# ---- alu_step_sequencer ----
**src/rtl/alu_seq_pkg.sv**
```systemverilog
// Shared types and widths for the ALU step sequencer slice.
// State encodings are visible on the LEDs, so their values are fixed.
package alu_seq_pkg;

   localparam int SWITCH_W    = 10;
   localparam int OPERAND_W   = 16;
   localparam int OPCODE_W    = 5;
   localparam int FLAG_W      = 5;
   localparam int OPERAND_PAD = 6;

   typedef enum logic [2:0] {
      S_SRC  = 3'd0,
      S_DEST = 3'd1,
      S_OP   = 3'd2,
      S_EXEC = 3'd3,
      S_SHOW = 3'd4
   } state_t;

endpackage

```
**src/rtl/alu_step_sequencer_btn_debounce.sv**
```systemverilog
// Debounced press detector for one active-low pushbutton.
// Emits a single-cycle pulse when the accepted level falls; releases are silent.
module btn_debounce #(
   parameter int DEBOUNCE_CYCLES = 500000
) (
   input  logic clk,
   input  logic rst_n,
   input  logic btn_n,
   output logic press
);

   localparam int CW = (DEBOUNCE_CYCLES > 1) ? $clog2(DEBOUNCE_CYCLES) : 1;

   logic [1:0]    sync_q;
   logic          stable;
   logic [CW-1:0] cnt;

   always_ff @(posedge clk or negedge rst_n) begin
      if (!rst_n) begin
         sync_q <= '1;
         stable <= 1'b1;
         cnt    <= '0;
         press  <= 1'b0;
      end else begin
         sync_q <= {sync_q[0], btn_n};
         press  <= 1'b0;
         if (sync_q[1] == stable) begin
            cnt <= '0;
         end else if (cnt == CW'(DEBOUNCE_CYCLES - 1)) begin
            // Level accepted; only a new low level counts as a press.
            stable <= sync_q[1];
            cnt    <= '0;
            press  <= ~sync_q[1];
         end else begin
            cnt <= cnt + 1'b1;
         end
      end
   end

endmodule

```
**src/rtl/alu_step_sequencer.sv**
```systemverilog
// Step-by-step loader for the shared ALU: Rsrc, Rdest, OpCode, then a
// timed capture of result and flags held for the display.
import alu_seq_pkg::*;

module alu_step_sequencer #(
   parameter int DEBOUNCE_CYCLES = 500000,
   parameter int ALU_LAT         = 1
) (
   input  logic                 clk,
   input  logic                 rst_n,
   input  logic [SWITCH_W-1:0]  data_in,
   input  logic [1:0]           btn_n,
   input  logic [OPERAND_W-1:0] alu_out,
   input  logic [FLAG_W-1:0]    alu_flags,
   output logic [OPERAND_W-1:0] alu_rsrc,
   output logic [OPERAND_W-1:0] alu_rdest,
   output logic [OPCODE_W-1:0]  alu_opcode,
   output logic [OPERAND_W-1:0] result,
   output logic [FLAG_W-1:0]    flags_q,
   output logic [2:0]           state_o,
   output logic                 busy,
   output logic                 done
);

   localparam int LW = (ALU_LAT > 0) ? $clog2(ALU_LAT + 1) : 1;

   state_t               state, state_nx;
   logic [LW-1:0]        lat_cnt;
   logic                 step_ev, abort_ev;
   logic                 ld_src, ld_dest, ld_op, capture;
   logic [OPERAND_W-1:0] operand;

   btn_debounce #(.DEBOUNCE_CYCLES(DEBOUNCE_CYCLES)) u_step (
      .clk(clk), .rst_n(rst_n), .btn_n(btn_n[0]), .press(step_ev)
   );

   btn_debounce #(.DEBOUNCE_CYCLES(DEBOUNCE_CYCLES)) u_abort (
      .clk(clk), .rst_n(rst_n), .btn_n(btn_n[1]), .press(abort_ev)
   );

   assign operand = {data_in, {OPERAND_PAD{1'b0}}};
   assign state_o = state;

   always_comb begin
      state_nx = state;
      ld_src   = 1'b0;
      ld_dest  = 1'b0;
      ld_op    = 1'b0;
      capture  = 1'b0;
      // Abort pre-empts everything, including a pending capture.
      if (abort_ev) begin
         state_nx = S_SRC;
      end else begin
         case (state)
            S_SRC:  if (step_ev) begin ld_src  = 1'b1; state_nx = S_DEST; end
            S_DEST: if (step_ev) begin ld_dest = 1'b1; state_nx = S_OP;   end
            S_OP:   if (step_ev) begin ld_op   = 1'b1; state_nx = S_EXEC; end
            S_EXEC: if (lat_cnt == LW'(ALU_LAT)) begin
                       capture  = 1'b1;
                       state_nx = S_SHOW;
                    end
            S_SHOW: if (step_ev) state_nx = S_SRC;
            default: state_nx = S_SRC;
         endcase
      end
   end

   always_ff @(posedge clk or negedge rst_n) begin
      if (!rst_n) begin
         state      <= S_SRC;
         lat_cnt    <= '0;
         alu_rsrc   <= '0;
         alu_rdest  <= '0;
         alu_opcode <= '0;
         result     <= '0;
         flags_q    <= '0;
         busy       <= 1'b0;
         done       <= 1'b0;
      end else begin
         state <= state_nx;
         if (ld_src)  alu_rsrc  <= operand;
         if (ld_dest) alu_rdest <= operand;
         if (ld_op) begin
            alu_opcode <= data_in[OPCODE_W-1:0];
            lat_cnt    <= '0;
         end else if (state == S_EXEC) begin
            lat_cnt <= lat_cnt + 1'b1;
         end
         if (capture) begin
            result  <= alu_out;
            flags_q <= alu_flags;
         end
         done <= capture;
         busy <= (state_nx == S_EXEC);
      end
   end

endmodule

```
**config.mk**
```make
export PLATFORM = sky130hd
export DESIGN_NAME = alu_step_sequencer
export DESIGN_NICKNAME = d
export VERILOG_FILES = /design/src/rtl/alu_seq_pkg.sv /design/src/rtl/alu_step_sequencer_btn_debounce.sv /design/src/rtl/alu_step_sequencer.sv
export SDC_FILE = /design/constraint.sdc
export NUM_CORES = 1
export LEC_CHECK = 0
export CAP_MARGIN = 20
export CORE_UTILIZATION = 25
export CTS_CLUSTER_SIZE = 16
export DETAILED_ROUTE_END_ITERATION = 8
export GPL_TIMING_DRIVEN = 0
export SYNTH_ARGS = -nofsm -noshare
export SYNTH_HDL_FRONTEND = slang
export SYNTH_HIERARCHICAL = 1
export SYNTH_SLANG_ARGS = --single-unit
```
**constraint.sdc**
```tcl
create_clock -name clk -period 2.73 [get_ports clk]
set_clock_uncertainty 0.15 [all_clocks]
set_input_delay 0.4095 -clock clk [delete_from_list [all_inputs] [get_ports clk]]
set_output_delay 0.4095 -clock clk [all_outputs]
set_load 0.05 [all_outputs]
```
# ---- ps2_key_rx ----
File: src/rtl/ps2_pkg.sv
// Shared constants, types and key-mapping helper for the PS/2 keyboard receiver.
package ps2_pkg;

    localparam logic [7:0] SC_EXT         = 8'hE0;
    localparam logic [7:0] SC_BRK         = 8'hF0;
    localparam logic [7:0] SC_ARROW_UP    = 8'h75;
    localparam logic [7:0] SC_ARROW_DOWN  = 8'h72;
    localparam logic [7:0] SC_ARROW_LEFT  = 8'h6B;
    localparam logic [7:0] SC_ARROW_RIGHT = 8'h74;
    localparam logic [7:0] SC_W           = 8'h1D;
    localparam logic [7:0] SC_S           = 8'h1B;
    localparam logic [7:0] SC_A           = 8'h1C;
    localparam logic [7:0] SC_D           = 8'h23;

    localparam logic [1:0] DIR_UP    = 2'd0;
    localparam logic [1:0] DIR_DOWN  = 2'd1;
    localparam logic [1:0] DIR_LEFT  = 2'd2;
    localparam logic [1:0] DIR_RIGHT = 2'd3;

    typedef enum logic [1:0] {
        ST_IDLE  = 2'd0,
        ST_RECV  = 2'd1,
        ST_CHECK = 2'd2
    } frame_state_t;

    typedef struct packed {
        logic       hit;
        logic [1:0] dir;
    } key_map_t;

    // Arrow keys only count behind an E0 prefix; WASD only without one.
    function automatic key_map_t map_key(input logic [7:0] code, input logic ext);
        key_map_t m;
        m.hit = 1'b1;
        m.dir = DIR_UP;
        if (ext) begin
            case (code)
                SC_ARROW_UP:    m.dir = DIR_UP;
                SC_ARROW_DOWN:  m.dir = DIR_DOWN;
                SC_ARROW_LEFT:  m.dir = DIR_LEFT;
                SC_ARROW_RIGHT: m.dir = DIR_RIGHT;
                default:        m.hit = 1'b0;
            endcase
        end else begin
            case (code)
                SC_W:    m.dir = DIR_UP;
                SC_S:    m.dir = DIR_DOWN;
                SC_A:    m.dir = DIR_LEFT;
                SC_D:    m.dir = DIR_RIGHT;
                default: m.hit = 1'b0;
            endcase
        end
        return m;
    endfunction

endpackage

File: src/rtl/ps2_clk_filter.sv
// Synchronises both PS/2 pins, de-glitches the clock and emits a one-cycle
// strobe on each falling edge of the filtered clock.
module ps2_clk_filter #(
    parameter int unsigned FILTER_LEN = 8
) (
    input  logic clk,
    input  logic rst_n,
    input  logic i_ps2_clk,
    input  logic i_ps2_data,
    output logic o_fall,
    output logic o_data
);

    localparam int unsigned CW = $clog2(FILTER_LEN);

    logic [1:0]    r_clk_sync;
    logic [1:0]    r_data_sync;
    logic          r_filt;
    logic [CW-1:0] r_cnt;
    logic          r_fall;

    // The filtered level flips only after FILTER_LEN consecutive differing samples.
    always_ff @(posedge clk or negedge rst_n) begin
        if (!rst_n) begin
            r_clk_sync  <= '0;
            r_data_sync <= '0;
            r_filt      <= 1'b0;
            r_cnt       <= '0;
            r_fall      <= 1'b0;
        end else begin
            r_clk_sync  <= {r_clk_sync[0], i_ps2_clk};
            r_data_sync <= {r_data_sync[0], i_ps2_data};
            r_fall      <= 1'b0;
            if (r_clk_sync[1] == r_filt) begin
                r_cnt <= '0;
            end else if (r_cnt == CW'(FILTER_LEN - 1)) begin
                r_filt <= r_clk_sync[1];
                r_cnt  <= '0;
                r_fall <= r_filt;
            end else begin
                r_cnt <= r_cnt + 1'b1;
            end
        end
    end

    assign o_fall = r_fall;
    assign o_data = r_data_sync[1];

endmodule

File: src/rtl/ps2_key_rx.sv
// PS/2 keyboard receiver: deframes device-to-host frames and decodes
// make/break/E0 sequences into the game's direction code.
module ps2_key_rx
    import ps2_pkg::*;
#(
    parameter int unsigned FILTER_LEN  = 8,
    parameter int unsigned TIMEOUT_CYC = 20000
) (
    input  logic       clk,
    input  logic       rst_n,
    input  logic       ps2_clk,
    input  logic       ps2_data,
    output logic [1:0] dir,
    output logic       dir_held,
    output logic       byte_valid,
    output logic [7:0] scancode,
    output logic       frame_err
);

    localparam int unsigned TW = $clog2(TIMEOUT_CYC);

    logic         w_fall;
    logic         w_data;
    logic         w_good;
    key_map_t     w_key;
    logic [3:0]   w_held_nxt;

    frame_state_t r_state;
    logic [9:0]   r_shift;
    logic [3:0]   r_bitcnt;
    logic [TW-1:0] r_idle;
    logic [3:0]   r_held;
    logic         r_ext;
    logic         r_brk;

    ps2_clk_filter #(
        .FILTER_LEN (FILTER_LEN)
    ) u_filt (
        .clk        (clk),
        .rst_n      (rst_n),
        .i_ps2_clk  (ps2_clk),
        .i_ps2_data (ps2_data),
        .o_fall     (w_fall),
        .o_data     (w_data)
    );

    // Odd parity over data+parity, stop bit must be high.
    assign w_good = (^r_shift[8:0]) && r_shift[9];
    assign w_key  = map_key(r_shift[7:0], r_ext);

    always_comb begin
        w_held_nxt = r_held;
        if (w_key.hit) begin
            w_held_nxt[w_key.dir] = ~r_brk;
        end
    end

    // Frame FSM plus decode; r_idle counts cycles since the last fall, the fall cycle being cycle 0.
    always_ff @(posedge clk or negedge rst_n) begin
        if (!rst_n) begin
            r_state    <= ST_IDLE;
            r_shift    <= '0;
            r_bitcnt   <= '0;
            r_idle     <= '0;
            r_held     <= '0;
            r_ext      <= 1'b0;
            r_brk      <= 1'b0;
            dir        <= '0;
            dir_held   <= 1'b0;
            byte_valid <= 1'b0;
            scancode   <= '0;
            frame_err  <= 1'b0;
        end else begin
            byte_valid <= 1'b0;
            frame_err  <= 1'b0;
            case (r_state)
                ST_IDLE: begin
                    if (w_fall && !w_data) begin
                        r_bitcnt <= '0;
                        r_idle   <= TW'(1);
                        r_state  <= ST_RECV;
                    end
                end
                ST_RECV: begin
                    if (w_fall) begin
                        r_shift  <= {w_data, r_shift[9:1]};
                        r_idle   <= TW'(1);
                        r_bitcnt <= r_bitcnt + 1'b1;
                        if (r_bitcnt == 4'd9) begin
                            r_state <= ST_CHECK;
                        end
                    end else if (r_idle == TW'(TIMEOUT_CYC - 1)) begin
                        frame_err <= 1'b1;
                        r_ext     <= 1'b0;
                        r_brk     <= 1'b0;
                        r_state   <= ST_IDLE;
                    end else begin
                        r_idle <= r_idle + 1'b1;
                    end
                end
                ST_CHECK: begin
                    r_state <= ST_IDLE;
                    if (w_good) begin
                        byte_valid <= 1'b1;
                        scancode   <= r_shift[7:0];
                        if (r_shift[7:0] == SC_EXT) begin
                            r_ext <= 1'b1;
                        end else if (r_shift[7:0] == SC_BRK) begin
                            r_brk <= 1'b1;
                        end else begin
                            r_ext    <= 1'b0;
                            r_brk    <= 1'b0;
                            r_held   <= w_held_nxt;
                            dir_held <= |w_held_nxt;
                            if (w_key.hit && !r_brk) begin
                                dir <= w_key.dir;
                            end
                        end
                    end else begin
                        frame_err <= 1'b1;
                        r_ext     <= 1'b0;
                        r_brk     <= 1'b0;
                    end
                end
                default: r_state <= ST_IDLE;
            endcase
        end
    end

endmodule
File: config.mk
export PLATFORM = sky130hd
export DESIGN_NAME = ps2_key_rx
export DESIGN_NICKNAME = d
export VERILOG_FILES = /design/src/rtl/ps2_pkg.sv /design/src/rtl/ps2_clk_filter.sv /design/src/rtl/ps2_key_rx.sv
export SDC_FILE = /design/constraint.sdc
export NUM_CORES = 1
export LEC_CHECK = 0
export ABC_AREA = 1
export CAP_MARGIN = 0
export CORE_UTILIZATION = 40
export CTS_BUF_LIST = sky130_fd_sc_hd__clkbuf_4
export DETAILED_ROUTE_END_ITERATION = 6
export PLACE_DENSITY = 0.64
export SETUP_SLACK_MARGIN = 0.1
export SLEW_MARGIN = 10
export SYNTH_ARGS = -nofsm -noshare
export SYNTH_HDL_FRONTEND = slang
export SYNTH_SLANG_ARGS = --single-unit
File: constraint.sdc
create_clock -name clk -period 3 [get_ports clk]
set_input_delay 0.6 -clock clk [delete_from_list [all_inputs] [get_ports clk]]
set_output_delay 0.6 -clock clk [all_outputs]
set_load 0.1 [all_outputs]
# ---- ps2_scan_receiver_flat ----
`src/rtl/ps2_scan_receiver_if.sv`:
```
// rtl/ps2_scan_receiver_if.sv - PS/2 line inputs and received scan-code outputs
interface ps2_scan_receiver_if;
  logic       ps2Clk;
  logic       ps2Data;
  logic [7:0] scanCode;
  logic       scanCodeReady;
  logic       parityError;
  logic       frameError;

  modport master (
    output ps2Clk,
    output ps2Data,
    input  scanCode,
    input  scanCodeReady,
    input  parityError,
    input  frameError
  );

  modport slave (
    input  ps2Clk,
    input  ps2Data,
    output scanCode,
    output scanCodeReady,
    output parityError,
    output frameError
  );
endinterface

```
`src/rtl/ps2_scan_receiver.sv`:
```
// rtl/ps2_scan_receiver.sv - PS/2 keyboard frame receiver with parity, stop and timeout checks
// Optional PS2_GLITCH_FILTER_EN: 4-sample ps2Clk glitch filter before edge detection.
module ps2_scan_receiver #(
  parameter int TIMEOUT_CYCLES = 50000
) (
  input logic clk,
  input logic rst,
  ps2_scan_receiver_if.slave bus
);

  localparam int CW = $clog2(TIMEOUT_CYCLES + 1);
  localparam logic [CW-1:0] TIMEOUT_MAX = CW'(TIMEOUT_CYCLES);

  typedef enum logic [1:0] {IDLE, DATA, PARITY, STOP} state_t;

  state_t        state;
  logic [1:0]    clkSync;
  logic [1:0]    dataSync;
  logic [2:0]    bitCnt;
  logic [7:0]    shiftReg;
  logic          parityOk;
  logic [CW-1:0] toCnt;
  logic          fall;
  logic          dIn;

  assign dIn = dataSync[1];

  always_ff @(posedge clk or negedge rst) begin
    if (!rst) begin
      clkSync  <= 2'b11;
      dataSync <= 2'b11;
    end else begin
      clkSync  <= {clkSync[0], bus.ps2Clk};
      dataSync <= {dataSync[0], bus.ps2Data};
    end
  end

`ifdef PS2_GLITCH_FILTER_EN
  logic [2:0] clkHist;
  logic       clkFilt;

  // Edge is flagged in the cycle the filter commits to low, so the FSM acts with it.
  assign fall = clkFilt && ({clkHist, clkSync[1]} == 4'b0000);

  always_ff @(posedge clk or negedge rst) begin
    if (!rst) begin
      clkHist <= 3'b111;
      clkFilt <= 1'b1;
    end else begin
      clkHist <= {clkHist[1:0], clkSync[1]};
      if ({clkHist, clkSync[1]} == 4'b0000) begin
        clkFilt <= 1'b0;
      end else if ({clkHist, clkSync[1]} == 4'b1111) begin
        clkFilt <= 1'b1;
      end
    end
  end
`else
  logic clkPrev;

  assign fall = clkPrev && !clkSync[1];

  always_ff @(posedge clk or negedge rst) begin
    if (!rst) begin
      clkPrev <= 1'b1;
    end else begin
      clkPrev <= clkSync[1];
    end
  end
`endif

  always_ff @(posedge clk or negedge rst) begin
    if (!rst) begin
      state             <= IDLE;
      bitCnt            <= 3'd0;
      shiftReg          <= 8'h00;
      parityOk          <= 1'b0;
      toCnt             <= '0;
      bus.scanCode      <= 8'h00;
      bus.scanCodeReady <= 1'b0;
      bus.parityError   <= 1'b0;
      bus.frameError    <= 1'b0;
    end else begin
      bus.scanCodeReady <= 1'b0;
      bus.parityError   <= 1'b0;
      bus.frameError    <= 1'b0;

      if (state == IDLE || fall) begin
        toCnt <= '0;
      end else if (toCnt != TIMEOUT_MAX) begin
        toCnt <= toCnt + 1'b1;
      end

      case (state)
        IDLE: begin
          if (fall && !dIn) begin
            state    <= DATA;
            bitCnt   <= 3'd0;
            shiftReg <= 8'h00;
          end
        end
        DATA: begin
          if (fall) begin
            shiftReg <= {dIn, shiftReg[7:1]};
            bitCnt   <= bitCnt + 3'd1;
            if (bitCnt == 3'd7) begin
              state <= PARITY;
            end
          end
        end
        PARITY: begin
          if (fall) begin
            parityOk <= (dIn == ~^shiftReg);
            state    <= STOP;
          end
        end
        STOP: begin
          if (fall) begin
            // Bad parity wins over a bad stop bit.
            if (!parityOk) begin
              bus.parityError <= 1'b1;
            end else if (!dIn) begin
              bus.frameError <= 1'b1;
            end else begin
              bus.scanCode      <= shiftReg;
              bus.scanCodeReady <= 1'b1;
            end
            state <= IDLE;
          end
        end
        default: state <= IDLE;
      endcase

      if (state != IDLE && !fall && toCnt == TIMEOUT_MAX) begin
        state          <= IDLE;
        bitCnt         <= 3'd0;
        shiftReg       <= 8'h00;
        toCnt          <= '0;
        bus.frameError <= 1'b1;
      end
    end
  end

endmodule

```
`src/flat_wrapper.sv`:
```
// flat-port wrapper written by rule: the top's interface ports become plain ports
module ps2_scan_receiver_flat 
#(
  parameter int TIMEOUT_CYCLES = 50000
)
  (clk, rst, bus_ps2Clk, bus_ps2Data, bus_scanCode, bus_scanCodeReady, bus_parityError, bus_frameError);
  ps2_scan_receiver_if bus_i ();
  input logic clk;
  input logic rst;
  input wire logic [$bits(bus_i.ps2Clk)-1:0] bus_ps2Clk;
  input wire logic [$bits(bus_i.ps2Data)-1:0] bus_ps2Data;
  output wire logic [$bits(bus_i.scanCode)-1:0] bus_scanCode;
  output wire logic [$bits(bus_i.scanCodeReady)-1:0] bus_scanCodeReady;
  output wire logic [$bits(bus_i.parityError)-1:0] bus_parityError;
  output wire logic [$bits(bus_i.frameError)-1:0] bus_frameError;
  assign bus_i.ps2Clk = bus_ps2Clk;
  assign bus_i.ps2Data = bus_ps2Data;
  assign bus_scanCode = bus_i.scanCode;
  assign bus_scanCodeReady = bus_i.scanCodeReady;
  assign bus_parityError = bus_i.parityError;
  assign bus_frameError = bus_i.frameError;
  ps2_scan_receiver #(.TIMEOUT_CYCLES(TIMEOUT_CYCLES)) u_core (.clk(clk), .rst(rst), .bus(bus_i));
endmodule
```
`config.mk`:
```
export PLATFORM = sky130hd
export DESIGN_NAME = ps2_scan_receiver_flat
export DESIGN_NICKNAME = d
export VERILOG_FILES = /design/src/rtl/ps2_scan_receiver_if.sv /design/src/rtl/ps2_scan_receiver.sv /design/src/flat_wrapper.sv
export SDC_FILE = /design/constraint.sdc
export NUM_CORES = 1
export LEC_CHECK = 0
export ABC_AREA = 1
export CORE_MARGIN = 2
export CORE_UTILIZATION = 50
export CTS_CLUSTER_SIZE = 40
export DETAILED_ROUTE_END_ITERATION = 16
export GPL_TIMING_DRIVEN = 0
export PLACE_DENSITY = 0.69
export SLEW_MARGIN = 20
export SYNTH_ARGS = -nofsm -noshare
export SYNTH_HDL_FRONTEND = slang
export SYNTH_SLANG_ARGS = --single-unit
```
`constraint.sdc`:
```
create_clock -name clk -period 1.85 [get_ports clk]
set_clock_uncertainty 0.1 [all_clocks]
set_input_delay 0.185 -clock clk [delete_from_list [all_inputs] [get_ports clk]]
set_output_delay 0.185 -clock clk [all_outputs]
set_load 0.005 [all_outputs]
```
# ---- riscv_result_capture ----
$ cat config.mk
export PLATFORM = sky130hd
export DESIGN_NAME = riscv_result_capture
export DESIGN_NICKNAME = d
export VERILOG_FILES = /design/src/rtl/riscv_result_capture.sv
export SDC_FILE = /design/constraint.sdc
export NUM_CORES = 1
export LEC_CHECK = 0
export CORE_MARGIN = 2
export CORE_UTILIZATION = 45
export CTS_CLUSTER_SIZE = 12
export DETAILED_ROUTE_END_ITERATION = 6
export PLACE_DENSITY = 0.87
export SLEW_MARGIN = 30
export SYNTH_ARGS = -nofsm -noshare
export SYNTH_HDL_FRONTEND = slang
export SYNTH_SLANG_ARGS = --single-unit
$ cat constraint.sdc
create_clock -name clk -period 2.55 [get_ports clk]
set_input_delay 0.51 -clock clk [delete_from_list [all_inputs] [get_ports clk]]
set_output_delay 0.51 -clock clk [all_outputs]
set_load 0.02 [all_outputs]
$ cat src/rtl/riscv_result_capture.sv
// riscv_result_capture: run monitor downstream of the RISC-V core.
// Counts cycles, captures s1 on the s2 sentinel, presents it once.
//
// Ports:
//   clk        in   rising-edge clock
//   reset      in   asynchronous active-low reset
//   s1         in   result register tap (WIDTH)
//   s2         in   status register tap (WIDTH)
//   res_ready  in   consumer accepts the result
//   res_valid  out  result available
//   res_data   out  latched s1 (WIDTH)
//   res_cycles out  latched cycle count (CNT_W)
//   res_status out  00 none, 01 done, 10 timeout
//   cpu_halt   out  sticky hold request to the core
//   busy       out  high while running
//
// Optional watchdog: define RESULT_TIMEOUT_EN.
module riscv_result_capture #(
  parameter int unsigned          WIDTH          = 32,
  parameter int unsigned          CNT_W          = 16,
  parameter logic [WIDTH-1:0]     SENTINEL       = 32'hFFFF_FFFF,
  parameter int unsigned          TIMEOUT_CYCLES = 1000
) (
  input  logic             clk,
  input  logic             reset,
  input  logic [WIDTH-1:0] s1,
  input  logic [WIDTH-1:0] s2,
  input  logic             res_ready,
  output logic             res_valid,
  output logic [WIDTH-1:0] res_data,
  output logic [CNT_W-1:0] res_cycles,
  output logic [1:0]       res_status,
  output logic             cpu_halt,
  output logic             busy
);

  typedef enum logic [1:0] {
    RUN     = 2'd0,
    PRESENT = 2'd1,
    DONE    = 2'd2
  } state_e;

  localparam logic [1:0] ST_NONE = 2'b00;
  localparam logic [1:0] ST_DONE = 2'b01;
`ifdef RESULT_TIMEOUT_EN
  localparam logic [1:0] ST_TOUT = 2'b10;
`endif

  state_e           state_q;
  logic [CNT_W-1:0] cnt_q;
  logic             valid_q;
  logic [WIDTH-1:0] data_q;
  logic [CNT_W-1:0] cycles_q;
  logic [1:0]       status_q;
  logic             halt_q;

  // Count this edge would record; pinned at all ones.
  logic [CNT_W-1:0] cnt_d;
  logic             sent_hit;

  assign cnt_d    = (&cnt_q) ? cnt_q : cnt_q + CNT_W'(1);
  assign sent_hit = (s2 == SENTINEL);

`ifdef RESULT_TIMEOUT_EN
  // Compared at 32 bits so a limit beyond the counter range
  // simply never fires instead of aliasing.
  logic to_hit;
  assign to_hit = (32'(cnt_d) == 32'(TIMEOUT_CYCLES));
`endif

  always_ff @(posedge clk or negedge reset) begin
    if (!reset) begin
      state_q  <= RUN;
      cnt_q    <= '0;
      valid_q  <= 1'b0;
      data_q   <= '0;
      cycles_q <= '0;
      status_q <= ST_NONE;
      halt_q   <= 1'b0;
    end else begin
      unique case (state_q)
        RUN: begin
          cnt_q <= cnt_d;
          if (sent_hit) begin
            state_q  <= PRESENT;
            data_q   <= s1;
            cycles_q <= cnt_d;
            status_q <= ST_DONE;
            valid_q  <= 1'b1;
            halt_q   <= 1'b1;
          end
`ifdef RESULT_TIMEOUT_EN
          else if (to_hit) begin
            state_q  <= PRESENT;
            data_q   <= s1;
            cycles_q <= cnt_d;
            status_q <= ST_TOUT;
            valid_q  <= 1'b1;
            halt_q   <= 1'b1;
          end
`endif
        end
        PRESENT: begin
          if (valid_q && res_ready) begin
            state_q <= DONE;
            valid_q <= 1'b0;
          end
        end
        DONE: begin
          state_q <= DONE;
        end
        default: begin
          state_q <= DONE;
          valid_q <= 1'b0;
          halt_q  <= 1'b1;
        end
      endcase
    end
  end

  assign res_valid  = valid_q;
  assign res_data   = data_q;
  assign res_cycles = cycles_q;
  assign res_status = status_q;
  assign cpu_halt   = halt_q;
  assign busy       = (state_q == RUN);

endmodule

# ---- fifo_ctrl ----
`src/rtl/fifo_ctrl.sv`:
```
// Pointer/flag controller for a circular first-word-fall-through FIFO built on an
// external 2**ADDR_WIDTH-entry register file with a registered write port.
module fifo_ctrl #(
   parameter int unsigned ADDR_WIDTH = 3,
   parameter int unsigned AF_LEVEL   = 2**ADDR_WIDTH - 1,
   parameter int unsigned AE_LEVEL   = 1
) (
   input  logic                  clk,
   input  logic                  reset_n,
   input  logic                  wr,
   input  logic                  rd,
   input  logic                  clr_err,
   output logic                  w_en,
   output logic [ADDR_WIDTH-1:0] w_addr,
   output logic [ADDR_WIDTH-1:0] r_addr,
   output logic [ADDR_WIDTH:0]   count,
   output logic                  full,
   output logic                  empty,
   output logic                  almost_full,
   output logic                  almost_empty,
   output logic                  overflow,
   output logic                  underflow
);

   localparam logic [ADDR_WIDTH:0] DEPTH_C = {1'b1, {ADDR_WIDTH{1'b0}}};

   logic [ADDR_WIDTH-1:0] w_ptr;
   logic [ADDR_WIDTH-1:0] r_ptr;
   logic                  push;
   logic                  pop;

   // A push into a full FIFO is accepted when a pop frees the slot in the same cycle
   always_comb begin
      push = wr & (~full | rd);
      pop  = rd & ~empty;
   end

   assign w_en   = push;
   assign w_addr = w_ptr;
   assign r_addr = r_ptr;

   assign full         = (count == DEPTH_C);
   assign empty        = (count == '0);
   assign almost_full  = (32'(count) >= AF_LEVEL);
   assign almost_empty = (32'(count) <= AE_LEVEL);

   always_ff @(posedge clk) begin
      if (!reset_n) begin
         w_ptr     <= '0;
         r_ptr     <= '0;
         count     <= '0;
         overflow  <= 1'b0;
         underflow <= 1'b0;
      end else begin
         if (push) w_ptr <= w_ptr + ADDR_WIDTH'(1);
         if (pop)  r_ptr <= r_ptr + ADDR_WIDTH'(1);
         case ({push, pop})
            2'b10:   count <= count + (ADDR_WIDTH+1)'(1);
            2'b01:   count <= count - (ADDR_WIDTH+1)'(1);
            default: count <= count;
         endcase
         // Setting an error outranks clearing it in the same cycle
         if (wr & full & ~rd) overflow <= 1'b1;
         else if (clr_err)    overflow <= 1'b0;
         if (rd & empty)      underflow <= 1'b1;
         else if (clr_err)    underflow <= 1'b0;
      end
   end

endmodule
```
`config.mk`:
```
export PLATFORM = sky130hd
export DESIGN_NAME = fifo_ctrl
export DESIGN_NICKNAME = d
export VERILOG_FILES = /design/src/rtl/fifo_ctrl.sv
export SDC_FILE = /design/constraint.sdc
export NUM_CORES = 1
export LEC_CHECK = 0
export ABC_AREA = 1
export CORE_UTILIZATION = 35
export DETAILED_ROUTE_END_ITERATION = 8
export GPL_ROUTABILITY_DRIVEN = 0
export PLACE_DENSITY = 0.7
export SETUP_SLACK_MARGIN = 0.05
export SYNTH_ARGS = -nofsm -noshare
export SYNTH_HDL_FRONTEND = slang
export SYNTH_SLANG_ARGS = --single-unit
```
`constraint.sdc`:
```
create_clock -name clk -period 2.16 [get_ports clk]
set_input_delay 0.648 -clock clk [delete_from_list [all_inputs] [get_ports clk]]
set_output_delay 0.648 -clock clk [all_outputs]
set_load 0.02 [all_outputs]
```
riscv_result_capture, track usage over the die:
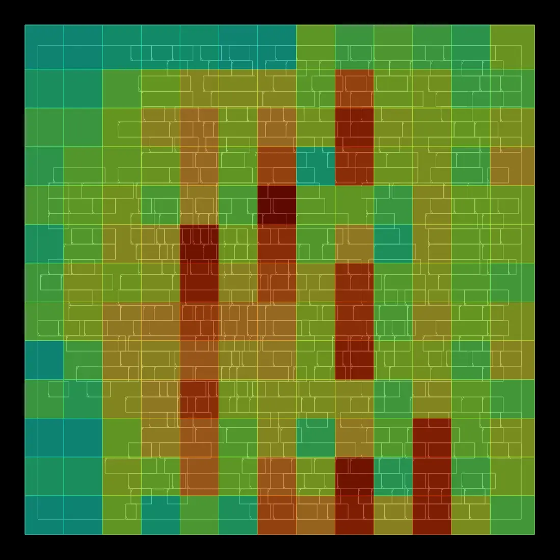
busiest metal layer after global routing: met2
overall track demand over capacity in global routing: 20.0%
met2 Use GR: 33.9%
met1 global-route usage: 24.1%

==> impl_metrics.yaml, riscv_result_capture <==
# yosys + openroad results
yosys:
  synth_flop_count: 69
  synthTopCellsByCount: "dfrtp_1, mux2_2, nand4_1"
  synth-async-reset-ratio_pct: 100
  enable_flop_cells: 0
  compound_area_share_pct: 7.66
  ys_warnings: 0
  ys_cells: 268
outcome:
  status: "finished clean"
final_layout:
  comb.multi_input.count: 178
  final_cell_area_um2: 4820
  largest_cell_class: "flip-flops and latches"
  layout.sequential_cells: 69
  nNonClkInverters: 3
  largest_reg_flops: 32
  n_clock_buffer: 9
place:
  place_inst: 474
  placed_area_um2: 4640
drt:
  top_layer: "met4"
  drt-wirelength-per-cell_um: 15.9
worst_setup_path:
  worst_setup_path_startpoint: "state_q[0]"
  setup.worst_path.end_class: "output port"
grt:
  grt_max_degree: 70
  globalRouteOverflowTotal: 0
  first_global_vias: 2697
timing:
  setup_viol_count_final: 0
power_and_ir_drop:
  combPwrFrac_pct: 6.5
  reported_leakage_power_nw: 2.12
cts:
  clock_tree.htree_level_count: 3
floorplan:
  num_io_pins: 120
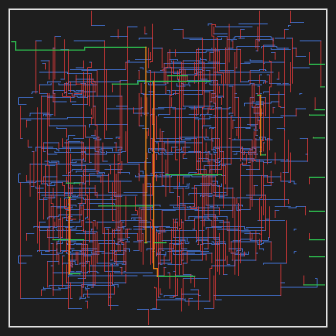
ps2_scan_receiver_flat: routed metal, one colour a layer
- M3: green (wire length 149 um)
- M1: blue (wire length 2190 um)
- M4: orange (wire length 127 um)
- M2: red (wire length 2720 um)
vias after detailed routing: 2152
overall track demand over capacity in global routing: 18.3%
post-DR wirelength/cell: 11.5 um
wire length after detailed routing: 5180 um

ps2_scan_receiver_flat, track usage over the die:
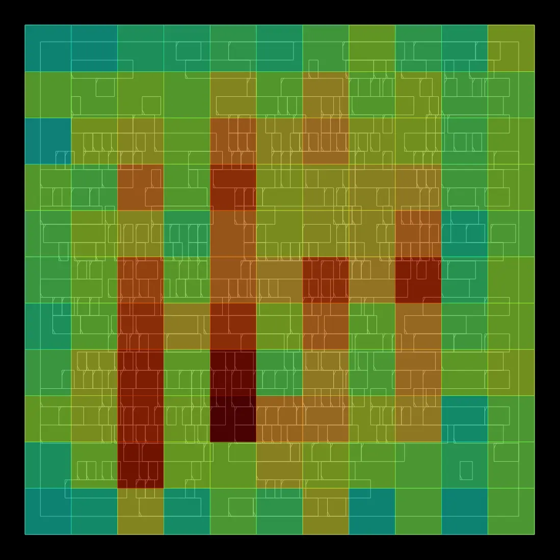
met2 Use GR: 33.1%
busiest metal layer after global routing: met2
met1 global-route usage: 20.7%

==> impl_metrics.yaml, ps2_scan_receiver_flat <==
# yosys + openroad results
drt:
  top_layer: "met4"
  routed_length_on_met1_um: 2190
  wl_met2_um: 2720
timing:
  maxSlewHeadroom_pct: 72.2
  grt_setup_unrepaired: "no"
  final_hold_viol_count: 0
final_layout:
  final_cells: 449
  insertedDiodeCount: 0
  ff_latch_area_um2: 1160
  layout_top_cell: "nand2_1"
  max_flop_register: "u_core.toCnt"
  most_instantiated_logic_cells_after_routing: "nand2_1, inv_1, dfrtp_1"
yosys:
  synth-adder-area-share_pct: 3.87
  synth_simple_gate_area_share_pct: 32.2
power_and_ir_drop:
  combPwrFrac_pct: 44.2
cts:
  clock_tree.htree_level_count: 2
outcome:
  status: "finished clean"
worst_setup_path:
  buffers_and_inverters_on_the_worst_path: 4
worst_hold_path:
  worstHoldPathType: "primary input to register"
  min_delay_path_depth: 1
floorplan:
  num_io_pins: 15
  tap_cells: 70
grt:
  grt_max_degree: 31
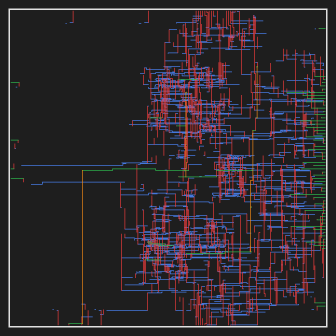
alu_step_sequencer: routed metal, one colour a layer
- M2: red (wire length 3810 um)
- M4: orange (wire length 176 um)
- M1: blue (wire length 4150 um)
- M3: green (wire length 430 um)
vias after detailed routing: 2993
wire length after detailed routing: 8560 um
overall track demand over capacity in global routing: 9.87%
post-DR wirelength/cell: 12.3 um

alu_step_sequencer, metal 3:
Scale bar: 50 um. Cells faint in the background.
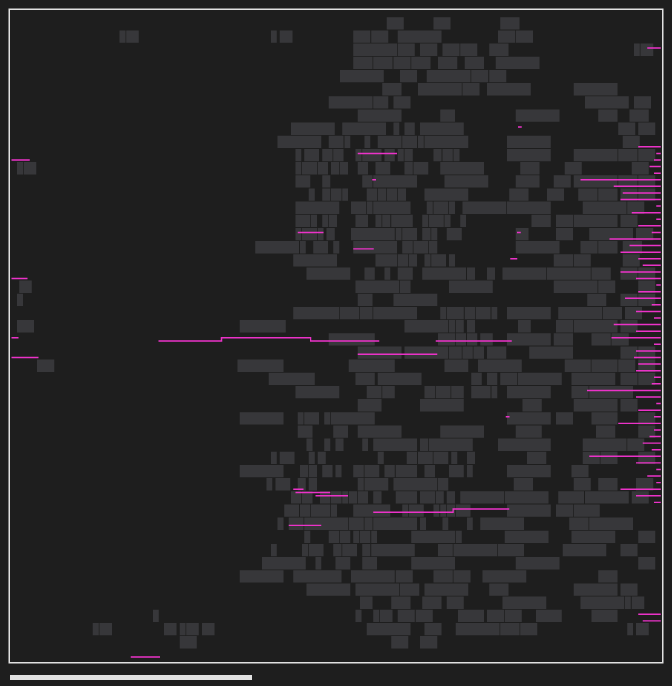
- share of all routed wire: 5.0%
- wire length on this layer: 430 um
- main direction: horizontal
- longest straight run: 18.4 um
met3 GRT Util: 2.06%

==> impl_metrics.yaml, alu_step_sequencer <==
# yosys + openroad results
outcome:
  status: "finished clean"
power_and_ir_drop:
  internal_power_mw: 2.41
  p_comb_uw: 294
  power.share.switching_pct: 22.9
yosys:
  synthTopCellsByCount: "dfrtp_1, nor2_1, mux2_2"
  post_synth_inst_count: 359
  yosys.cell_types.count: 43
  synth-adder-area-share_pct: 0.569
timing:
  final.min_clock_period_ns: 2.25
  hold_ws_ns: 0.206
  timing.final.crit_share_pct: 82.6
  setup_viol_count_final: 0
grt:
  grt_max_degree: 53
  globalRouteOverflowTotal: 0
  grt_antenna_before_repair: 0
worst_setup_path:
  worst_setup_path_endpoint: "state_o[2]"
  path_cells: "clkdlybuf4s50_1"
  timing.critical_path.depth: 1
  worst_r2r_startpoint: "u_abort/cnt[0]"
  cp.arrival_ns: 1.70
final_layout:
  largest_cell_class: "flip-flops and latches"
  final_util_pct: 34.4
  layout_top_cell: "dfrtp_1"
  most_instantiated_logic_cells_after_routing: "dfrtp_1, clkdlybuf4s50_1, nor2_1"
  nNonClkInverters: 6
floorplan:
  fp.coreArea_um2: 17200
place:
  dpl.hpwl_um: 6100
  place_inst: 681
drt:
  met3RoutedLength_um: 430
worst_hold_path:
  hp-start: "u_step/sync_q[0]"
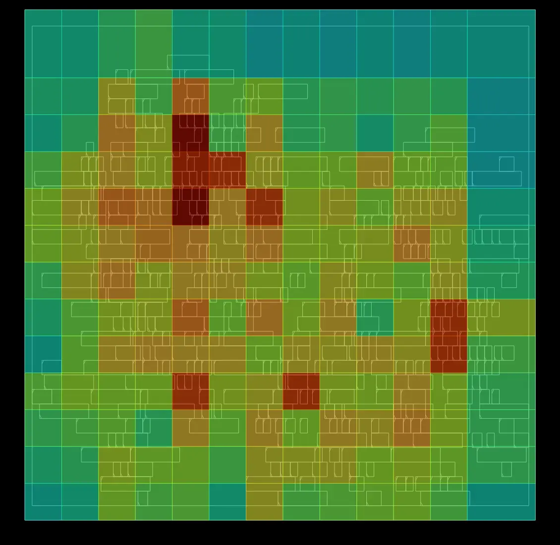
ps2_key_rx: track usage over the die
busiest metal layer after global routing: met2
met1 global-route usage: 21.5%

==> impl_metrics.yaml, ps2_key_rx <==
# yosys + openroad results
outcome:
  status: "finished clean"
cts:
  cts_root_buffer: "clkbuf_4"
  clock_latency_ns: 0.41
timing:
  hold_ws_ns: 0.0371
final_layout:
  nNonClkInverters: 57
  max_flop_register: "r_idle"
  layout_top_registers: "r_idle x15, r_shift x10, scancode x8"
  area.growth.synth_to_final_pct: 10.7
place:
  place_inst: 547
worst_setup_path:
  critPathLaunchType: "register"
  worst_endpoint_required_time_ns: 3.33
  critical-path-max-stage-delay_ns: 0.49
grt:
  first_global_vias: 2610
  global_route.usage.total_pct: 17.0
yosys:
  ys_cells: 431
  synth-adder-area-share_pct: 7.87
  post_synth_mux_share_pct: 0.608
  top_comb_family_area: "simple AND/OR/NAND/NOR gates"
  syn_avg_cell_area_um2: 8.12
  synth_flop_count: 59
drt:
  met3RoutedLength_um: 217
  drt-initial-drc-count: 70
floorplan:
  chipArea_um2: 9130
run:
  stage_log_warnings: 39
power_and_ir_drop:
  max_ir_drop_vdd_uv: 488
fifo_ctrl, track usage over the die:
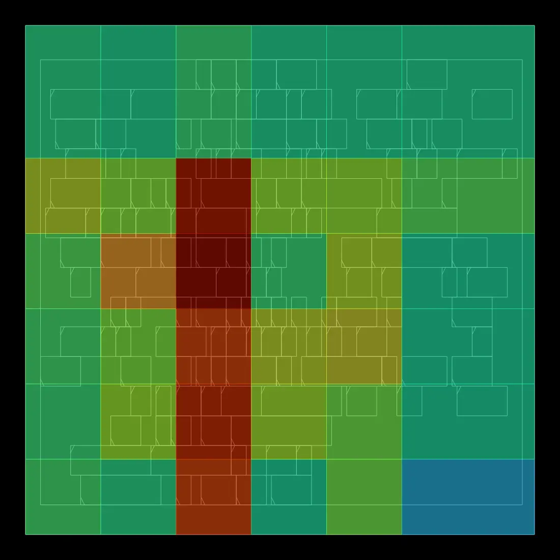
met1 global-route usage: 21.5%
post-DR wirelength/cell: 10.4 um
met2 Use GR: 29.7%

fifo_ctrl, routed metal, one colour a layer:
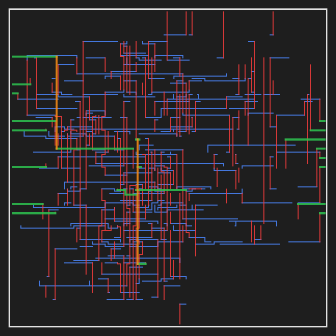
- M1: blue (wire length 781 um)
- M4: orange (wire length 32.0 um)
- M2: red (wire length 813 um)
- M3: green (wire length 75.4 um)
vias after detailed routing: 761
wire length after detailed routing: 1700 um

==> impl_metrics.yaml, fifo_ctrl <==
# yosys + openroad results
cts:
  cts_root_buffer: "clkbuf_4"
  cts_buffer_depth: 2
  cts-buffers-inserted: 3
yosys:
  yosysSeqAreaShare_pct: 34.4
  synthDominantAreaCellType: "dfxtp_1"
  post_synth_mux_share_pct: 0
  yosys.cell_types.count: 20
timing:
  final_hold_viol_count: 0
  final.min_clock_period_ns: 2.06
final_layout:
  clock_buffer_and_inverter_area_fraction_after_layout_pct: 3.30
worst_setup_path:
  timing.setup.critical_path_class: "primary input to output port"
  cp.arrival_ns: 1.41
outcome:
  status: "finished clean"
power_and_ir_drop:
  internal_power_uw: 728
  total_power_mw: 1.25
run:
  drv_cap: 0
  stage_log_warnings: 29
place:
  io_buffers: 21

# ---- even_parity_generator ----
===== src/rtl/parity_pkg.sv =====
// Shared constants and a reference even-parity helper for the parity generator/checker.
// Pure declarations: no latency, no flow control.
package parity_pkg;

  localparam int unsigned DEF_WIDTH = 8;
  localparam int unsigned DEF_CNT_W = 16;

  function automatic logic even_parity(input logic [DEF_WIDTH-1:0] word);
    return ^word;
  endfunction

endpackage


===== src/rtl/parity_tree.sv =====
// Balanced XOR reduction of a WIDTH-bit word; result is the even-parity bit.
// Combinational, zero latency, no flow control.
module parity_tree
  import parity_pkg::*;
#(
  parameter int unsigned WIDTH = DEF_WIDTH
) (
  input  logic [WIDTH-1:0] data_i,
  output logic             parity_o
);

  localparam int unsigned LEVELS = (WIDTH > 1) ? $clog2(WIDTH) : 0;
  localparam int unsigned LEAVES = 1 << LEVELS;

  // Heap layout: node 0 is the root, children of k are 2k+1 and 2k+2,
  // leaves occupy LEAVES-1 .. 2*LEAVES-2 and are zero-padded past WIDTH.
  logic [2*LEAVES-2:0] node;

  for (genvar i = 0; i < LEAVES; i++) begin : g_leaf
    if (i < WIDTH) begin : g_data
      assign node[LEAVES-1+i] = data_i[i];
    end else begin : g_pad
      assign node[LEAVES-1+i] = 1'b0;
    end
  end

  for (genvar k = 0; k < LEAVES - 1; k++) begin : g_inner
    assign node[k] = node[2*k+1] ^ node[2*k+2];
  end

  assign parity_o = node[0];

endmodule


===== src/rtl/even_parity_generator.sv =====
// Even-parity generator (combinational + 1-cycle registered copy) with RX parity check and saturating error count.
// RX flag/count update 1 cycle after the sampling edge; no backpressure, a word may be presented every cycle.
module even_parity_generator
  import parity_pkg::*;
#(
  parameter int unsigned WIDTH = DEF_WIDTH,
  parameter int unsigned CNT_W = DEF_CNT_W
) (
  input  logic             clk,
  input  logic             rst_n,
  input  logic [WIDTH-1:0] data_in,
  input  logic             in_valid,
  output logic             parity,
  output logic             parity_q,
  output logic [WIDTH-1:0] data_q,
  output logic             out_valid,
  input  logic [WIDTH-1:0] rx_data,
  input  logic             rx_parity,
  input  logic             rx_valid,
  output logic             parity_err,
  output logic [CNT_W-1:0] err_count,
  input  logic             err_clr
);

  logic             tx_par;
  logic             rx_par;
  logic             rx_bad;

  logic [WIDTH-1:0] tx_data_d, tx_data_q;
  logic             tx_par_d, tx_par_q;
  logic             tx_vld_d, tx_vld_q;
  logic             rx_err_d, rx_err_q;
  logic [CNT_W-1:0] err_cnt_d, err_cnt_q;

  parity_tree #(.WIDTH(WIDTH)) u_tx_tree (
    .data_i   (data_in),
    .parity_o (tx_par)
  );

  parity_tree #(.WIDTH(WIDTH)) u_rx_tree (
    .data_i   (rx_data),
    .parity_o (rx_par)
  );

  assign rx_bad = rx_valid & (rx_par ^ rx_parity);

  always_comb begin
    tx_data_d = tx_data_q;
    tx_par_d  = tx_par_q;
    tx_vld_d  = in_valid;
    if (in_valid) begin
      tx_data_d = data_in;
      tx_par_d  = tx_par;
    end
  end

  // Clear wins over a simultaneous error, so that error is never counted.
  always_comb begin
    rx_err_d  = rx_bad;
    err_cnt_d = err_cnt_q;
    if (err_clr) begin
      err_cnt_d = '0;
    end else if (rx_bad && !(&err_cnt_q)) begin
      err_cnt_d = err_cnt_q + CNT_W'(1);
    end
  end

  always_ff @(posedge clk or negedge rst_n) begin
    if (!rst_n) begin
      tx_data_q <= '0;
      tx_par_q  <= 1'b0;
      tx_vld_q  <= 1'b0;
      rx_err_q  <= 1'b0;
      err_cnt_q <= '0;
    end else begin
      tx_data_q <= tx_data_d;
      tx_par_q  <= tx_par_d;
      tx_vld_q  <= tx_vld_d;
      rx_err_q  <= rx_err_d;
      err_cnt_q <= err_cnt_d;
    end
  end

  assign parity     = tx_par;
  assign data_q     = tx_data_q;
  assign parity_q   = tx_par_q;
  assign out_valid  = tx_vld_q;
  assign parity_err = rx_err_q;
  assign err_count  = err_cnt_q;

endmodule


===== config.mk =====
export PLATFORM = sky130hd
export DESIGN_NAME = even_parity_generator
export DESIGN_NICKNAME = d
export VERILOG_FILES = /design/src/rtl/parity_pkg.sv /design/src/rtl/parity_tree.sv /design/src/rtl/even_parity_generator.sv
export SDC_FILE = /design/constraint.sdc
export NUM_CORES = 1
export LEC_CHECK = 0
export CORE_ASPECT_RATIO = 1.2
export CORE_MARGIN = 8
export CORE_UTILIZATION = 48
export DETAILED_ROUTE_END_ITERATION = 16
export HOLD_SLACK_MARGIN = 0.03
export PLACE_DENSITY = 0.84
export SLEW_MARGIN = 20
export SYNTH_ARGS = -nofsm -noshare
export SYNTH_HDL_FRONTEND = slang
export SYNTH_SLANG_ARGS = --single-unit

===== constraint.sdc =====
create_clock -name clk -period 5.76 [get_ports clk]
set_input_delay 1.152 -clock clk [delete_from_list [all_inputs] [get_ports clk]]
set_output_delay 1.152 -clock clk [all_outputs]
set_load 0.05 [all_outputs]

# ---- counter_seek_arbiter ----
===== config.mk =====
export PLATFORM = sky130hd
export DESIGN_NAME = counter_seek_arbiter
export DESIGN_NICKNAME = d
export VERILOG_FILES = /design/src/rtl/counter_seek_arbiter.sv
export SDC_FILE = /design/constraint.sdc
export NUM_CORES = 1
export LEC_CHECK = 0
export CELL_PAD_IN_SITES_DETAIL_PLACEMENT = 2
export CELL_PAD_IN_SITES_GLOBAL_PLACEMENT = 2
export CORE_ASPECT_RATIO = 0.9
export CORE_MARGIN = 3
export CORE_UTILIZATION = 28
export CTS_CLUSTER_SIZE = 8
export DETAILED_ROUTE_END_ITERATION = 10
export GPL_TIMING_DRIVEN = 1
export PLACE_DENSITY_LB_ADDON = 0.2
export SKIP_CTS_REPAIR_TIMING = 1
export SLEW_MARGIN = 20
export SYNTH_ARGS = -nofsm -noshare
export SYNTH_HDL_FRONTEND = slang
export SYNTH_SLANG_ARGS = --single-unit

===== constraint.sdc =====
create_clock -name clk_i -period 2.9 [get_ports clk_i]
set_input_delay 0.58 -clock clk_i [delete_from_list [all_inputs] [get_ports clk_i]]
set_output_delay 0.58 -clock clk_i [all_outputs]
set_load 0.05 [all_outputs]

===== src/rtl/counter_seek_arbiter.sv =====
// counter_seek_arbiter: round-robin owner of a shared wrap-around up/down
// counter. It grants one requester at a time, steps the counter along the
// shortest path to that requester's target, then pulses an acknowledge.
module counter_seek_arbiter #(
    parameter int N_REQ = 4,
    parameter int WIDTH = 4
) (
    input  logic                   clk_i,
    input  logic                   rst_i,
    input  logic [N_REQ-1:0]       req_i,
    input  logic [N_REQ*WIDTH-1:0] tgt_i,
    input  logic [WIDTH-1:0]       cnt_val_i,
    output logic                   cnt_step_o,
    output logic                   cnt_up_o,
    output logic [N_REQ-1:0]       gnt_o,
    output logic [N_REQ-1:0]       ack_o,
    output logic                   busy_o
);

    localparam int IDX_W = (N_REQ > 1) ? $clog2(N_REQ) : 1;
    // Half the modulus: a tie at this distance is resolved upward.
    localparam logic [WIDTH-1:0] HALF = WIDTH'(1) << (WIDTH - 1);

    typedef enum logic [1:0] {
        S_IDLE = 2'd0,
        S_CMP  = 2'd1,
        S_STEP = 2'd2,
        S_DONE = 2'd3
    } state_t;

    state_t             state_q, state_d;
    logic [IDX_W-1:0]   ptr_q, ptr_d;
    logic [IDX_W-1:0]   idx_q, idx_d;
    logic [WIDTH-1:0]   tgt_q, tgt_d;
    logic               cnt_up_q, cnt_up_d;
    logic               cnt_step_q, cnt_step_d;
    logic [N_REQ-1:0]   gnt_q, gnt_d;
    logic [N_REQ-1:0]   ack_q, ack_d;
    logic               busy_q, busy_d;

    logic               pick_found_s;
    logic [IDX_W-1:0]   pick_idx_s;
    logic [WIDTH-1:0]   diff_s;
    logic [N_REQ-1:0]   onehot_s;

    // Cyclic first-set search over req starting at the round-robin pointer.
    always_comb begin
        int pos;
        pick_found_s = 1'b0;
        pick_idx_s   = '0;
        pos          = 0;
        for (int k = 0; k < N_REQ; k++) begin
            pos = int'(ptr_q) + k;
            pos = (pos >= N_REQ) ? (pos - N_REQ) : pos;
            if (!pick_found_s && req_i[IDX_W'(pos)]) begin
                pick_found_s = 1'b1;
                pick_idx_s   = IDX_W'(pos);
            end else begin
                pick_found_s = pick_found_s;
            end
        end
    end

    // Next-state logic: latch the winner, compare, step, acknowledge.
    always_comb begin
        state_d  = state_q;
        ptr_d    = ptr_q;
        idx_d    = idx_q;
        tgt_d    = tgt_q;
        cnt_up_d = cnt_up_q;
        diff_s   = tgt_q - cnt_val_i;
        case (state_q)
            S_IDLE: begin
                if (pick_found_s) begin
                    idx_d   = pick_idx_s;
                    tgt_d   = tgt_i[pick_idx_s*WIDTH +: WIDTH];
                    state_d = S_CMP;
                end else begin
                    cnt_up_d = 1'b0;
                end
            end
            S_CMP: begin
                if (diff_s == '0) begin
                    state_d = S_DONE;
                end else if (diff_s <= HALF) begin
                    cnt_up_d = 1'b1;
                    state_d  = S_STEP;
                end else begin
                    cnt_up_d = 1'b0;
                    state_d  = S_STEP;
                end
            end
            S_STEP: begin
                // Always re-check after a step so the counter never overshoots.
                state_d = S_CMP;
            end
            S_DONE: begin
                ptr_d    = (idx_q == IDX_W'(N_REQ - 1)) ? '0 : (idx_q + IDX_W'(1));
                cnt_up_d = 1'b0;
                state_d  = S_IDLE;
            end
            default: begin
                state_d = S_IDLE;
            end
        endcase
    end

    // Output decode from the next state so every output leaves a flop.
    always_comb begin
        onehot_s   = N_REQ'(1) << idx_d;
        cnt_step_d = (state_d == S_STEP);
        busy_d     = (state_d != S_IDLE);
        gnt_d      = busy_d ? onehot_s : '0;
        ack_d      = (state_d == S_DONE) ? onehot_s : '0;
    end

    // State and output registers with synchronous reset.
    always_ff @(posedge clk_i) begin
        if (rst_i) begin
            state_q    <= S_IDLE;
            ptr_q      <= '0;
            idx_q      <= '0;
            tgt_q      <= '0;
            cnt_up_q   <= 1'b0;
            cnt_step_q <= 1'b0;
            gnt_q      <= '0;
            ack_q      <= '0;
            busy_q     <= 1'b0;
        end else begin
            state_q    <= state_d;
            ptr_q      <= ptr_d;
            idx_q      <= idx_d;
            tgt_q      <= tgt_d;
            cnt_up_q   <= cnt_up_d;
            cnt_step_q <= cnt_step_d;
            gnt_q      <= gnt_d;
            ack_q      <= ack_d;
            busy_q     <= busy_d;
        end
    end

    assign cnt_step_o = cnt_step_q;
    assign cnt_up_o   = cnt_up_q;
    assign gnt_o      = gnt_q;
    assign ack_o      = ack_q;
    assign busy_o     = busy_q;

endmodule


counter_seek_arbiter, metal 3:
Scale bar: 20 um. Cells faint in the background.
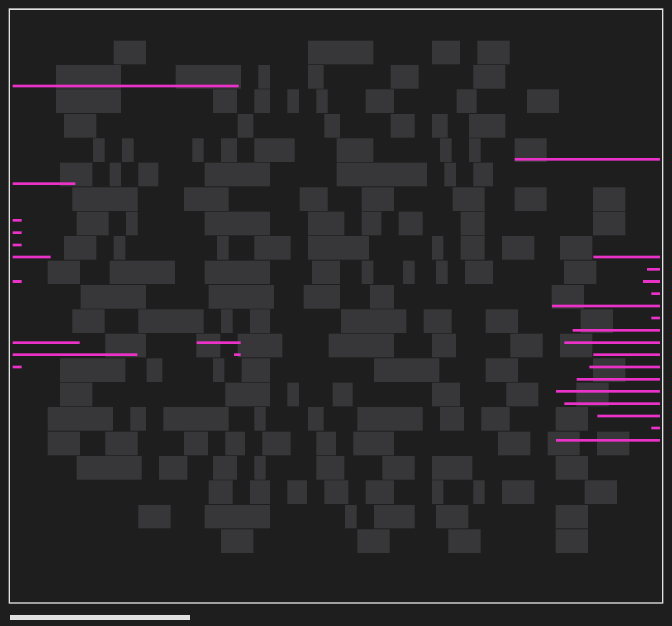
- main direction: horizontal
- nets with wire on the layer: 28
- longest straight run: 24.8 um
- share of all routed wire: 6.0%
vias after detailed routing: 995
wire length after detailed routing: 3140 um
met3 GRT Util: 4.26%

counter_seek_arbiter, track usage over the die:
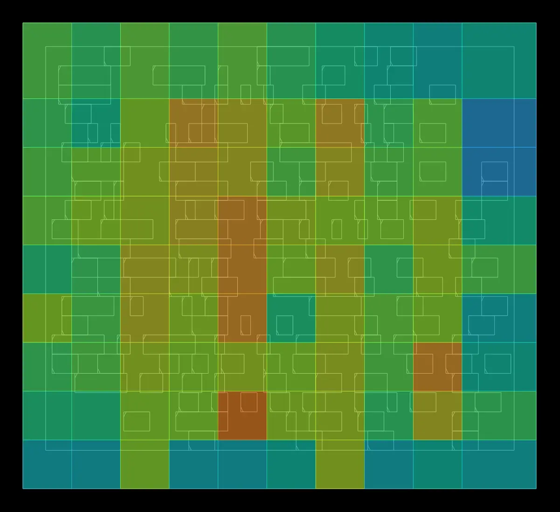
final design utilization: 41.4%
met1 global-route usage: 18.1%

==> impl_metrics.yaml, counter_seek_arbiter <==
# yosys + openroad results
outcome:
  status: "finished clean"
power_and_ir_drop:
  share_seq_of_total_power_pct: 44.2
  dominant_power_group: "sequential cells"
  power.share.switching_pct: 30.8
  netSwitchingPower_uw: 228
  max_ir_drop_vdd_uv: 280
  clk-power_uw: 186
final_layout:
  layout-drive-gt1-share_pct: 12.4
  layout.sequential_cells: 21
  insertedDiodeCount: 0
  final_cells: 199
  layout_top_cell: "clkdlybuf4s50_1"
  finalNetCount: 184
  buffer_area_share_pct: 23.0
  comb.multi_input.count: 89
  nNonClkInverters: 3
grt:
  global_route.usage.total_pct: 14.4
  first_pass_grt_wire_length_um: 5220
  grt_util_met2_pct: 23.1
drt:
  routed_length_on_met1_um: 1460
yosys:
  xor_share_pct: 1.57
  number_of_nets_in_the_synthesized_netlist: 146
  top_comb_family_area: "simple AND/OR/NAND/NOR gates"
  compound_area_share_pct: 18.1
  synthTopCellsByCount: "dfxtp_1, nor2_1, mux2i_1, nand2_1, nand3b_1"
cts:
  clock_latency_ns: 0.25
worst_setup_path:
  worst_case_reg_to_reg_path_depth: 6
  timing.critical_path.depth: 8
timing:
  fin_worst_skew_ns: 0.00377
floorplan:
  die_w_um: 72.6
even_parity_generator, clock network drawn from the DEF:
Scale bar: 20 um.
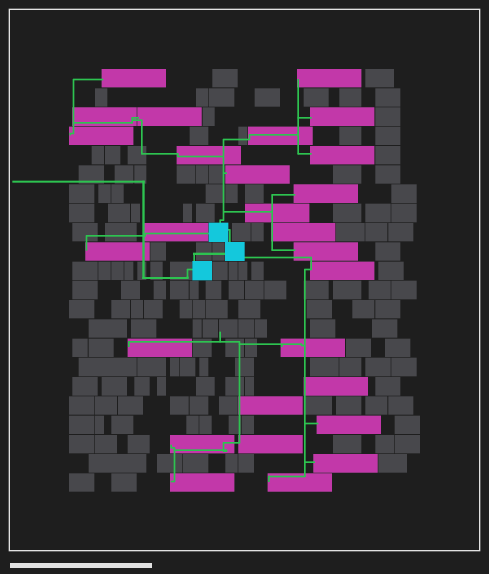
- flip-flops: magenta (count 27)
- clock-net drivers: cyan (count 3)
- clock wires: green (length 289 um)
- routed clock nets: 4
clock latency at the later pin of the worst-skew pair: 0.32 ns
Worst Skew: 0.00432 ns

==> impl_metrics.yaml, even_parity_generator <==
# yosys + openroad results
power_and_ir_drop:
  power.share.switching_pct: 36.2
yosys:
  ys_warnings: 0
  netlist.top_cell.by_instances: "dfrtp_1"
  post_synth_instance_area_um2: 1450
final_layout:
  layout_top_cell: "clkdlybuf4s50_1"
  seq_area_share_pct: 33.9
  finalNetCount: 209
place:
  place.gp.congestion: 0.802
run:
  stage_log_warnings: 26
worst_hold_path:
  hp-start: "data_q[6]"
outcome:
  status: "finished clean"
grt:
  grt_max_degree: 28
  globalRouteOverflowTotal: 0
drt:
  routed_wirelength_um: 3650
timing:
  fin_setup_tns_ns: 0
floorplan:
  num_io_pins: 50
worst_setup_path:
  critical_path.top_delay_family: "buffers and inverters"

# ---- btn_debounce_pulse ----
btn_debounce_pulse, signal wires on met2:
Cells faint in the background.
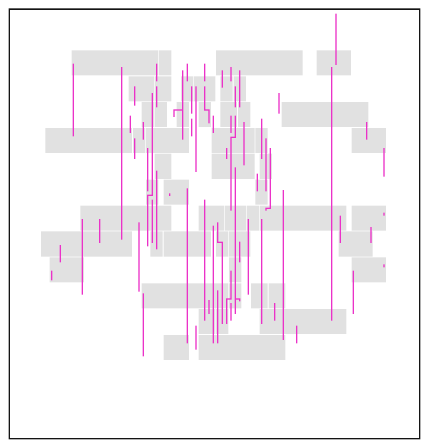

<file path="config.mk">
export PLATFORM = sky130hd
export DESIGN_NAME = btn_debounce_pulse
export DESIGN_NICKNAME = d
export VERILOG_FILES = /design/src/rtl/btn_debounce_pulse.sv
export SDC_FILE = /design/constraint.sdc
export NUM_CORES = 1
export LEC_CHECK = 0
export ABC_AREA = 1
export ABC_CLOCK_PERIOD_IN_PS = 3800
export CORE_AREA = 3 3 40 42
export CTS_CLUSTER_SIZE = 8
export DETAILED_ROUTE_END_ITERATION = 7
export DIE_AREA = 0 0 43 45
export PLACE_DENSITY = 0.59
export SYNTH_ARGS = -nofsm -noshare
export SYNTH_HDL_FRONTEND = slang
export SYNTH_SLANG_ARGS = --single-unit
</file>
<file path="constraint.sdc">
create_clock -name clk -period 3.8 [get_ports clk]
set_clock_uncertainty 0.05 [all_clocks]
set_input_delay 0.38 -clock clk [delete_from_list [all_inputs] [get_ports clk]]
set_output_delay 0.38 -clock clk [all_outputs]
set_load 0.05 [all_outputs]
</file>
<file path="src/rtl/btn_debounce_pulse.sv">
// btn_debounce_pulse: conditions a raw mechanical push button for the stack unit.
// The raw level passes through a 2-FF synchronizer. It is then polarity-corrected
// and debounced by a counter-based FSM. The block emits registered single-cycle
// press, release and command pulses. The command pulse can optionally auto-repeat
// while the button is held.
module btn_debounce_pulse #(
  parameter int ACTIVE_LOW    = 1,
  parameter int DB_CYCLES     = 4,
  parameter int REPEAT_EN     = 0,
  parameter int REPEAT_DELAY  = 8,
  parameter int REPEAT_PERIOD = 4
) (
  input  logic clk,
  input  logic reset_n,
  input  logic sw,
  output logic db_level,
  output logic press_tick,
  output logic release_tick,
  output logic cmd_tick
);

  localparam int CNT_W   = $clog2(DB_CYCLES) + 1;
  localparam int RPT_MAX = (REPEAT_DELAY > REPEAT_PERIOD) ? REPEAT_DELAY : REPEAT_PERIOD;
  localparam int RPT_W   = $clog2(RPT_MAX) + 1;

  localparam logic [CNT_W-1:0] CNT_LAST    = CNT_W'(DB_CYCLES - 1);
  localparam logic [RPT_W-1:0] DELAY_LAST  = RPT_W'(REPEAT_DELAY - 1);
  localparam logic [RPT_W-1:0] PERIOD_LAST = RPT_W'(REPEAT_PERIOD - 1);

  // Raw level that means "not pressed"; the synchronizer idles at this value.
  localparam logic IDLE_RAW = (ACTIVE_LOW != 0) ? 1'b1 : 1'b0;

  typedef enum logic [1:0] {
    ST_RELEASED,
    ST_WAIT_PRESS,
    ST_PRESSED,
    ST_WAIT_RELEASE
  } state_t;

  state_t           r_state;
  logic             r_sync1;
  logic             r_sync2;
  logic [CNT_W-1:0] r_cnt;
  logic [RPT_W-1:0] r_rpt_cnt;
  logic             r_rpt_first;
  logic             r_db;
  logic             r_press;
  logic             r_release;
  logic             r_cmd;

  logic             w_s;
  logic             w_rpt_hit;

  // Pressed-level after synchronization: 1 = pressed, regardless of board polarity.
  assign w_s = r_sync2 ^ IDLE_RAW;

  // Repeat timer reaches its target: the initial delay first, then the period.
  assign w_rpt_hit = (r_rpt_cnt == (r_rpt_first ? DELAY_LAST : PERIOD_LAST));

  // Two-flop synchronizer; reset to the idle level so nothing looks pressed.
  always_ff @(posedge clk or negedge reset_n) begin
    if (!reset_n) begin
      r_sync1 <= IDLE_RAW;
      r_sync2 <= IDLE_RAW;
    end else begin
      r_sync1 <= sw;
      r_sync2 <= r_sync1;
    end
  end

  // Debounce FSM with registered level, pulse outputs and the repeat timer.
  always_ff @(posedge clk or negedge reset_n) begin
    if (!reset_n) begin
      r_state     <= ST_RELEASED;
      r_cnt       <= '0;
      r_rpt_cnt   <= '0;
      r_rpt_first <= 1'b1;
      r_db        <= 1'b0;
      r_press     <= 1'b0;
      r_release   <= 1'b0;
      r_cmd       <= 1'b0;
    end else begin
      r_press   <= 1'b0;
      r_release <= 1'b0;
      r_cmd     <= 1'b0;
      case (r_state)
        ST_RELEASED: begin
          if (w_s) begin
            r_state <= ST_WAIT_PRESS;
            r_cnt   <= '0;
          end
        end
        ST_WAIT_PRESS: begin
          if (!w_s) begin
            r_state <= ST_RELEASED;
          end else if (r_cnt == CNT_LAST) begin
            r_state     <= ST_PRESSED;
            r_db        <= 1'b1;
            r_press     <= 1'b1;
            r_cmd       <= 1'b1;
            r_rpt_cnt   <= '0;
            r_rpt_first <= 1'b1;
          end else begin
            r_cnt <= r_cnt + CNT_W'(1);
          end
        end
        ST_PRESSED: begin
          if (!w_s) begin
            r_state <= ST_WAIT_RELEASE;
            r_cnt   <= '0;
          end
          // The timer counts every cycle spent here; it resets itself on each hit.
          if (REPEAT_EN != 0) begin
            if (w_rpt_hit) begin
              r_cmd       <= 1'b1;
              r_rpt_cnt   <= '0;
              r_rpt_first <= 1'b0;
            end else begin
              r_rpt_cnt <= r_rpt_cnt + RPT_W'(1);
            end
          end
        end
        ST_WAIT_RELEASE: begin
          // A return to pressed is a bounce: no pulse and the repeat timer keeps its value.
          if (w_s) begin
            r_state <= ST_PRESSED;
          end else if (r_cnt == CNT_LAST) begin
            r_state   <= ST_RELEASED;
            r_db      <= 1'b0;
            r_release <= 1'b1;
          end else begin
            r_cnt <= r_cnt + CNT_W'(1);
          end
        end
        default: begin
          r_state <= ST_RELEASED;
        end
      endcase
    end
  end

  assign db_level     = r_db;
  assign press_tick   = r_press;
  assign release_tick = r_release;
  assign cmd_tick     = r_cmd;

endmodule

</file>
# ---- instruction_fetch ----
<file path="config.mk">
export PLATFORM = sky130hd
export DESIGN_NAME = instruction_fetch
export DESIGN_NICKNAME = d
export VERILOG_FILES = /design/src/rtl/fetch_pkg.sv /design/src/rtl/fetch_fifo.sv /design/src/rtl/instruction_fetch.sv
export SDC_FILE = /design/constraint.sdc
export NUM_CORES = 1
export LEC_CHECK = 0
export ABC_AREA = 1
export CAP_MARGIN = 20
export CORE_MARGIN = 2
export CORE_UTILIZATION = 50
export CTS_BUF_LIST = sky130_fd_sc_hd__clkbuf_8
export CTS_CLUSTER_DIAMETER = 60
export CTS_CLUSTER_SIZE = 8
export DETAILED_ROUTE_END_ITERATION = 16
export DONT_BUFFER_PORTS = 1
export GPL_ROUTABILITY_DRIVEN = 0
export HOLD_SLACK_MARGIN = 0.15
export RECOVER_POWER = 50
export REMOVE_ABC_BUFFERS = 1
export SETUP_SLACK_MARGIN = 0.4
export SYNTH_ARGS = -nofsm -noshare
export SYNTH_HDL_FRONTEND = slang
export SYNTH_SLANG_ARGS = --single-unit
</file>
<file path="constraint.sdc">
create_clock -name clk -period 3.3 [get_ports clk]
set_input_delay 0.495 -clock clk [delete_from_list [all_inputs] [get_ports clk]]
set_output_delay 0.495 -clock clk [all_outputs]
set_load 0.02 [all_outputs]
</file>
<file path="src/rtl/fetch_pkg.sv">
// fetch_pkg: shared state, entry type and default widths for the instruction fetch stage
package fetch_pkg;
  localparam int FETCH_ADDR_W = 16;
  localparam int FETCH_DATA_W = 16;
  typedef enum logic [1:0] {IDLE, FETCH, FAULT} fetch_state_t;
  typedef struct packed {
    logic [FETCH_ADDR_W-1:0] pc;
    logic [FETCH_DATA_W-1:0] instr;
  } fetch_entry_t;
endpackage

</file>
<file path="src/rtl/fetch_fifo.sv">
// fetch_fifo: synchronous FIFO of fetched entries with async active-low clear
module fetch_fifo
  import fetch_pkg::*;
#(
  parameter int DEPTH = 2,
  parameter type T = fetch_entry_t
) (
  input  logic                         clk,
  input  logic                         clr_n,
  input  logic                         push,
  input  logic                         pop,
  input  T                             din,
  output T                             dout,
  output logic [$clog2(DEPTH+1)-1:0]   count,
  output logic                         full,
  output logic                         empty
);
  localparam int PW = $clog2(DEPTH);
  localparam int CW = $clog2(DEPTH + 1);
  T mem [DEPTH];
  logic [PW-1:0] wp, rp;
  logic do_push, do_pop;
  assign full = count == CW'(DEPTH);
  assign empty = count == '0;
  assign do_push = push & !full;
  assign do_pop = pop & !empty;
  assign dout = mem[rp];
  always_ff @(posedge clk or negedge clr_n) begin
    if (!clr_n) begin
      wp <= '0;
      rp <= '0;
      count <= '0;
      for (int i = 0; i < DEPTH; i++) mem[i] <= '0;
    end else begin
      if (do_push) begin
        mem[wp] <= din;
        wp <= wp + PW'(1);
      end
      if (do_pop) rp <= rp + PW'(1);
      count <= count + CW'(do_push) - CW'(do_pop);
    end
  end
endmodule

</file>
<file path="src/rtl/instruction_fetch.sv">
// instruction_fetch: ROM fetch stage feeding a small instruction FIFO; FETCH_TIMEOUT_EN adds a sticky ROM-timeout fault
module instruction_fetch
  import fetch_pkg::*;
#(
  parameter int ADDR_W = FETCH_ADDR_W,
  parameter int DATA_W = FETCH_DATA_W,
  parameter int FIFO_DEPTH = 2,
  parameter int ROM_TIMEOUT = 15
) (
  input  logic              clk,
  input  logic              is_powered_on,
  input  logic [ADDR_W-1:0] program_counter,
  output logic              pc_advance,
  output logic              rom_req,
  output logic [ADDR_W-1:0] rom_addr,
  input  logic              rom_ack,
  input  logic [DATA_W-1:0] rom_data,
  output logic              instr_valid,
  input  logic              instr_ready,
  output logic [DATA_W-1:0] instr,
  output logic [ADDR_W-1:0] instr_pc,
  output logic              fetch_fault
);
  localparam int CW = $clog2(FIFO_DEPTH + 1);
  typedef struct packed {
    logic [ADDR_W-1:0] pc;
    logic [DATA_W-1:0] instr;
  } entry_t;
  fetch_state_t state, state_n;
  entry_t head, tail;
  logic [CW-1:0] count;
  logic full, empty, pop, tmo_hit;
  assign rom_req = state == FETCH;
  assign rom_addr = program_counter;
  assign pc_advance = rom_req & rom_ack;
  assign instr_valid = !empty;
  assign pop = instr_valid & instr_ready;
  assign tail = '{pc: program_counter, instr: rom_data};
  assign instr = head.instr;
  assign instr_pc = head.pc;
  fetch_fifo #(.DEPTH(FIFO_DEPTH), .T(entry_t)) u_fifo (
    .clk   (clk),
    .clr_n (is_powered_on),
    .push  (pc_advance),
    .pop   (pop),
    .din   (tail),
    .dout  (head),
    .count (count),
    .full  (full),
    .empty (empty)
  );
`ifdef FETCH_TIMEOUT_EN
  localparam int TW = $clog2(ROM_TIMEOUT + 1);
  logic [TW-1:0] tmo;
  assign tmo_hit = rom_req & !rom_ack & (tmo == TW'(ROM_TIMEOUT - 1));
  assign fetch_fault = state == FAULT;
  always_ff @(posedge clk or negedge is_powered_on) begin
    if (!is_powered_on) tmo <= '0;
    else if (rom_req) tmo <= rom_ack ? '0 : tmo + TW'(1);
  end
`else
  assign tmo_hit = 1'b0;
  assign fetch_fault = ROM_TIMEOUT < 0;
`endif
  always_comb begin
    state_n = (state == IDLE)  ? (full ? IDLE : FETCH) :
              (state == FETCH) ? (rom_ack ? (((count < CW'(FIFO_DEPTH - 1)) | pop) ? FETCH : IDLE)
                                          : (tmo_hit ? FAULT : FETCH)) :
              state;
  end
  always_ff @(posedge clk or negedge is_powered_on) begin
    if (!is_powered_on) state <= IDLE;
    else state <= state_n;
  end
endmodule

</file>
# ---- pci_master_arbiter ----
<file path="src/rtl/pci_master_arbiter.sv">
// pci_master_arbiter
//   Shares the single PCI initiator user interface among NREQ local requesters.
//   Picks a requester, sequences request/address/data phases, tracks remaining
//   dwords and the current address, re-issues the cycle after a retry or
//   disconnect, and reports per-requester done/error.
//   Build macro: PCI_ARB_FIXED_PRIO_EN selects fixed lowest-index priority
//   instead of round-robin (default build: round-robin).
//   RETRY_GAP must be at least 1; NREQ must be 2..8.
module pci_master_arbiter #(
    parameter int NREQ      = 4,
    parameter int LEN_W     = 8,
    parameter int MAX_RETRY = 15,
    parameter int RETRY_GAP = 2
) (
    input  logic                  CLK,
    input  logic                  reset_n,
    input  logic [NREQ-1:0]       req_valid,
    input  logic [NREQ*32-1:0]    req_addr,
    input  logic [NREQ*LEN_W-1:0] req_len,
    input  logic [NREQ-1:0]       req_dir,
    output logic [NREQ-1:0]       req_grant,
    output logic [NREQ-1:0]       req_done,
    output logic [NREQ-1:0]       req_err,
    output logic [2:0]            cur_sel,
    output logic [31:0]           cur_addr,
    input  logic                  m_addr_n,
    input  logic                  m_data,
    input  logic                  m_data_vld,
    input  logic [39:0]           csr,
    output logic                  request,
    output logic                  requesthold,
    output logic                  complete,
    output logic                  m_ready,
    output logic [3:0]            m_cbe,
    output logic                  m_wrdn
);

    localparam int RC_W  = $clog2(MAX_RETRY + 2);
    localparam int GAP_W = (RETRY_GAP > 1) ? $clog2(RETRY_GAP) : 1;

    typedef enum logic [2:0] {
        S_IDLE,
        S_REQ,
        S_DATA,
        S_GAP,
        S_DONE
    } state_t;

    state_t             r_state;
    logic [2:0]         r_rr_ptr;
    logic [2:0]         r_sel;
    logic [29:0]        r_addr;
    logic [LEN_W-1:0]   r_rem;
    logic               r_dir;
    logic [RC_W-1:0]    r_retry_cnt;
    logic [GAP_W-1:0]   r_gap_cnt;
    logic               r_request;
    logic               r_m_ready;
    logic               r_m_data_q;
    logic [NREQ-1:0]    r_req_grant;
    logic [NREQ-1:0]    r_req_done;
    logic [NREQ-1:0]    r_req_err;

    // Descriptor slices padded to 8 entries so a 3-bit select indexes them cleanly
    logic [29:0]        w_addr_arr [8];
    logic [LEN_W-1:0]   w_len_arr  [8];
    logic               w_dir_arr  [8];
    logic [NREQ*2-1:0]  w_addr_lo_unused;

    generate
        for (genvar gi = 0; gi < 8; gi++) begin : g_slice
            if (gi < NREQ) begin : g_used
                assign w_addr_arr[gi]             = req_addr[gi*32+2 +: 30];
                assign w_len_arr[gi]              = req_len[gi*LEN_W +: LEN_W];
                assign w_dir_arr[gi]              = req_dir[gi];
                assign w_addr_lo_unused[gi*2 +: 2] = req_addr[gi*32 +: 2];
            end else begin : g_pad
                assign w_addr_arr[gi] = '0;
                assign w_len_arr[gi]  = '0;
                assign w_dir_arr[gi]  = 1'b0;
            end
        end
    endgenerate

    // Byte-offset address bits and unused status bits are deliberately ignored
    logic w_unused;
    assign w_unused = ^{w_addr_lo_unused, csr[37], csr[35:0]};

    // Arbitration: rotate the request vector so the search starts at the base index
    logic [2:0]        w_base;
    logic [2*NREQ-1:0] w_dbl;
    logic [NREQ-1:0]   w_rot;
    logic [2:0]        w_off;
    logic              w_found;
    logic [3:0]        w_sum;
    logic [2:0]        w_pick;

`ifdef PCI_ARB_FIXED_PRIO_EN
    assign w_base = 3'd0;
`else
    assign w_base = r_rr_ptr;
`endif

    assign w_dbl = {req_valid, req_valid};
    assign w_rot = NREQ'(w_dbl >> w_base);

    // Lowest set bit of the rotated vector is the winner's offset from the base
    always_comb begin
        w_off   = 3'd0;
        w_found = 1'b0;
        for (int k = NREQ - 1; k >= 0; k--) begin
            if (w_rot[k]) begin
                w_off   = 3'(k);
                w_found = 1'b1;
            end
        end
    end

    assign w_sum  = 4'(w_base) + 4'(w_off);
    assign w_pick = (w_sum >= 4'(NREQ)) ? 3'(w_sum - 4'(NREQ)) : 3'(w_sum);

    // Data-phase bookkeeping for the current cycle
    logic [LEN_W-1:0] w_rem_dec;
    logic [29:0]      w_addr_inc;
    logic [RC_W-1:0]  w_retry_inc;
    logic             w_fall;
    logic             w_beat;

    assign w_beat      = m_data_vld && (r_rem != '0);
    assign w_rem_dec   = w_beat ? (r_rem - LEN_W'(1)) : r_rem;
    assign w_addr_inc  = w_beat ? (r_addr + 30'd1) : r_addr;
    assign w_retry_inc = r_retry_cnt + RC_W'(1);
    assign w_fall      = r_m_data_q && !m_data;

    // Main sequencer: arbitration, phase tracking, retry handling and pulse outputs
    always_ff @(posedge CLK or negedge reset_n) begin
        if (!reset_n) begin
            r_state     <= S_IDLE;
            r_rr_ptr    <= 3'd0;
            r_sel       <= 3'd0;
            r_addr      <= '0;
            r_rem       <= '0;
            r_dir       <= 1'b0;
            r_retry_cnt <= '0;
            r_gap_cnt   <= '0;
            r_request   <= 1'b0;
            r_m_ready   <= 1'b0;
            r_m_data_q  <= 1'b0;
            r_req_grant <= '0;
            r_req_done  <= '0;
            r_req_err   <= '0;
        end else begin
            r_m_ready   <= 1'b1;
            r_m_data_q  <= m_data;
            r_request   <= 1'b0;
            r_req_grant <= '0;
            r_req_done  <= '0;
            r_req_err   <= '0;
            case (r_state)
                S_IDLE: begin
                    if (w_found) begin
                        r_sel       <= w_pick;
                        r_addr      <= w_addr_arr[w_pick];
                        r_rem       <= w_len_arr[w_pick];
                        r_dir       <= w_dir_arr[w_pick];
                        r_req_grant <= NREQ'(1) << w_pick;
`ifndef PCI_ARB_FIXED_PRIO_EN
                        r_rr_ptr    <= (w_pick == 3'(NREQ - 1)) ? 3'd0 : (w_pick + 3'd1);
`endif
                        if (w_len_arr[w_pick] == '0) begin
                            // Empty descriptor: fail it without touching the bus
                            r_state    <= S_DONE;
                            r_req_done <= NREQ'(1) << w_pick;
                            r_req_err  <= NREQ'(1) << w_pick;
                        end else begin
                            r_state   <= S_REQ;
                            r_request <= 1'b1;
                        end
                    end
                end
                S_REQ: begin
                    if (!m_addr_n) begin
                        r_state <= S_DATA;
                    end
                end
                S_DATA: begin
                    r_rem  <= w_rem_dec;
                    r_addr <= w_addr_inc;
                    if (w_fall) begin
                        if (csr[39] || csr[38]) begin
                            r_state    <= S_DONE;
                            r_req_done <= NREQ'(1) << r_sel;
                            r_req_err  <= NREQ'(1) << r_sel;
                        end else if (w_rem_dec == '0) begin
                            r_state    <= S_DONE;
                            r_req_done <= NREQ'(1) << r_sel;
                        end else if (w_retry_inc > RC_W'(MAX_RETRY)) begin
                            r_state    <= S_DONE;
                            r_req_done <= NREQ'(1) << r_sel;
                            r_req_err  <= NREQ'(1) << r_sel;
                        end else begin
                            r_retry_cnt <= w_retry_inc;
                            r_gap_cnt   <= '0;
                            r_state     <= S_GAP;
                        end
                    end
                end
                S_GAP: begin
                    if (r_gap_cnt == GAP_W'(RETRY_GAP - 1)) begin
                        r_state   <= S_REQ;
                        r_request <= 1'b1;
                    end else begin
                        r_gap_cnt <= r_gap_cnt + GAP_W'(1);
                    end
                end
                S_DONE: begin
                    r_retry_cnt <= '0;
                    r_state     <= S_IDLE;
                end
                default: begin
                    r_state <= S_IDLE;
                end
            endcase
        end
    end

    // complete looks one beat ahead so the core can end the burst on the last dword
    assign complete = ((r_state == S_REQ) || (r_state == S_DATA)) &&
                      ((r_rem <= LEN_W'(1)) || ((r_rem == LEN_W'(2)) && m_data_vld));

    assign m_cbe       = (!m_addr_n && ((r_state == S_REQ) || (r_state == S_DATA))) ?
                         {3'b011, r_dir} : 4'b0000;
    assign request     = r_request;
    assign requesthold = 1'b0;
    assign m_ready     = r_m_ready;
    assign m_wrdn      = r_dir;
    assign cur_sel     = r_sel;
    assign cur_addr    = {r_addr, 2'b00};
    assign req_grant   = r_req_grant;
    assign req_done    = r_req_done;
    assign req_err     = r_req_err;

endmodule
</file>
<file path="config.mk">
export PLATFORM = sky130hd
export DESIGN_NAME = pci_master_arbiter
export DESIGN_NICKNAME = d
export VERILOG_FILES = /design/src/rtl/pci_master_arbiter.sv
export SDC_FILE = /design/constraint.sdc
export NUM_CORES = 1
export LEC_CHECK = 0
export ABC_AREA = 1
export CORE_MARGIN = 5
export CORE_UTILIZATION = 44
export CTS_BUF_LIST = sky130_fd_sc_hd__clkbuf_4
export CTS_CLUSTER_DIAMETER = 80
export DETAILED_ROUTE_END_ITERATION = 6
export PLACE_DENSITY = 0.84
export SYNTH_ARGS = -nofsm -noshare
export SYNTH_HDL_FRONTEND = slang
export SYNTH_SLANG_ARGS = --single-unit
</file>
<file path="constraint.sdc">
create_clock -name CLK -period 3.7 [get_ports CLK]
set_clock_uncertainty 0.2 [all_clocks]
set_input_delay 0.925 -clock CLK [delete_from_list [all_inputs] [get_ports CLK]]
set_output_delay 0.925 -clock CLK [all_outputs]
set_load 0.02 [all_outputs]
</file>
# ---- mem_rd_ctrl ----
==> src/rtl/mem_rd_ctrl_pkg.sv <==
// Shared definitions for the multi-cycle memory read controller:
// state encodings and the latency-counter width rule.
package mem_rd_ctrl_pkg;

  typedef enum logic [1:0] {
    ST_IDLE = 2'b00,
    ST_WAIT = 2'b01,
    ST_DONE = 2'b10
  } state_e;

  // Counter must be able to hold the value LATENCY itself.
  function automatic int cnt_width(input int latency);
    return $clog2(latency + 1);
  endfunction

endpackage

==> src/rtl/mem_rd_cnt.sv <==
// Clearable, enabled up-counter with a terminal-count flag (cnt == LATENCY).
module mem_rd_cnt
  import mem_rd_ctrl_pkg::*;
#(
  parameter int LATENCY = 4,
  parameter int CW      = cnt_width(LATENCY)
) (
  input  logic          clk,
  input  logic          rst,
  input  logic          clr,
  input  logic          en,
  output logic [CW-1:0] cnt,
  output logic          tc
);

  logic [CW-1:0] cnt_q;
  logic [CW-1:0] cnt_d;

  always_comb begin
    cnt_d = cnt_q;
    if (clr) begin
      cnt_d = '0;
    end else if (en) begin
      cnt_d = cnt_q + CW'(1);
    end
  end

  always_ff @(posedge clk) begin
    if (rst) begin
      cnt_q <= '0;
    end else begin
      cnt_q <= cnt_d;
    end
  end

  assign cnt = cnt_q;
  assign tc  = (cnt_q == CW'(LATENCY));

endmodule

==> src/rtl/mem_rd_ctrl.sv <==
// Multi-cycle read controller: strobes a variable-latency memory, stalls the
// pipeline while the access is outstanding and presents the result for one cycle.
module mem_rd_ctrl
  import mem_rd_ctrl_pkg::*;
#(
  parameter int LATENCY = 4,
  parameter int AW      = 16,
  parameter int DW      = 16
) (
  input  logic          clk,
  input  logic          rst,
  input  logic          rd_req,
  input  logic [AW-1:0] rd_addr,
  output logic          stall,
  output logic [DW-1:0] rd_data,
  output logic          rd_done,
  output logic          mem_rd,
  output logic [AW-1:0] mem_addr,
  input  logic [DW-1:0] mem_data,
  input  logic          mem_valid,
  output logic          err
);

  localparam int CW = cnt_width(LATENCY);

  state_e        state_q, state_d;
  logic          mem_rd_q, mem_rd_d;
  logic [AW-1:0] mem_addr_q, mem_addr_d;
  logic [DW-1:0] rd_data_q, rd_data_d;
  logic          rd_done_q, rd_done_d;
  logic          err_q, err_d;
  logic          cnt_clr, cnt_en, cnt_tc;
  logic [CW-1:0] cnt;

  mem_rd_cnt #(
    .LATENCY(LATENCY),
    .CW     (CW)
  ) u_cnt (
    .clk(clk),
    .rst(rst),
    .clr(cnt_clr),
    .en (cnt_en),
    .cnt(cnt),
    .tc (cnt_tc)
  );

  always_comb begin
    state_d    = state_q;
    mem_rd_d   = 1'b0;
    mem_addr_d = mem_addr_q;
    rd_data_d  = rd_data_q;
    rd_done_d  = 1'b0;
    err_d      = err_q;
    cnt_clr    = 1'b0;
    cnt_en     = 1'b0;
    stall      = 1'b0;

    case (state_q)
      ST_IDLE: begin
        stall = rd_req;
        if (rd_req) begin
          state_d    = ST_WAIT;
          mem_rd_d   = 1'b1;
          mem_addr_d = rd_addr;
          cnt_clr    = 1'b1;
        end
        if (mem_valid) begin
          err_d = 1'b1;
        end
      end
      ST_WAIT: begin
        stall = 1'b1;
        // A response in the strobe cycle itself is illegal; keep waiting.
        if (mem_valid) begin
          if (cnt == '0) begin
            err_d = 1'b1;
          end else begin
            rd_data_d = mem_data;
            rd_done_d = 1'b1;
            state_d   = ST_DONE;
          end
        end else if (cnt_tc) begin
          err_d   = 1'b1;
          state_d = ST_IDLE;
        end
        cnt_en = (state_d == ST_WAIT);
      end
      ST_DONE: begin
        // rd_req here still belongs to the instruction now advancing.
        state_d = ST_IDLE;
        if (mem_valid) begin
          err_d = 1'b1;
        end
      end
      default: begin
        state_d = ST_IDLE;
      end
    endcase

    if (rst) begin
      stall = 1'b0;
    end
  end

  always_ff @(posedge clk) begin
    if (rst) begin
      state_q    <= ST_IDLE;
      mem_rd_q   <= 1'b0;
      mem_addr_q <= '0;
      rd_data_q  <= '0;
      rd_done_q  <= 1'b0;
      err_q      <= 1'b0;
    end else begin
      state_q    <= state_d;
      mem_rd_q   <= mem_rd_d;
      mem_addr_q <= mem_addr_d;
      rd_data_q  <= rd_data_d;
      rd_done_q  <= rd_done_d;
      err_q      <= err_d;
    end
  end

  assign mem_rd   = mem_rd_q;
  assign mem_addr = mem_addr_q;
  assign rd_data  = rd_data_q;
  assign rd_done  = rd_done_q;
  assign err      = err_q;

endmodule

==> config.mk <==
export PLATFORM = sky130hd
export DESIGN_NAME = mem_rd_ctrl
export DESIGN_NICKNAME = d
export VERILOG_FILES = /design/src/rtl/mem_rd_ctrl_pkg.sv /design/src/rtl/mem_rd_cnt.sv /design/src/rtl/mem_rd_ctrl.sv
export SDC_FILE = /design/constraint.sdc
export NUM_CORES = 1
export LEC_CHECK = 0
export ABC_AREA = 0
export CORE_ASPECT_RATIO = 1.5
export CORE_MARGIN = 2
export CORE_UTILIZATION = 44
export DETAILED_ROUTE_END_ITERATION = 16
export GPL_TIMING_DRIVEN = 0
export PLACE_DENSITY_LB_ADDON = 0.12
export SETUP_SLACK_MARGIN = 0.5
export SLEW_MARGIN = 20
export SYNTH_ARGS = -nofsm -noshare
export SYNTH_HDL_FRONTEND = slang
export SYNTH_SLANG_ARGS = --single-unit
==> constraint.sdc <==
create_clock -name clk -period 2.41 [get_ports clk]
set_input_delay 0.3615 -clock clk [delete_from_list [all_inputs] [get_ports clk]]
set_output_delay 0.3615 -clock clk [all_outputs]
set_load 0.02 [all_outputs]
mem_rd_ctrl, track usage over the die:
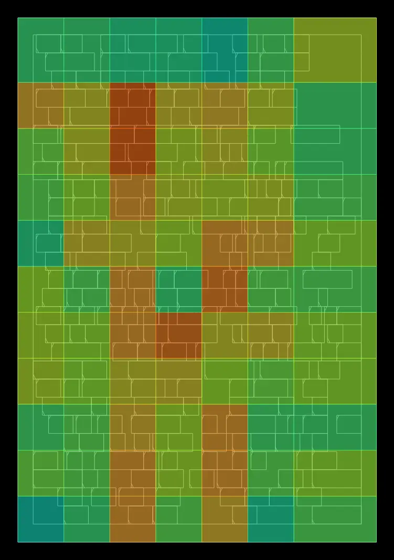
met1 global-route usage: 19.5%
final design utilization: 69.5%

==> impl_metrics.yaml, mem_rd_ctrl <==
# yosys + openroad results
worst_setup_path:
  worst_setup_path_endpoint: "stall"
  worst_r2r_startpoint: "u_cnt.cnt[0]"
  slowest_stage_cell_on_the_critical_path: "clkdlybuf4s50_1"
  cp.arrival_ns: 1.36
cts:
  cts-buffers-inserted: 5
  tritoncts: "built"
  cts_root_buffer: "clkbuf_8"
  post-cts-setup-buffer-count: 0
power_and_ir_drop:
  power.sequential.total_uw: 710
  internal_power_mw: 1.16
worst_hold_path:
  hp-start: "rd_data[4]"
final_layout:
  n_clock_buffer: 6
  multi_input_comb_area_um2: 752
run:
  drv_cap: 0
yosys:
  synth.top_cells.by_area: "dfxtp_1, nand2b_1, mux2i_1"
  ys_dominant_reg_cell: "dfxtp_1"
  synth_simple_gate_area_share_pct: 22.0
outcome:
  status: "finished clean"
place:
  place_inst: 264
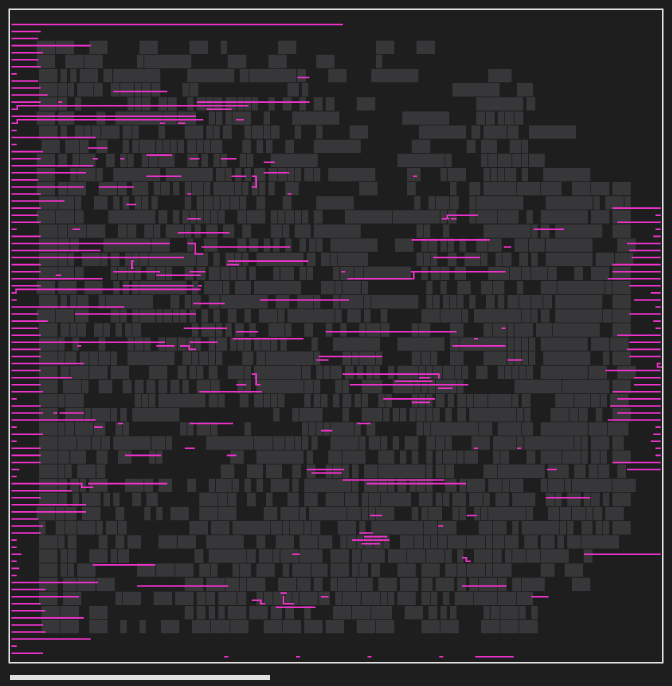
pci_master_arbiter: metal 3
Scale bar: 50 um. Cells faint in the background.
- share of all routed wire: 8.2%
- longest straight run: 63.5 um
met3 GRT Util: 7.08%
wire length after detailed routing: 21000 um
vias after detailed routing: 7104

==> impl_metrics.yaml, pci_master_arbiter <==
# yosys + openroad results
grt:
  globalRouteOverflowTotal: 0
  globalRoute.busiestLayer: "met2"
final_layout:
  clock_buffer_and_inverter_area_fraction_after_layout_pct: 1.19
outcome:
  status: "finished clean"
cts:
  clock_tree.htree_level_count: 3
run:
  drv_cap: 0
drt:
  routed_length_on_met1_um: 8000
  detail_route.vias_per_cell: 5.29
  drt_pre_antenna_iters: 5
floorplan:
  num_io_pins: 269
yosys:
  area_figure_in_the_yosys_stat_output_um2: 5870
  synth-adder-area-share_pct: 3.11
  post_synth_inst_count: 912
  synthTopCellsByCount: "nand2_1, nor2_1, o21ai_0"
worst_setup_path:
  setup.worst_path.end_class: "register"
  critical_path.reg2reg.endpoint: "req_err[2]"
timing:
  timing.final.ws_setup_ns: 0.162
power_and_ir_drop:
  p_comb_mw: 8.55
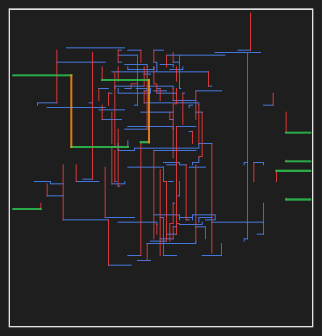
btn_debounce_pulse: routed metal, one colour a layer
- M1: blue (wire length 275 um)
- M2: red (wire length 344 um)
- M3: green (wire length 43.2 um)
- M4: orange (wire length 19.0 um)
overall track demand over capacity in global routing: 9.86%
wire length after detailed routing: 681 um
vias after detailed routing: 314

About 'signal wires on met2' of btn_debounce_pulse:
- main direction: vertical
- wire length on this layer: 344 um
- share of all routed wire: 51%
- nets with wire on the layer: 48
met2 Use GR: 15.3%

==> impl_metrics.yaml, btn_debounce_pulse <==
# yosys + openroad results
outcome:
  status: "finished clean"
floorplan:
  die_h_um: 45
final_layout:
  area.growth.synth_to_final_pct: 25.1
  layout-drive-gt1-share_pct: 17.0
  n_clock_buffer: 4
  finalNetCount: 60
  buffer_area_share_pct: 11.2
  clock_buffer_and_inverter_area_fraction_after_layout_pct: 6.76
  final_cells: 68
cts:
  clock_latency_ns: 0.27
  cts_buffer_depth: 2
  post_cts_hold_buffer_count: 0
yosys:
  compound_area_share_pct: 5.25
  number_of_nets_in_the_synthesized_netlist: 50
  netlist.top_cell.by_instances: "nand2_1"
  top_area_share_pct: 46.6
timing:
  maxSlewHeadroom_pct: 67.3
  timing.final.crit_share_pct: 48.2
  grt_setup_unrepaired: "no"
  hold_ws_ns: 0.307
worst_setup_path:
  setup.reg_to_reg.worst_slack_ns: 2.47
  worst_case_reg_to_reg_path_depth: 6
power_and_ir_drop:
  total_power_uw: 354
  combPwrFrac_pct: 29.2
worst_hold_path:
  min_delay_worst_endpoint: "r_sync2"
place:
  place.gp.congestion: 0.769
instruction_fetch, routed metal, one colour a layer:
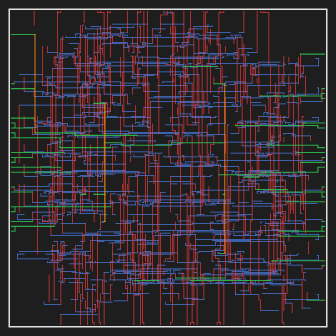
- M1: blue (wire length 3360 um)
- M3: green (wire length 509 um)
- M4: orange (wire length 107 um)
- M2: red (wire length 3730 um)
wire length after detailed routing: 7700 um
post-DR wirelength/cell: 15.7 um
overall track demand over capacity in global routing: 21.6%

==> impl_metrics.yaml, instruction_fetch <==
# yosys + openroad results
outcome:
  violations_in_the_final_reports: "max-capacitance violations, max-slew violations"
  status: "complete, but fails checks"
worst_setup_path:
  critical_path.top_delay_family: "simple AND/OR/NAND/NOR gates"
final_layout:
  layout_top_cell: "nand2_1"
yosys:
  synth_simple_gate_area_share_pct: 37.8
timing:
  timing.final.max_slew_violations: 70
  fin_worst_skew_ns: 0.00719
floorplan:
  fp.coreArea_um2: 6760
grt:
  first_global_vias: 2595
  grt_util_met2_pct: 35.6
power_and_ir_drop:
  power.density_cell_area_nw_per_um2: 1110
run:
  drv_cap: 1
worst_hold_path:
  hp-start: "instr_ready"
drt:
  routed_length_on_met1_um: 3360
  drt-initial-drc-count: 178

# ---- cpu_run_controller ----
cpu_run_controller, clock network drawn from the DEF:
Scale bar: 20 um.
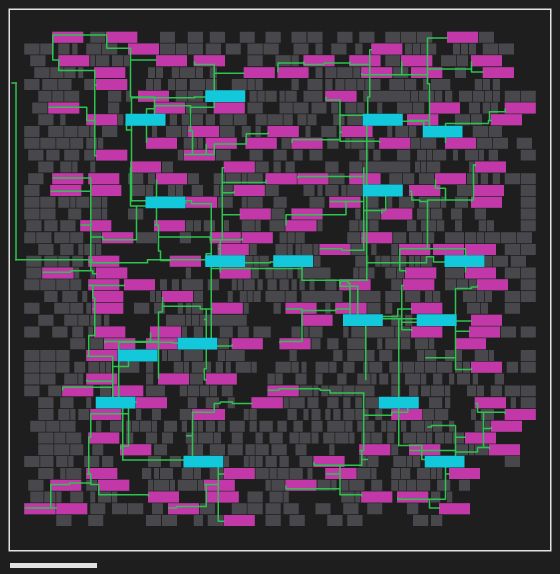

[config.mk]
export PLATFORM = sky130hd
export DESIGN_NAME = cpu_run_controller
export DESIGN_NICKNAME = d
export VERILOG_FILES = /design/src/rtl/cpu_run_controller.sv
export SDC_FILE = /design/constraint.sdc
export NUM_CORES = 1
export LEC_CHECK = 0
export CORE_MARGIN = 3
export CORE_UTILIZATION = 50
export DETAILED_ROUTE_END_ITERATION = 8
export PLACE_DENSITY_LB_ADDON = 0.05
export RECOVER_POWER = 25
export SYNTH_ARGS = -nofsm -noshare
export SYNTH_HDL_FRONTEND = slang
export SYNTH_SLANG_ARGS = --single-unit
[constraint.sdc]
create_clock -name clk -period 3.3 [get_ports clk]
set_input_delay 0.33 -clock clk [delete_from_list [all_inputs] [get_ports clk]]
set_output_delay 0.33 -clock clk [all_outputs]
set_load 0.01 [all_outputs]
[src/rtl/cpu_run_controller.sv]
`default_nettype none
// ============================================================================
// Module      : cpu_run_controller
// Description : Run controller for CPU bring-up and regression runs. It holds
//               the CPU in reset, counts RUN cycles, ends the run on a halt
//               PC, a PC stall or a cycle timeout, and folds the ALU results
//               into a rolling signature.
// Revision    : 1.0 - initial release
// ============================================================================
module cpu_run_controller #(
    parameter int          PC_W         = 32,
    parameter int          DATA_W       = 32,
    parameter int          CNT_W        = 32,
    parameter int          RESET_CYCLES = 5,
    parameter int          MAX_CYCLES   = 200000,
    parameter int          STALL_CYCLES = 16,
    parameter int          HALT_EN      = 1,
    parameter logic [31:0] HALT_PC      = 32'hFFFF_FFFC
) (
    input  logic              clk,
    input  logic              rst,
    input  logic [PC_W-1:0]   pc,
    input  logic [DATA_W-1:0] alu_result,
    output logic              cpu_rst,
    output logic              running,
    output logic              done,
    output logic [1:0]        status,
    output logic [CNT_W-1:0]  cycle_count,
    output logic [DATA_W-1:0] signature,
    output logic [PC_W-1:0]   last_pc
);

    // Hold counter only has to reach RESET_CYCLES-1.
    localparam int c_HOLD_W  = (RESET_CYCLES > 1) ? $clog2(RESET_CYCLES) : 1;
    // Stall counter must be able to hold STALL_CYCLES itself.
    localparam int c_STALL_W = (STALL_CYCLES > 0) ? $clog2(STALL_CYCLES + 1) : 1;

    localparam logic [c_HOLD_W-1:0]  c_HOLD_LAST = c_HOLD_W'(RESET_CYCLES - 1);
    localparam logic [c_STALL_W-1:0] c_STALL_TGT = c_STALL_W'(STALL_CYCLES);
    localparam logic [CNT_W-1:0]     c_MAX_CNT   = CNT_W'(MAX_CYCLES);
    localparam logic [PC_W-1:0]      c_HALT_PC   = PC_W'(HALT_PC);

    localparam logic [1:0] c_ST_HALT    = 2'd1;
    localparam logic [1:0] c_ST_STALL   = 2'd2;
    localparam logic [1:0] c_ST_TIMEOUT = 2'd3;

    typedef enum logic [1:0] {
        S_HOLD = 2'd0,
        S_RUN  = 2'd1,
        S_DONE = 2'd2
    } state_t;

    state_t               r_state,       w_state;
    logic [c_HOLD_W-1:0]  r_hold_cnt,    w_hold_cnt;
    logic [c_STALL_W-1:0] r_stall_cnt,   w_stall_cnt;
    logic [PC_W-1:0]      r_pc_prev,     w_pc_prev;
    logic                 r_cpu_rst,     w_cpu_rst;
    logic                 r_running,     w_running;
    logic                 r_done,        w_done;
    logic [1:0]           r_status,      w_status;
    logic [CNT_W-1:0]     r_cycle_count, w_cycle_count;
    logic [DATA_W-1:0]    r_signature,   w_signature;
    logic [PC_W-1:0]      r_last_pc,     w_last_pc;

    // Candidate RUN-cycle updates; termination looks at these next values.
    logic [CNT_W-1:0]     w_cyc_inc;
    logic [DATA_W-1:0]    w_sig_upd;
    logic [c_STALL_W-1:0] w_stall_upd;
    logic                 w_halt_hit;
    logic                 w_stall_hit;
    logic                 w_timeout_hit;

    // Next-value datapath shared by the RUN state decisions.
    always_comb begin
        w_cyc_inc   = r_cycle_count + CNT_W'(1);
        w_sig_upd   = {r_signature[DATA_W-2:0], r_signature[DATA_W-1]} ^ alu_result;
        w_stall_upd = '0;
        if ((STALL_CYCLES != 0) && (pc == r_pc_prev)) begin
            // Saturate rather than wrap so a stall can never be missed.
            w_stall_upd = (r_stall_cnt == '1) ? r_stall_cnt
                                              : r_stall_cnt + c_STALL_W'(1);
        end
        w_halt_hit    = (HALT_EN != 0) && (pc == c_HALT_PC);
        w_stall_hit   = (STALL_CYCLES != 0) && (w_stall_upd == c_STALL_TGT);
        w_timeout_hit = (w_cyc_inc == c_MAX_CNT);
    end

    // Next-state and registered-output decode; defaults keep every value.
    always_comb begin
        w_state       = r_state;
        w_hold_cnt    = r_hold_cnt;
        w_stall_cnt   = r_stall_cnt;
        w_pc_prev     = r_pc_prev;
        w_cpu_rst     = r_cpu_rst;
        w_running     = r_running;
        w_done        = r_done;
        w_status      = r_status;
        w_cycle_count = r_cycle_count;
        w_signature   = r_signature;
        w_last_pc     = r_last_pc;
        case (r_state)
            S_HOLD: begin
                w_hold_cnt = r_hold_cnt + c_HOLD_W'(1);
                w_pc_prev  = pc;
                if (r_hold_cnt == c_HOLD_LAST) begin
                    w_state   = S_RUN;
                    w_cpu_rst = 1'b0;
                    w_running = 1'b1;
                end
            end
            S_RUN: begin
                w_cycle_count = w_cyc_inc;
                w_signature   = w_sig_upd;
                w_stall_cnt   = w_stall_upd;
                w_pc_prev     = pc;
                if (w_halt_hit || w_stall_hit || w_timeout_hit) begin
                    // Priority: halt over stall over timeout.
                    if (w_halt_hit) begin
                        w_status = c_ST_HALT;
                    end else if (w_stall_hit) begin
                        w_status = c_ST_STALL;
                    end else begin
                        w_status = c_ST_TIMEOUT;
                    end
                    w_last_pc = pc;
                    w_done    = 1'b1;
                    w_running = 1'b0;
                    w_cpu_rst = 1'b1;
                    w_state   = S_DONE;
                end
            end
            S_DONE: begin
                // Frozen until rst.
            end
            default: begin
                w_state = S_HOLD;
            end
        endcase
    end

    // State and output registers with synchronous reset.
    always_ff @(posedge clk) begin
        if (rst) begin
            r_state       <= S_HOLD;
            r_hold_cnt    <= '0;
            r_stall_cnt   <= '0;
            r_pc_prev     <= '0;
            r_cpu_rst     <= 1'b1;
            r_running     <= 1'b0;
            r_done        <= 1'b0;
            r_status      <= 2'd0;
            r_cycle_count <= '0;
            r_signature   <= '0;
            r_last_pc     <= '0;
        end else begin
            r_state       <= w_state;
            r_hold_cnt    <= w_hold_cnt;
            r_stall_cnt   <= w_stall_cnt;
            r_pc_prev     <= w_pc_prev;
            r_cpu_rst     <= w_cpu_rst;
            r_running     <= w_running;
            r_done        <= w_done;
            r_status      <= w_status;
            r_cycle_count <= w_cycle_count;
            r_signature   <= w_signature;
            r_last_pc     <= w_last_pc;
        end
    end

    assign cpu_rst     = r_cpu_rst;
    assign running     = r_running;
    assign done        = r_done;
    assign status      = r_status;
    assign cycle_count = r_cycle_count;
    assign signature   = r_signature;
    assign last_pc     = r_last_pc;

endmodule
`default_nettype wire
# ---- pipeline_interlock_ctrl ----
**config.mk**
```make
export PLATFORM = sky130hd
export DESIGN_NAME = pipeline_interlock_ctrl
export DESIGN_NICKNAME = d
export VERILOG_FILES = /design/src/rtl/pipeline_interlock_ctrl.sv
export SDC_FILE = /design/constraint.sdc
export NUM_CORES = 1
export LEC_CHECK = 0
export ABC_AREA = 0
export CORE_UTILIZATION = 30
export CTS_BUF_LIST = sky130_fd_sc_hd__clkbuf_4 sky130_fd_sc_hd__clkbuf_8
export DETAILED_ROUTE_END_ITERATION = 7
export GPL_ROUTABILITY_DRIVEN = 0
export PLACE_DENSITY = 0.69
export SYNTH_ARGS = -nofsm -noshare
export SYNTH_HDL_FRONTEND = slang
export SYNTH_SLANG_ARGS = --single-unit
export TNS_END_PERCENT = 30
```
**constraint.sdc**
```tcl
create_clock -name clk -period 3 [get_ports clk]
set_clock_uncertainty 0.15 [all_clocks]
set_input_delay 0.75 -clock clk [delete_from_list [all_inputs] [get_ports clk]]
set_output_delay 0.75 -clock clk [all_outputs]
set_load 0.03 [all_outputs]
```
**src/rtl/pipeline_interlock_ctrl.sv**
```systemverilog
// pipeline_interlock_ctrl: merges load-use, branch-flush and MDU interlocks into IF/ID strobes
// and sequences the multi-cycle MDU busy/latency counter.
module pipeline_interlock_ctrl #(
    parameter int REG_W      = 5,
    parameter int MUL_CYCLES = 4,
    parameter int DIV_CYCLES = 32,
    parameter int CNT_W      = 6
) (
    input  logic             clk,
    input  logic             reset,
    input  logic             ID_EX_MemRead,
    input  logic [REG_W-1:0] ID_EX_Rt,
    input  logic [REG_W-1:0] IF_ID_Rs,
    input  logic [REG_W-1:0] IF_ID_Rt,
    input  logic             IF_ID_UsesRt,
    input  logic             IF_ID_MDUStart,
    input  logic             IF_ID_MDUDiv,
    input  logic             IF_ID_ReadHiLo,
    input  logic             Branch_Taken,
    output logic             PCWrite,
    output logic             IF_ID_Write,
    output logic             IF_ID_Flush,
    output logic             Stall,
    output logic             MDU_Issue,
    output logic             MDU_Busy,
    output logic             MDU_Done
);
    typedef enum logic {IDLE, BUSY} state_t;
    state_t r_state, w_state_next;
    logic [CNT_W-1:0] r_cnt, w_cnt_next;
    logic w_lu, w_mi, w_stall;
    assign w_lu = ID_EX_MemRead && (ID_EX_Rt != '0) &&
                  ((ID_EX_Rt == IF_ID_Rs) || (IF_ID_UsesRt && (ID_EX_Rt == IF_ID_Rt)));
    assign w_mi = MDU_Busy && (IF_ID_MDUStart || IF_ID_ReadHiLo);
    // reset forces the pipeline to free-run, so every stall source is masked by it
    assign w_stall     = ~reset && (w_lu || w_mi);
    assign PCWrite     = ~w_stall;
    assign IF_ID_Write = ~w_stall;
    assign Stall       = w_stall;
    assign IF_ID_Flush = Branch_Taken && ~w_stall && ~reset;
    assign MDU_Issue   = IF_ID_MDUStart && ~w_stall && ~reset;
    assign MDU_Busy    = (r_state == BUSY);
    assign MDU_Done    = MDU_Busy && (r_cnt == '0) && ~reset;
    always_comb begin
        w_state_next = r_state;
        w_cnt_next   = r_cnt;
        if (r_state == IDLE) begin
            if (MDU_Issue) begin
                w_state_next = BUSY;
                w_cnt_next   = IF_ID_MDUDiv ? CNT_W'(DIV_CYCLES - 1) : CNT_W'(MUL_CYCLES - 1);
            end
        end else begin
            w_state_next = (r_cnt == '0) ? IDLE : BUSY;
            w_cnt_next   = (r_cnt == '0) ? r_cnt : r_cnt - 1'b1;
        end
    end
    always_ff @(posedge clk) begin
        if (reset) begin
            r_state <= IDLE;
            r_cnt   <= '0;
        end else begin
            r_state <= w_state_next;
            r_cnt   <= w_cnt_next;
        end
    end
endmodule

```
# ---- ps2_scan_receiver ----
==> config.mk <==
export PLATFORM = sky130hd
export DESIGN_NAME = ps2_scan_receiver
export DESIGN_NICKNAME = d
export VERILOG_FILES = /design/src/rtl/ps2_pkg.sv /design/src/rtl/ps2_sync_filter.sv /design/src/rtl/ps2_scan_receiver.sv
export SDC_FILE = /design/constraint.sdc
export NUM_CORES = 1
export LEC_CHECK = 0
export CAP_MARGIN = 15
export CORE_MARGIN = 1.5
export CORE_UTILIZATION = 59
export CTS_BUF_LIST = sky130_fd_sc_hd__clkbuf_16
export DETAILED_ROUTE_END_ITERATION = 10
export PLACE_DENSITY = 0.84
export REMOVE_ABC_BUFFERS = 1
export SYNTH_ARGS = -nofsm -noshare
export SYNTH_HDL_FRONTEND = slang
export SYNTH_SLANG_ARGS = --single-unit
==> constraint.sdc <==
create_clock -name clk -period 4.9 [get_ports clk]
set_clock_uncertainty 0.1 [all_clocks]
set_input_delay 0.98 -clock clk [delete_from_list [all_inputs] [get_ports clk]]
set_output_delay 0.98 -clock clk [all_outputs]
set_load 0.02 [all_outputs]
==> src/rtl/ps2_pkg.sv <==
// Shared PS/2 receive definitions: FSM encoding, frame geometry, well-known
// scan codes and the odd-parity check used on every received byte.
package ps2_pkg;

  typedef enum logic [1:0] {
    ST_IDLE   = 2'd0,
    ST_DATA   = 2'd1,
    ST_PARITY = 2'd2,
    ST_STOP   = 2'd3
  } ps2_state_e;

  // start + 8 data + parity + stop
  localparam int FRAME_BITS = 11;
  localparam int DATA_BITS  = FRAME_BITS - 3;

  localparam logic [7:0] SC_ENTER = 8'h5A;
  localparam logic [7:0] SC_BREAK = 8'hF0;
  localparam logic [7:0] SC_EXT   = 8'hE0;

  function automatic logic odd_parity_ok(input logic [7:0] data, input logic par);
    return ^{data, par};
  endfunction

endpackage

==> src/rtl/ps2_sync_filter.sv <==
// Brings the asynchronous PS/2 lines into clk, rejects short ps2_clk glitches
// and emits a one-cycle fall_tick for each accepted falling clock edge.
module ps2_sync_filter
  import ps2_pkg::*;
#(
  parameter int FILTER_LEN = 8
) (
  input  logic clk,
  input  logic rst_n,
  input  logic ps2_clk,
  input  logic ps2_data,
  output logic fall_tick,
  output logic data_bit
);

  localparam int CNT_W = $clog2(FILTER_LEN + 1);
  localparam logic [CNT_W-1:0] FLT_LAST = CNT_W'(FILTER_LEN - 1);

  logic             clk_meta_r, clk_sync_r;
  logic             data_meta_r, data_sync_r;
  logic             clk_filt_r;
  logic [CNT_W-1:0] flt_cnt_r;
  logic             fall_tick_r;

  // Two-flop synchronizers, reset to the idle-high bus level.
  always_ff @(posedge clk or negedge rst_n) begin
    if (!rst_n) begin
      clk_meta_r  <= 1'b1;
      clk_sync_r  <= 1'b1;
      data_meta_r <= 1'b1;
      data_sync_r <= 1'b1;
    end else begin
      clk_meta_r  <= ps2_clk;
      clk_sync_r  <= clk_meta_r;
      data_meta_r <= ps2_data;
      data_sync_r <= data_meta_r;
    end
  end

  // Glitch filter: the filtered clock follows only a level held for FILTER_LEN samples.
  always_ff @(posedge clk or negedge rst_n) begin
    if (!rst_n) begin
      clk_filt_r  <= 1'b1;
      flt_cnt_r   <= '0;
      fall_tick_r <= 1'b0;
    end else if (clk_sync_r == clk_filt_r) begin
      flt_cnt_r   <= '0;
      fall_tick_r <= 1'b0;
    end else if (flt_cnt_r == FLT_LAST) begin
      clk_filt_r  <= clk_sync_r;
      flt_cnt_r   <= '0;
      fall_tick_r <= ~clk_sync_r;
    end else begin
      flt_cnt_r   <= flt_cnt_r + CNT_W'(1);
      fall_tick_r <= 1'b0;
    end
  end

  assign fall_tick = fall_tick_r;
  assign data_bit  = data_sync_r;

endmodule

==> src/rtl/ps2_scan_receiver.sv <==
// PS/2 frame receiver: checks start/parity/stop, aborts stalled frames and
// shifts every good byte into a four-byte scan history for the key detector.
module ps2_scan_receiver
  import ps2_pkg::*;
#(
  parameter int FILTER_LEN  = 8,
  parameter int TIMEOUT_CYC = 100000
) (
  input  logic        clk,
  input  logic        rst_n,
  input  logic        ps2_clk,
  input  logic        ps2_data,
  output logic [31:0] scan_history,
  output logic        busy,
  output logic        byte_valid,
  output logic        frame_err
);

  localparam int TMO_W = $clog2(TIMEOUT_CYC);
  localparam logic [TMO_W-1:0] TMO_LAST = TMO_W'(TIMEOUT_CYC - 1);
  localparam logic [2:0]       LAST_BIT = 3'(DATA_BITS - 1);

  logic             fall_tick_s, data_bit_s;
  ps2_state_e       state_r, state_n;
  logic [2:0]       bit_cnt_r, bit_cnt_n;
  logic [7:0]       shift_r, shift_n;
  logic             parity_r, parity_n;
  logic [TMO_W-1:0] tmo_r, tmo_n;
  logic [31:0]      hist_r, hist_n;
  logic             busy_r, busy_n;
  logic             bv_r, bv_n;
  logic             fe_r, fe_n;

  ps2_sync_filter #(.FILTER_LEN(FILTER_LEN)) u_sync_filter (
    .clk       (clk),
    .rst_n     (rst_n),
    .ps2_clk   (ps2_clk),
    .ps2_data  (ps2_data),
    .fall_tick (fall_tick_s),
    .data_bit  (data_bit_s)
  );

  // Frame FSM next-state, frame checks and timeout abort.
  always_comb begin
    state_n   = state_r;
    bit_cnt_n = bit_cnt_r;
    shift_n   = shift_r;
    parity_n  = parity_r;
    hist_n    = hist_r;
    busy_n    = busy_r;
    bv_n      = 1'b0;
    fe_n      = 1'b0;
    if (state_r == ST_IDLE || fall_tick_s) begin
      tmo_n = '0;
    end else begin
      tmo_n = tmo_r + TMO_W'(1);
    end

    // A stalled partial frame is dropped; a real edge on the last count still wins.
    if (state_r != ST_IDLE && !fall_tick_s && tmo_r == TMO_LAST) begin
      state_n = ST_IDLE;
      busy_n  = 1'b0;
      fe_n    = 1'b1;
      tmo_n   = '0;
    end else begin
      case (state_r)
        ST_IDLE: begin
          if (fall_tick_s && !data_bit_s) begin
            state_n   = ST_DATA;
            bit_cnt_n = 3'd0;
            busy_n    = 1'b1;
          end else begin
            state_n = ST_IDLE;
          end
        end
        ST_DATA: begin
          if (fall_tick_s) begin
            shift_n   = {data_bit_s, shift_r[7:1]};
            bit_cnt_n = bit_cnt_r + 3'd1;
            if (bit_cnt_r == LAST_BIT) begin
              state_n = ST_PARITY;
            end else begin
              state_n = ST_DATA;
            end
          end else begin
            state_n = ST_DATA;
          end
        end
        ST_PARITY: begin
          if (fall_tick_s) begin
            parity_n = data_bit_s;
            state_n  = ST_STOP;
          end else begin
            state_n = ST_PARITY;
          end
        end
        ST_STOP: begin
          if (fall_tick_s) begin
            state_n = ST_IDLE;
            busy_n  = 1'b0;
            if (data_bit_s && odd_parity_ok(shift_r, parity_r)) begin
              hist_n = {hist_r[23:0], shift_r};
              bv_n   = 1'b1;
            end else begin
              fe_n = 1'b1;
            end
          end else begin
            state_n = ST_STOP;
          end
        end
        default: begin
          state_n = ST_IDLE;
          busy_n  = 1'b0;
        end
      endcase
    end
  end

  // State, datapath and registered outputs.
  always_ff @(posedge clk or negedge rst_n) begin
    if (!rst_n) begin
      state_r   <= ST_IDLE;
      bit_cnt_r <= 3'd0;
      shift_r   <= 8'h00;
      parity_r  <= 1'b0;
      tmo_r     <= '0;
      hist_r    <= 32'h0000_0000;
      busy_r    <= 1'b0;
      bv_r      <= 1'b0;
      fe_r      <= 1'b0;
    end else begin
      state_r   <= state_n;
      bit_cnt_r <= bit_cnt_n;
      shift_r   <= shift_n;
      parity_r  <= parity_n;
      tmo_r     <= tmo_n;
      hist_r    <= hist_n;
      busy_r    <= busy_n;
      bv_r      <= bv_n;
      fe_r      <= fe_n;
    end
  end

  assign scan_history = hist_r;
  assign busy         = busy_r;
  assign byte_valid   = bv_r;
  assign frame_err    = fe_r;

endmodule
pipeline_interlock_ctrl, routed metal, one colour a layer:
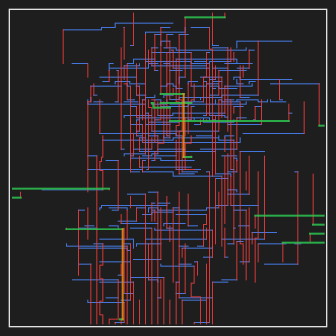
- M1: blue (wire length 766 um)
- M3: green (wire length 81.9 um)
- M4: orange (wire length 23.1 um)
- M2: red (wire length 987 um)
wire length after detailed routing: 1860 um
overall track demand over capacity in global routing: 17.9%
post-DR wirelength/cell: 12.9 um
vias after detailed routing: 716

==> impl_metrics.yaml, pipeline_interlock_ctrl <==
# yosys + openroad results
outcome:
  status: "finished clean"
place:
  pre_cts_ws_ns: -0.400
worst_setup_path:
  critical-path-max-stage-delay_ns: 0.25
  critical_path.reg2reg.endpoint: "r_cnt[5]"
floorplan:
  chipArea_um2: 2280
  tap_cells: 27
  number_of_placement_rows: 16
yosys:
  synth.top_cells.by_area: "dfxtp_1, xor2_1, buf_6"
  synth-async-reset-ratio_pct: 0
  syn_avg_cell_area_um2: 8.14
  xor_share_pct: 14.0
  synthDominantAreaCellType: "dfxtp_1"
cts:
  path_clk_slew_ns: 0.05
drt:
  drt-initial-drc-count: 19
timing:
  fmax_mhz: 337
  setup_viol_count_final: 0
  timing.final.ws_setup_ns: 0.0319
final_layout:
  clock_buffer_and_inverter_area_fraction_after_layout_pct: 2.95
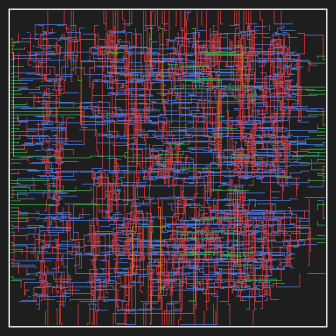
cpu_run_controller: routed metal, one colour a layer
- M1: blue (wire length 8570 um)
- M3: green (wire length 1210 um)
- M4: orange (wire length 376 um)
- M2: red (wire length 8660 um)
post-DR wirelength/cell: 16.5 um
vias after detailed routing: 6522

About 'clock network drawn from the DEF' of cpu_run_controller:
- flip-flops: magenta (count 143)
- clock wires: green (length 1790 um)
- clock-net drivers: cyan (count 17)
- routed clock nets: 18
- flops lie: all over the die
Clk. pwr: 2.00 mW
clock latency at the later pin of the worst-skew pair: 0.42 ns
share of total power in the clock network: 46.6%
Worst Skew: 0.00697 ns

==> impl_metrics.yaml, cpu_run_controller <==
# yosys + openroad results
cts:
  post_cts_resize_count: 0
  cts_root_buffer: "clkbuf_16"
power_and_ir_drop:
  power.sequential.total_mw: 1.84
  p_comb_uw: 456
  internal_power_mw: 3.29
worst_setup_path:
  path_cells: "nand4_2 > or4_4 > nor4_2 > a31oi_1 > or4_4 > o41ai_4 > buf_12 > a21oi_1 > a311oi_1"
  critPathLaunchType: "register"
  worst_setup_path_startpoint: "cycle_count[5]"
  timing.critical_path.depth: 9
  critical-path-max-stage-delay_ns: 0.59
drt:
  ant_nets: 0
  drc_errors: 0
  routed_wirelength_um: 18800
  drt-initial-drc-count: 506
  met3RoutedLength_um: 1210
  top_layer: "met4"
yosys:
  post_synth_inst_count: 781
  post_synth_instance_area_um2: 7030
  ys_dominant_reg_cell: "dfxtp_1"
  enable_flop_cells: 0
  netlist.top_cell.by_instances: "dfxtp_1"
timing:
  timing.final.max_slew_violations: 34
outcome:
  violations_in_the_final_reports: "max-capacitance violations, max-slew violations"
  status: "complete, but fails checks"
final_layout:
  final_cell_area_um2: 9480
run:
  drv_cap: 1
ps2_scan_receiver, routed metal, one colour a layer:
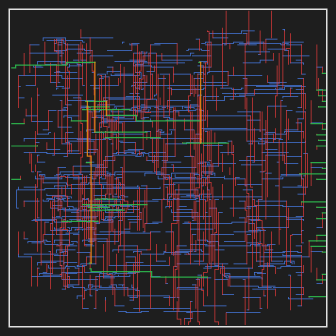
- M4: orange (wire length 80.5 um)
- M1: blue (wire length 2450 um)
- M3: green (wire length 251 um)
- M2: red (wire length 2870 um)
vias after detailed routing: 2124
wire length after detailed routing: 5650 um
overall track demand over capacity in global routing: 21.4%
post-DR wirelength/cell: 15.0 um

==> impl_metrics.yaml, ps2_scan_receiver <==
# yosys + openroad results
yosys:
  compound_area_share_pct: 4.65
  post_synth_mux_share_pct: 12.8
  ys_warnings: 0
  yosysSeqAreaShare_pct: 59.1
place:
  dpl.hpwl_um: 3380
drt:
  wl_met2_um: 2870
  routed_length_on_met1_um: 2450
power_and_ir_drop:
  total_power_mw: 1.45
  internal_power_mw: 1.16
  dominant_power_group: "clock"
  power.share.switching_pct: 19.7
  combPwrFrac_pct: 3.1
  max_ir_drop_vdd_uv: 294
outcome:
  status: "finished clean"
floorplan:
  die_h_um: 77.0
  chipArea_um2: 5930
worst_setup_path:
  timing.critical_path.depth: 1
  worst_setup_path_startpoint: "busy"
  critical-path-max-stage-delay_ns: 0.63
worst_hold_path:
  min_delay_path_depth: 0
final_layout:
  comb.multi_input.count: 170
grt:
  grt_util_met2_pct: 34.5
timing:
  fmax_mhz: 409
cts:
  cts_num_sinks: 76

==> layout pictures side by side <==
Signal wires on met2.
Cells faint in the background.
panel A
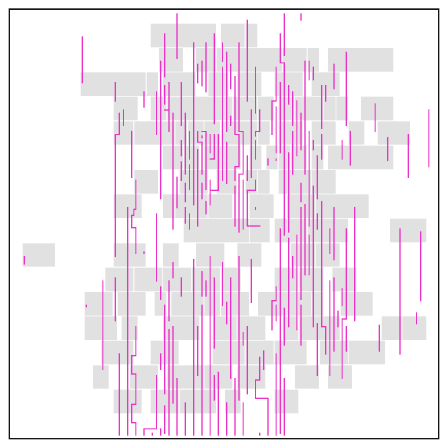
panel B
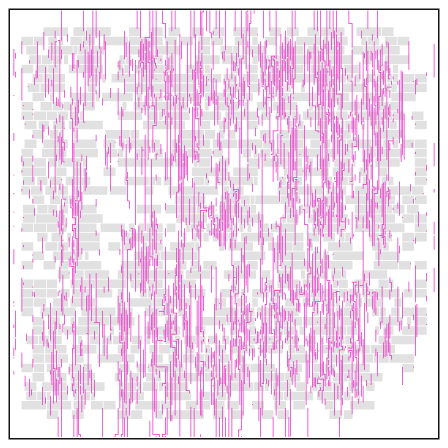
panel C
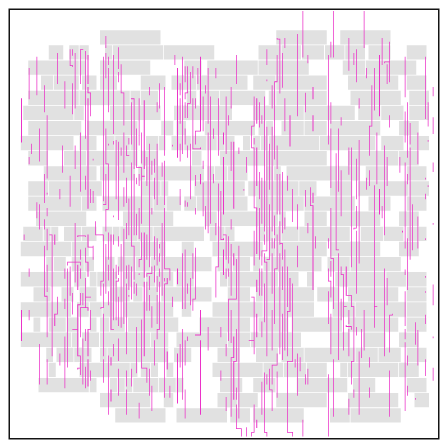
cpu_run_controller: panel B
ps2_scan_receiver: panel C
pipeline_interlock_ctrl: panel A

Key to panel C:
- nets with wire on the layer: 280
- longest straight run: 30.9 um
- wire length on this layer: 2870 um



==> notes/layouts.md <==
Pictures saved along the way, in no particular order.

Track usage over the die.
picture 1
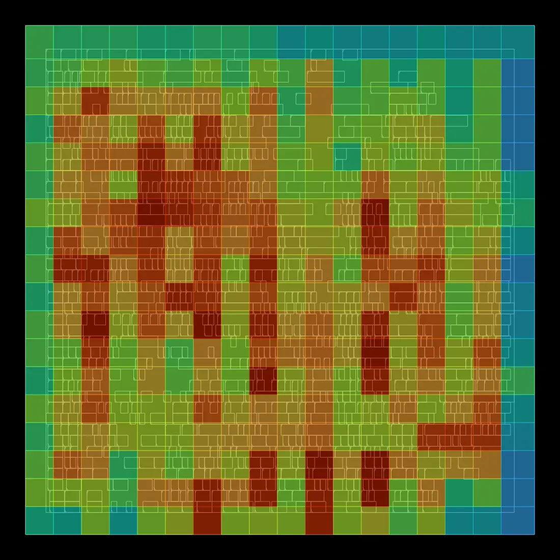
picture 2
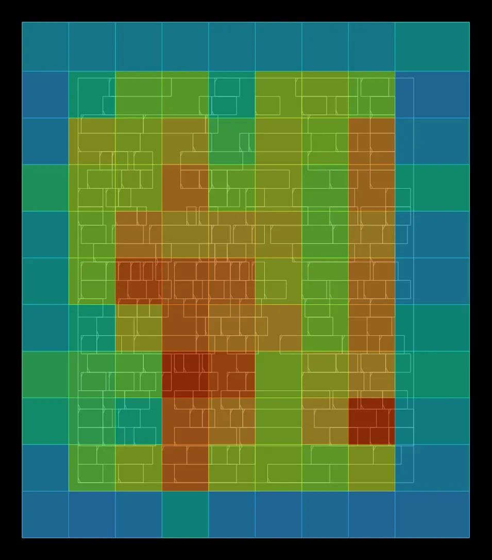
picture 3
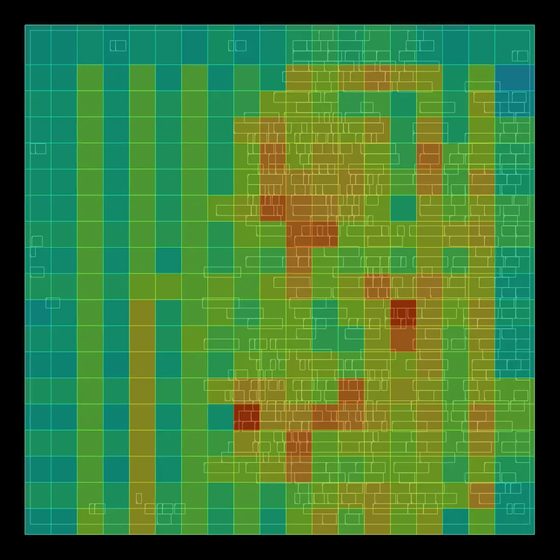
picture 4
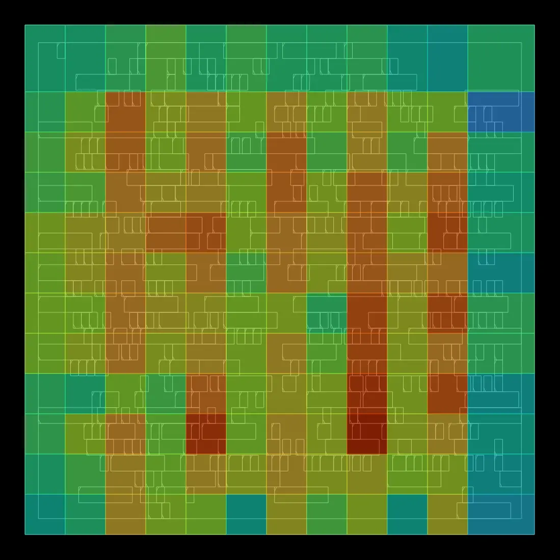
picture 5
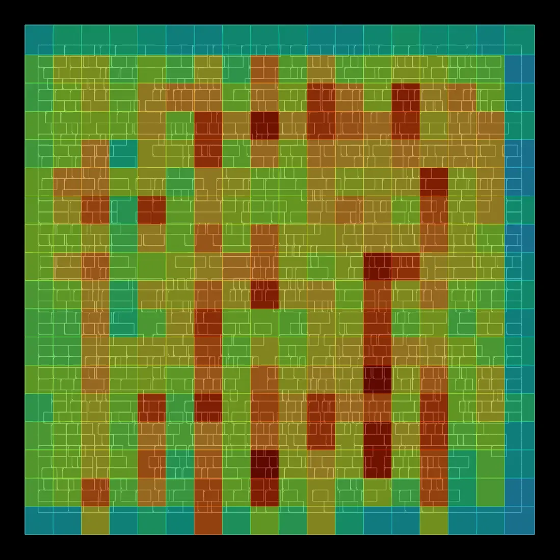
picture 6
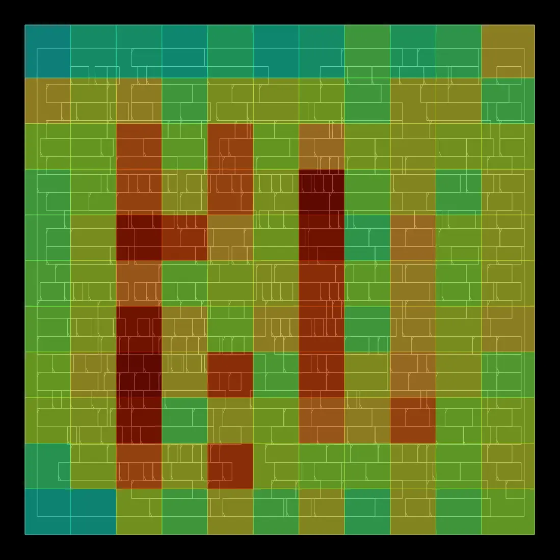
| picture | from |
|---|---|
| picture 6 | ps2_scan_receiver |
| picture 3 | alu_step_sequencer |
| picture 4 | instruction_fetch |
| picture 2 | even_parity_generator |
| picture 1 | pci_master_arbiter |
| picture 5 | cpu_run_controller |


==> screenshots <==
Clock network drawn from the DEF.
shot_01.png
Scale bar: 50 um.
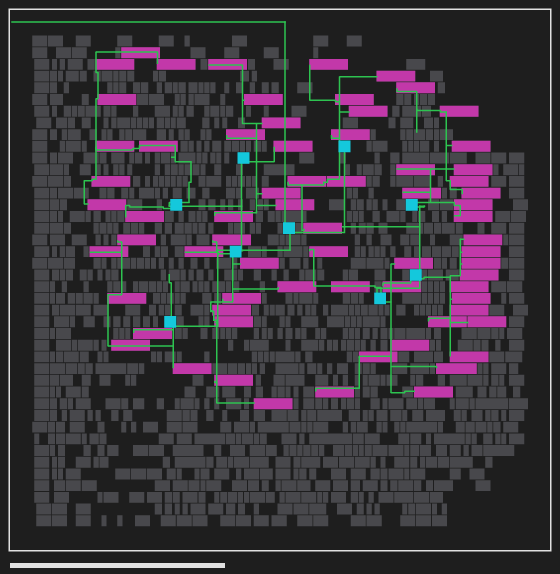
shot_02.png
Scale bar: 20 um.
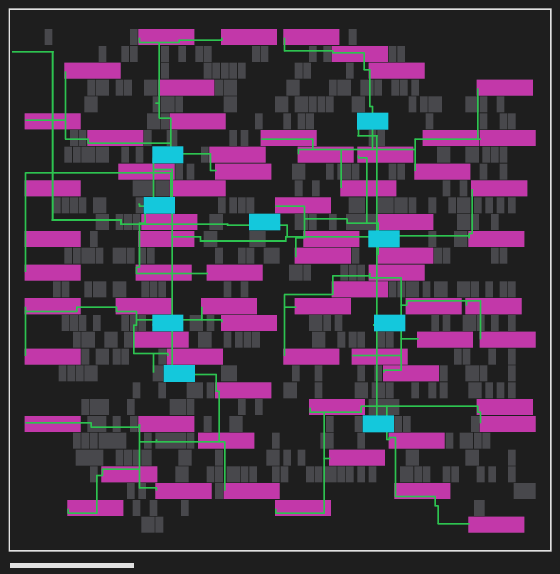
shot_03.png
Scale bar: 20 um.
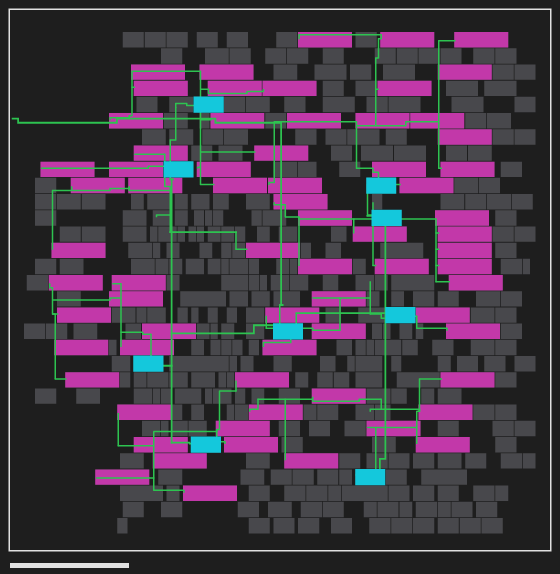
shot_04.png
Scale bar: 20 um.
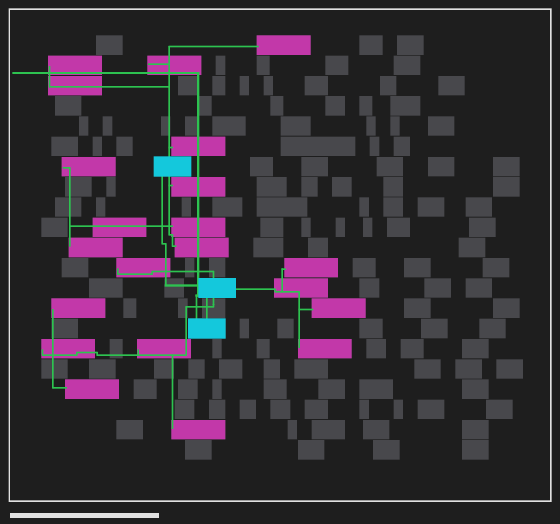
shot_05.png
Scale bar: 20 um.
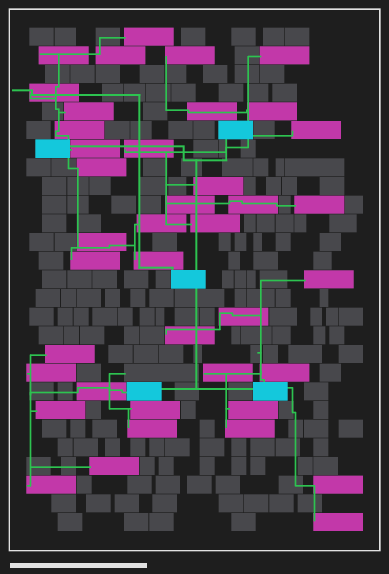
shot_06.png
Scale bar: 10 um.
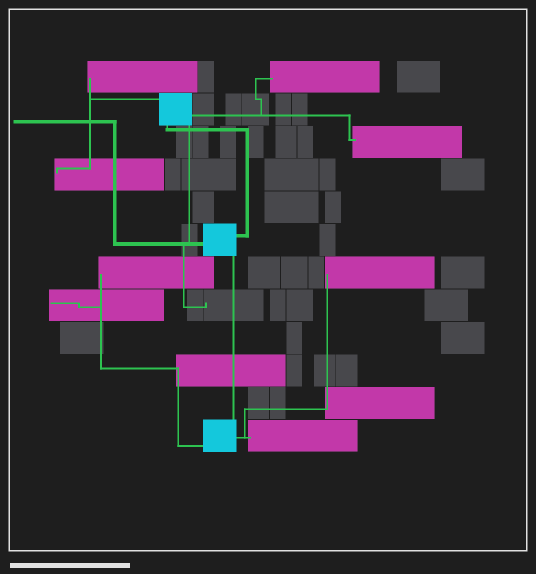
shot_05.png: mem_rd_ctrl
shot_06.png: btn_debounce_pulse
shot_03.png: riscv_result_capture
shot_02.png: instruction_fetch
shot_04.png: counter_seek_arbiter
shot_01.png: pci_master_arbiter

Key to shot_01.png:
- clock-net drivers: cyan (count 9)
- flip-flops: magenta (count 69)
- clock wires: green (length 985 um)
- routed clock nets: 10

No activity file was given, so power comes from the tool's default toggle rates.
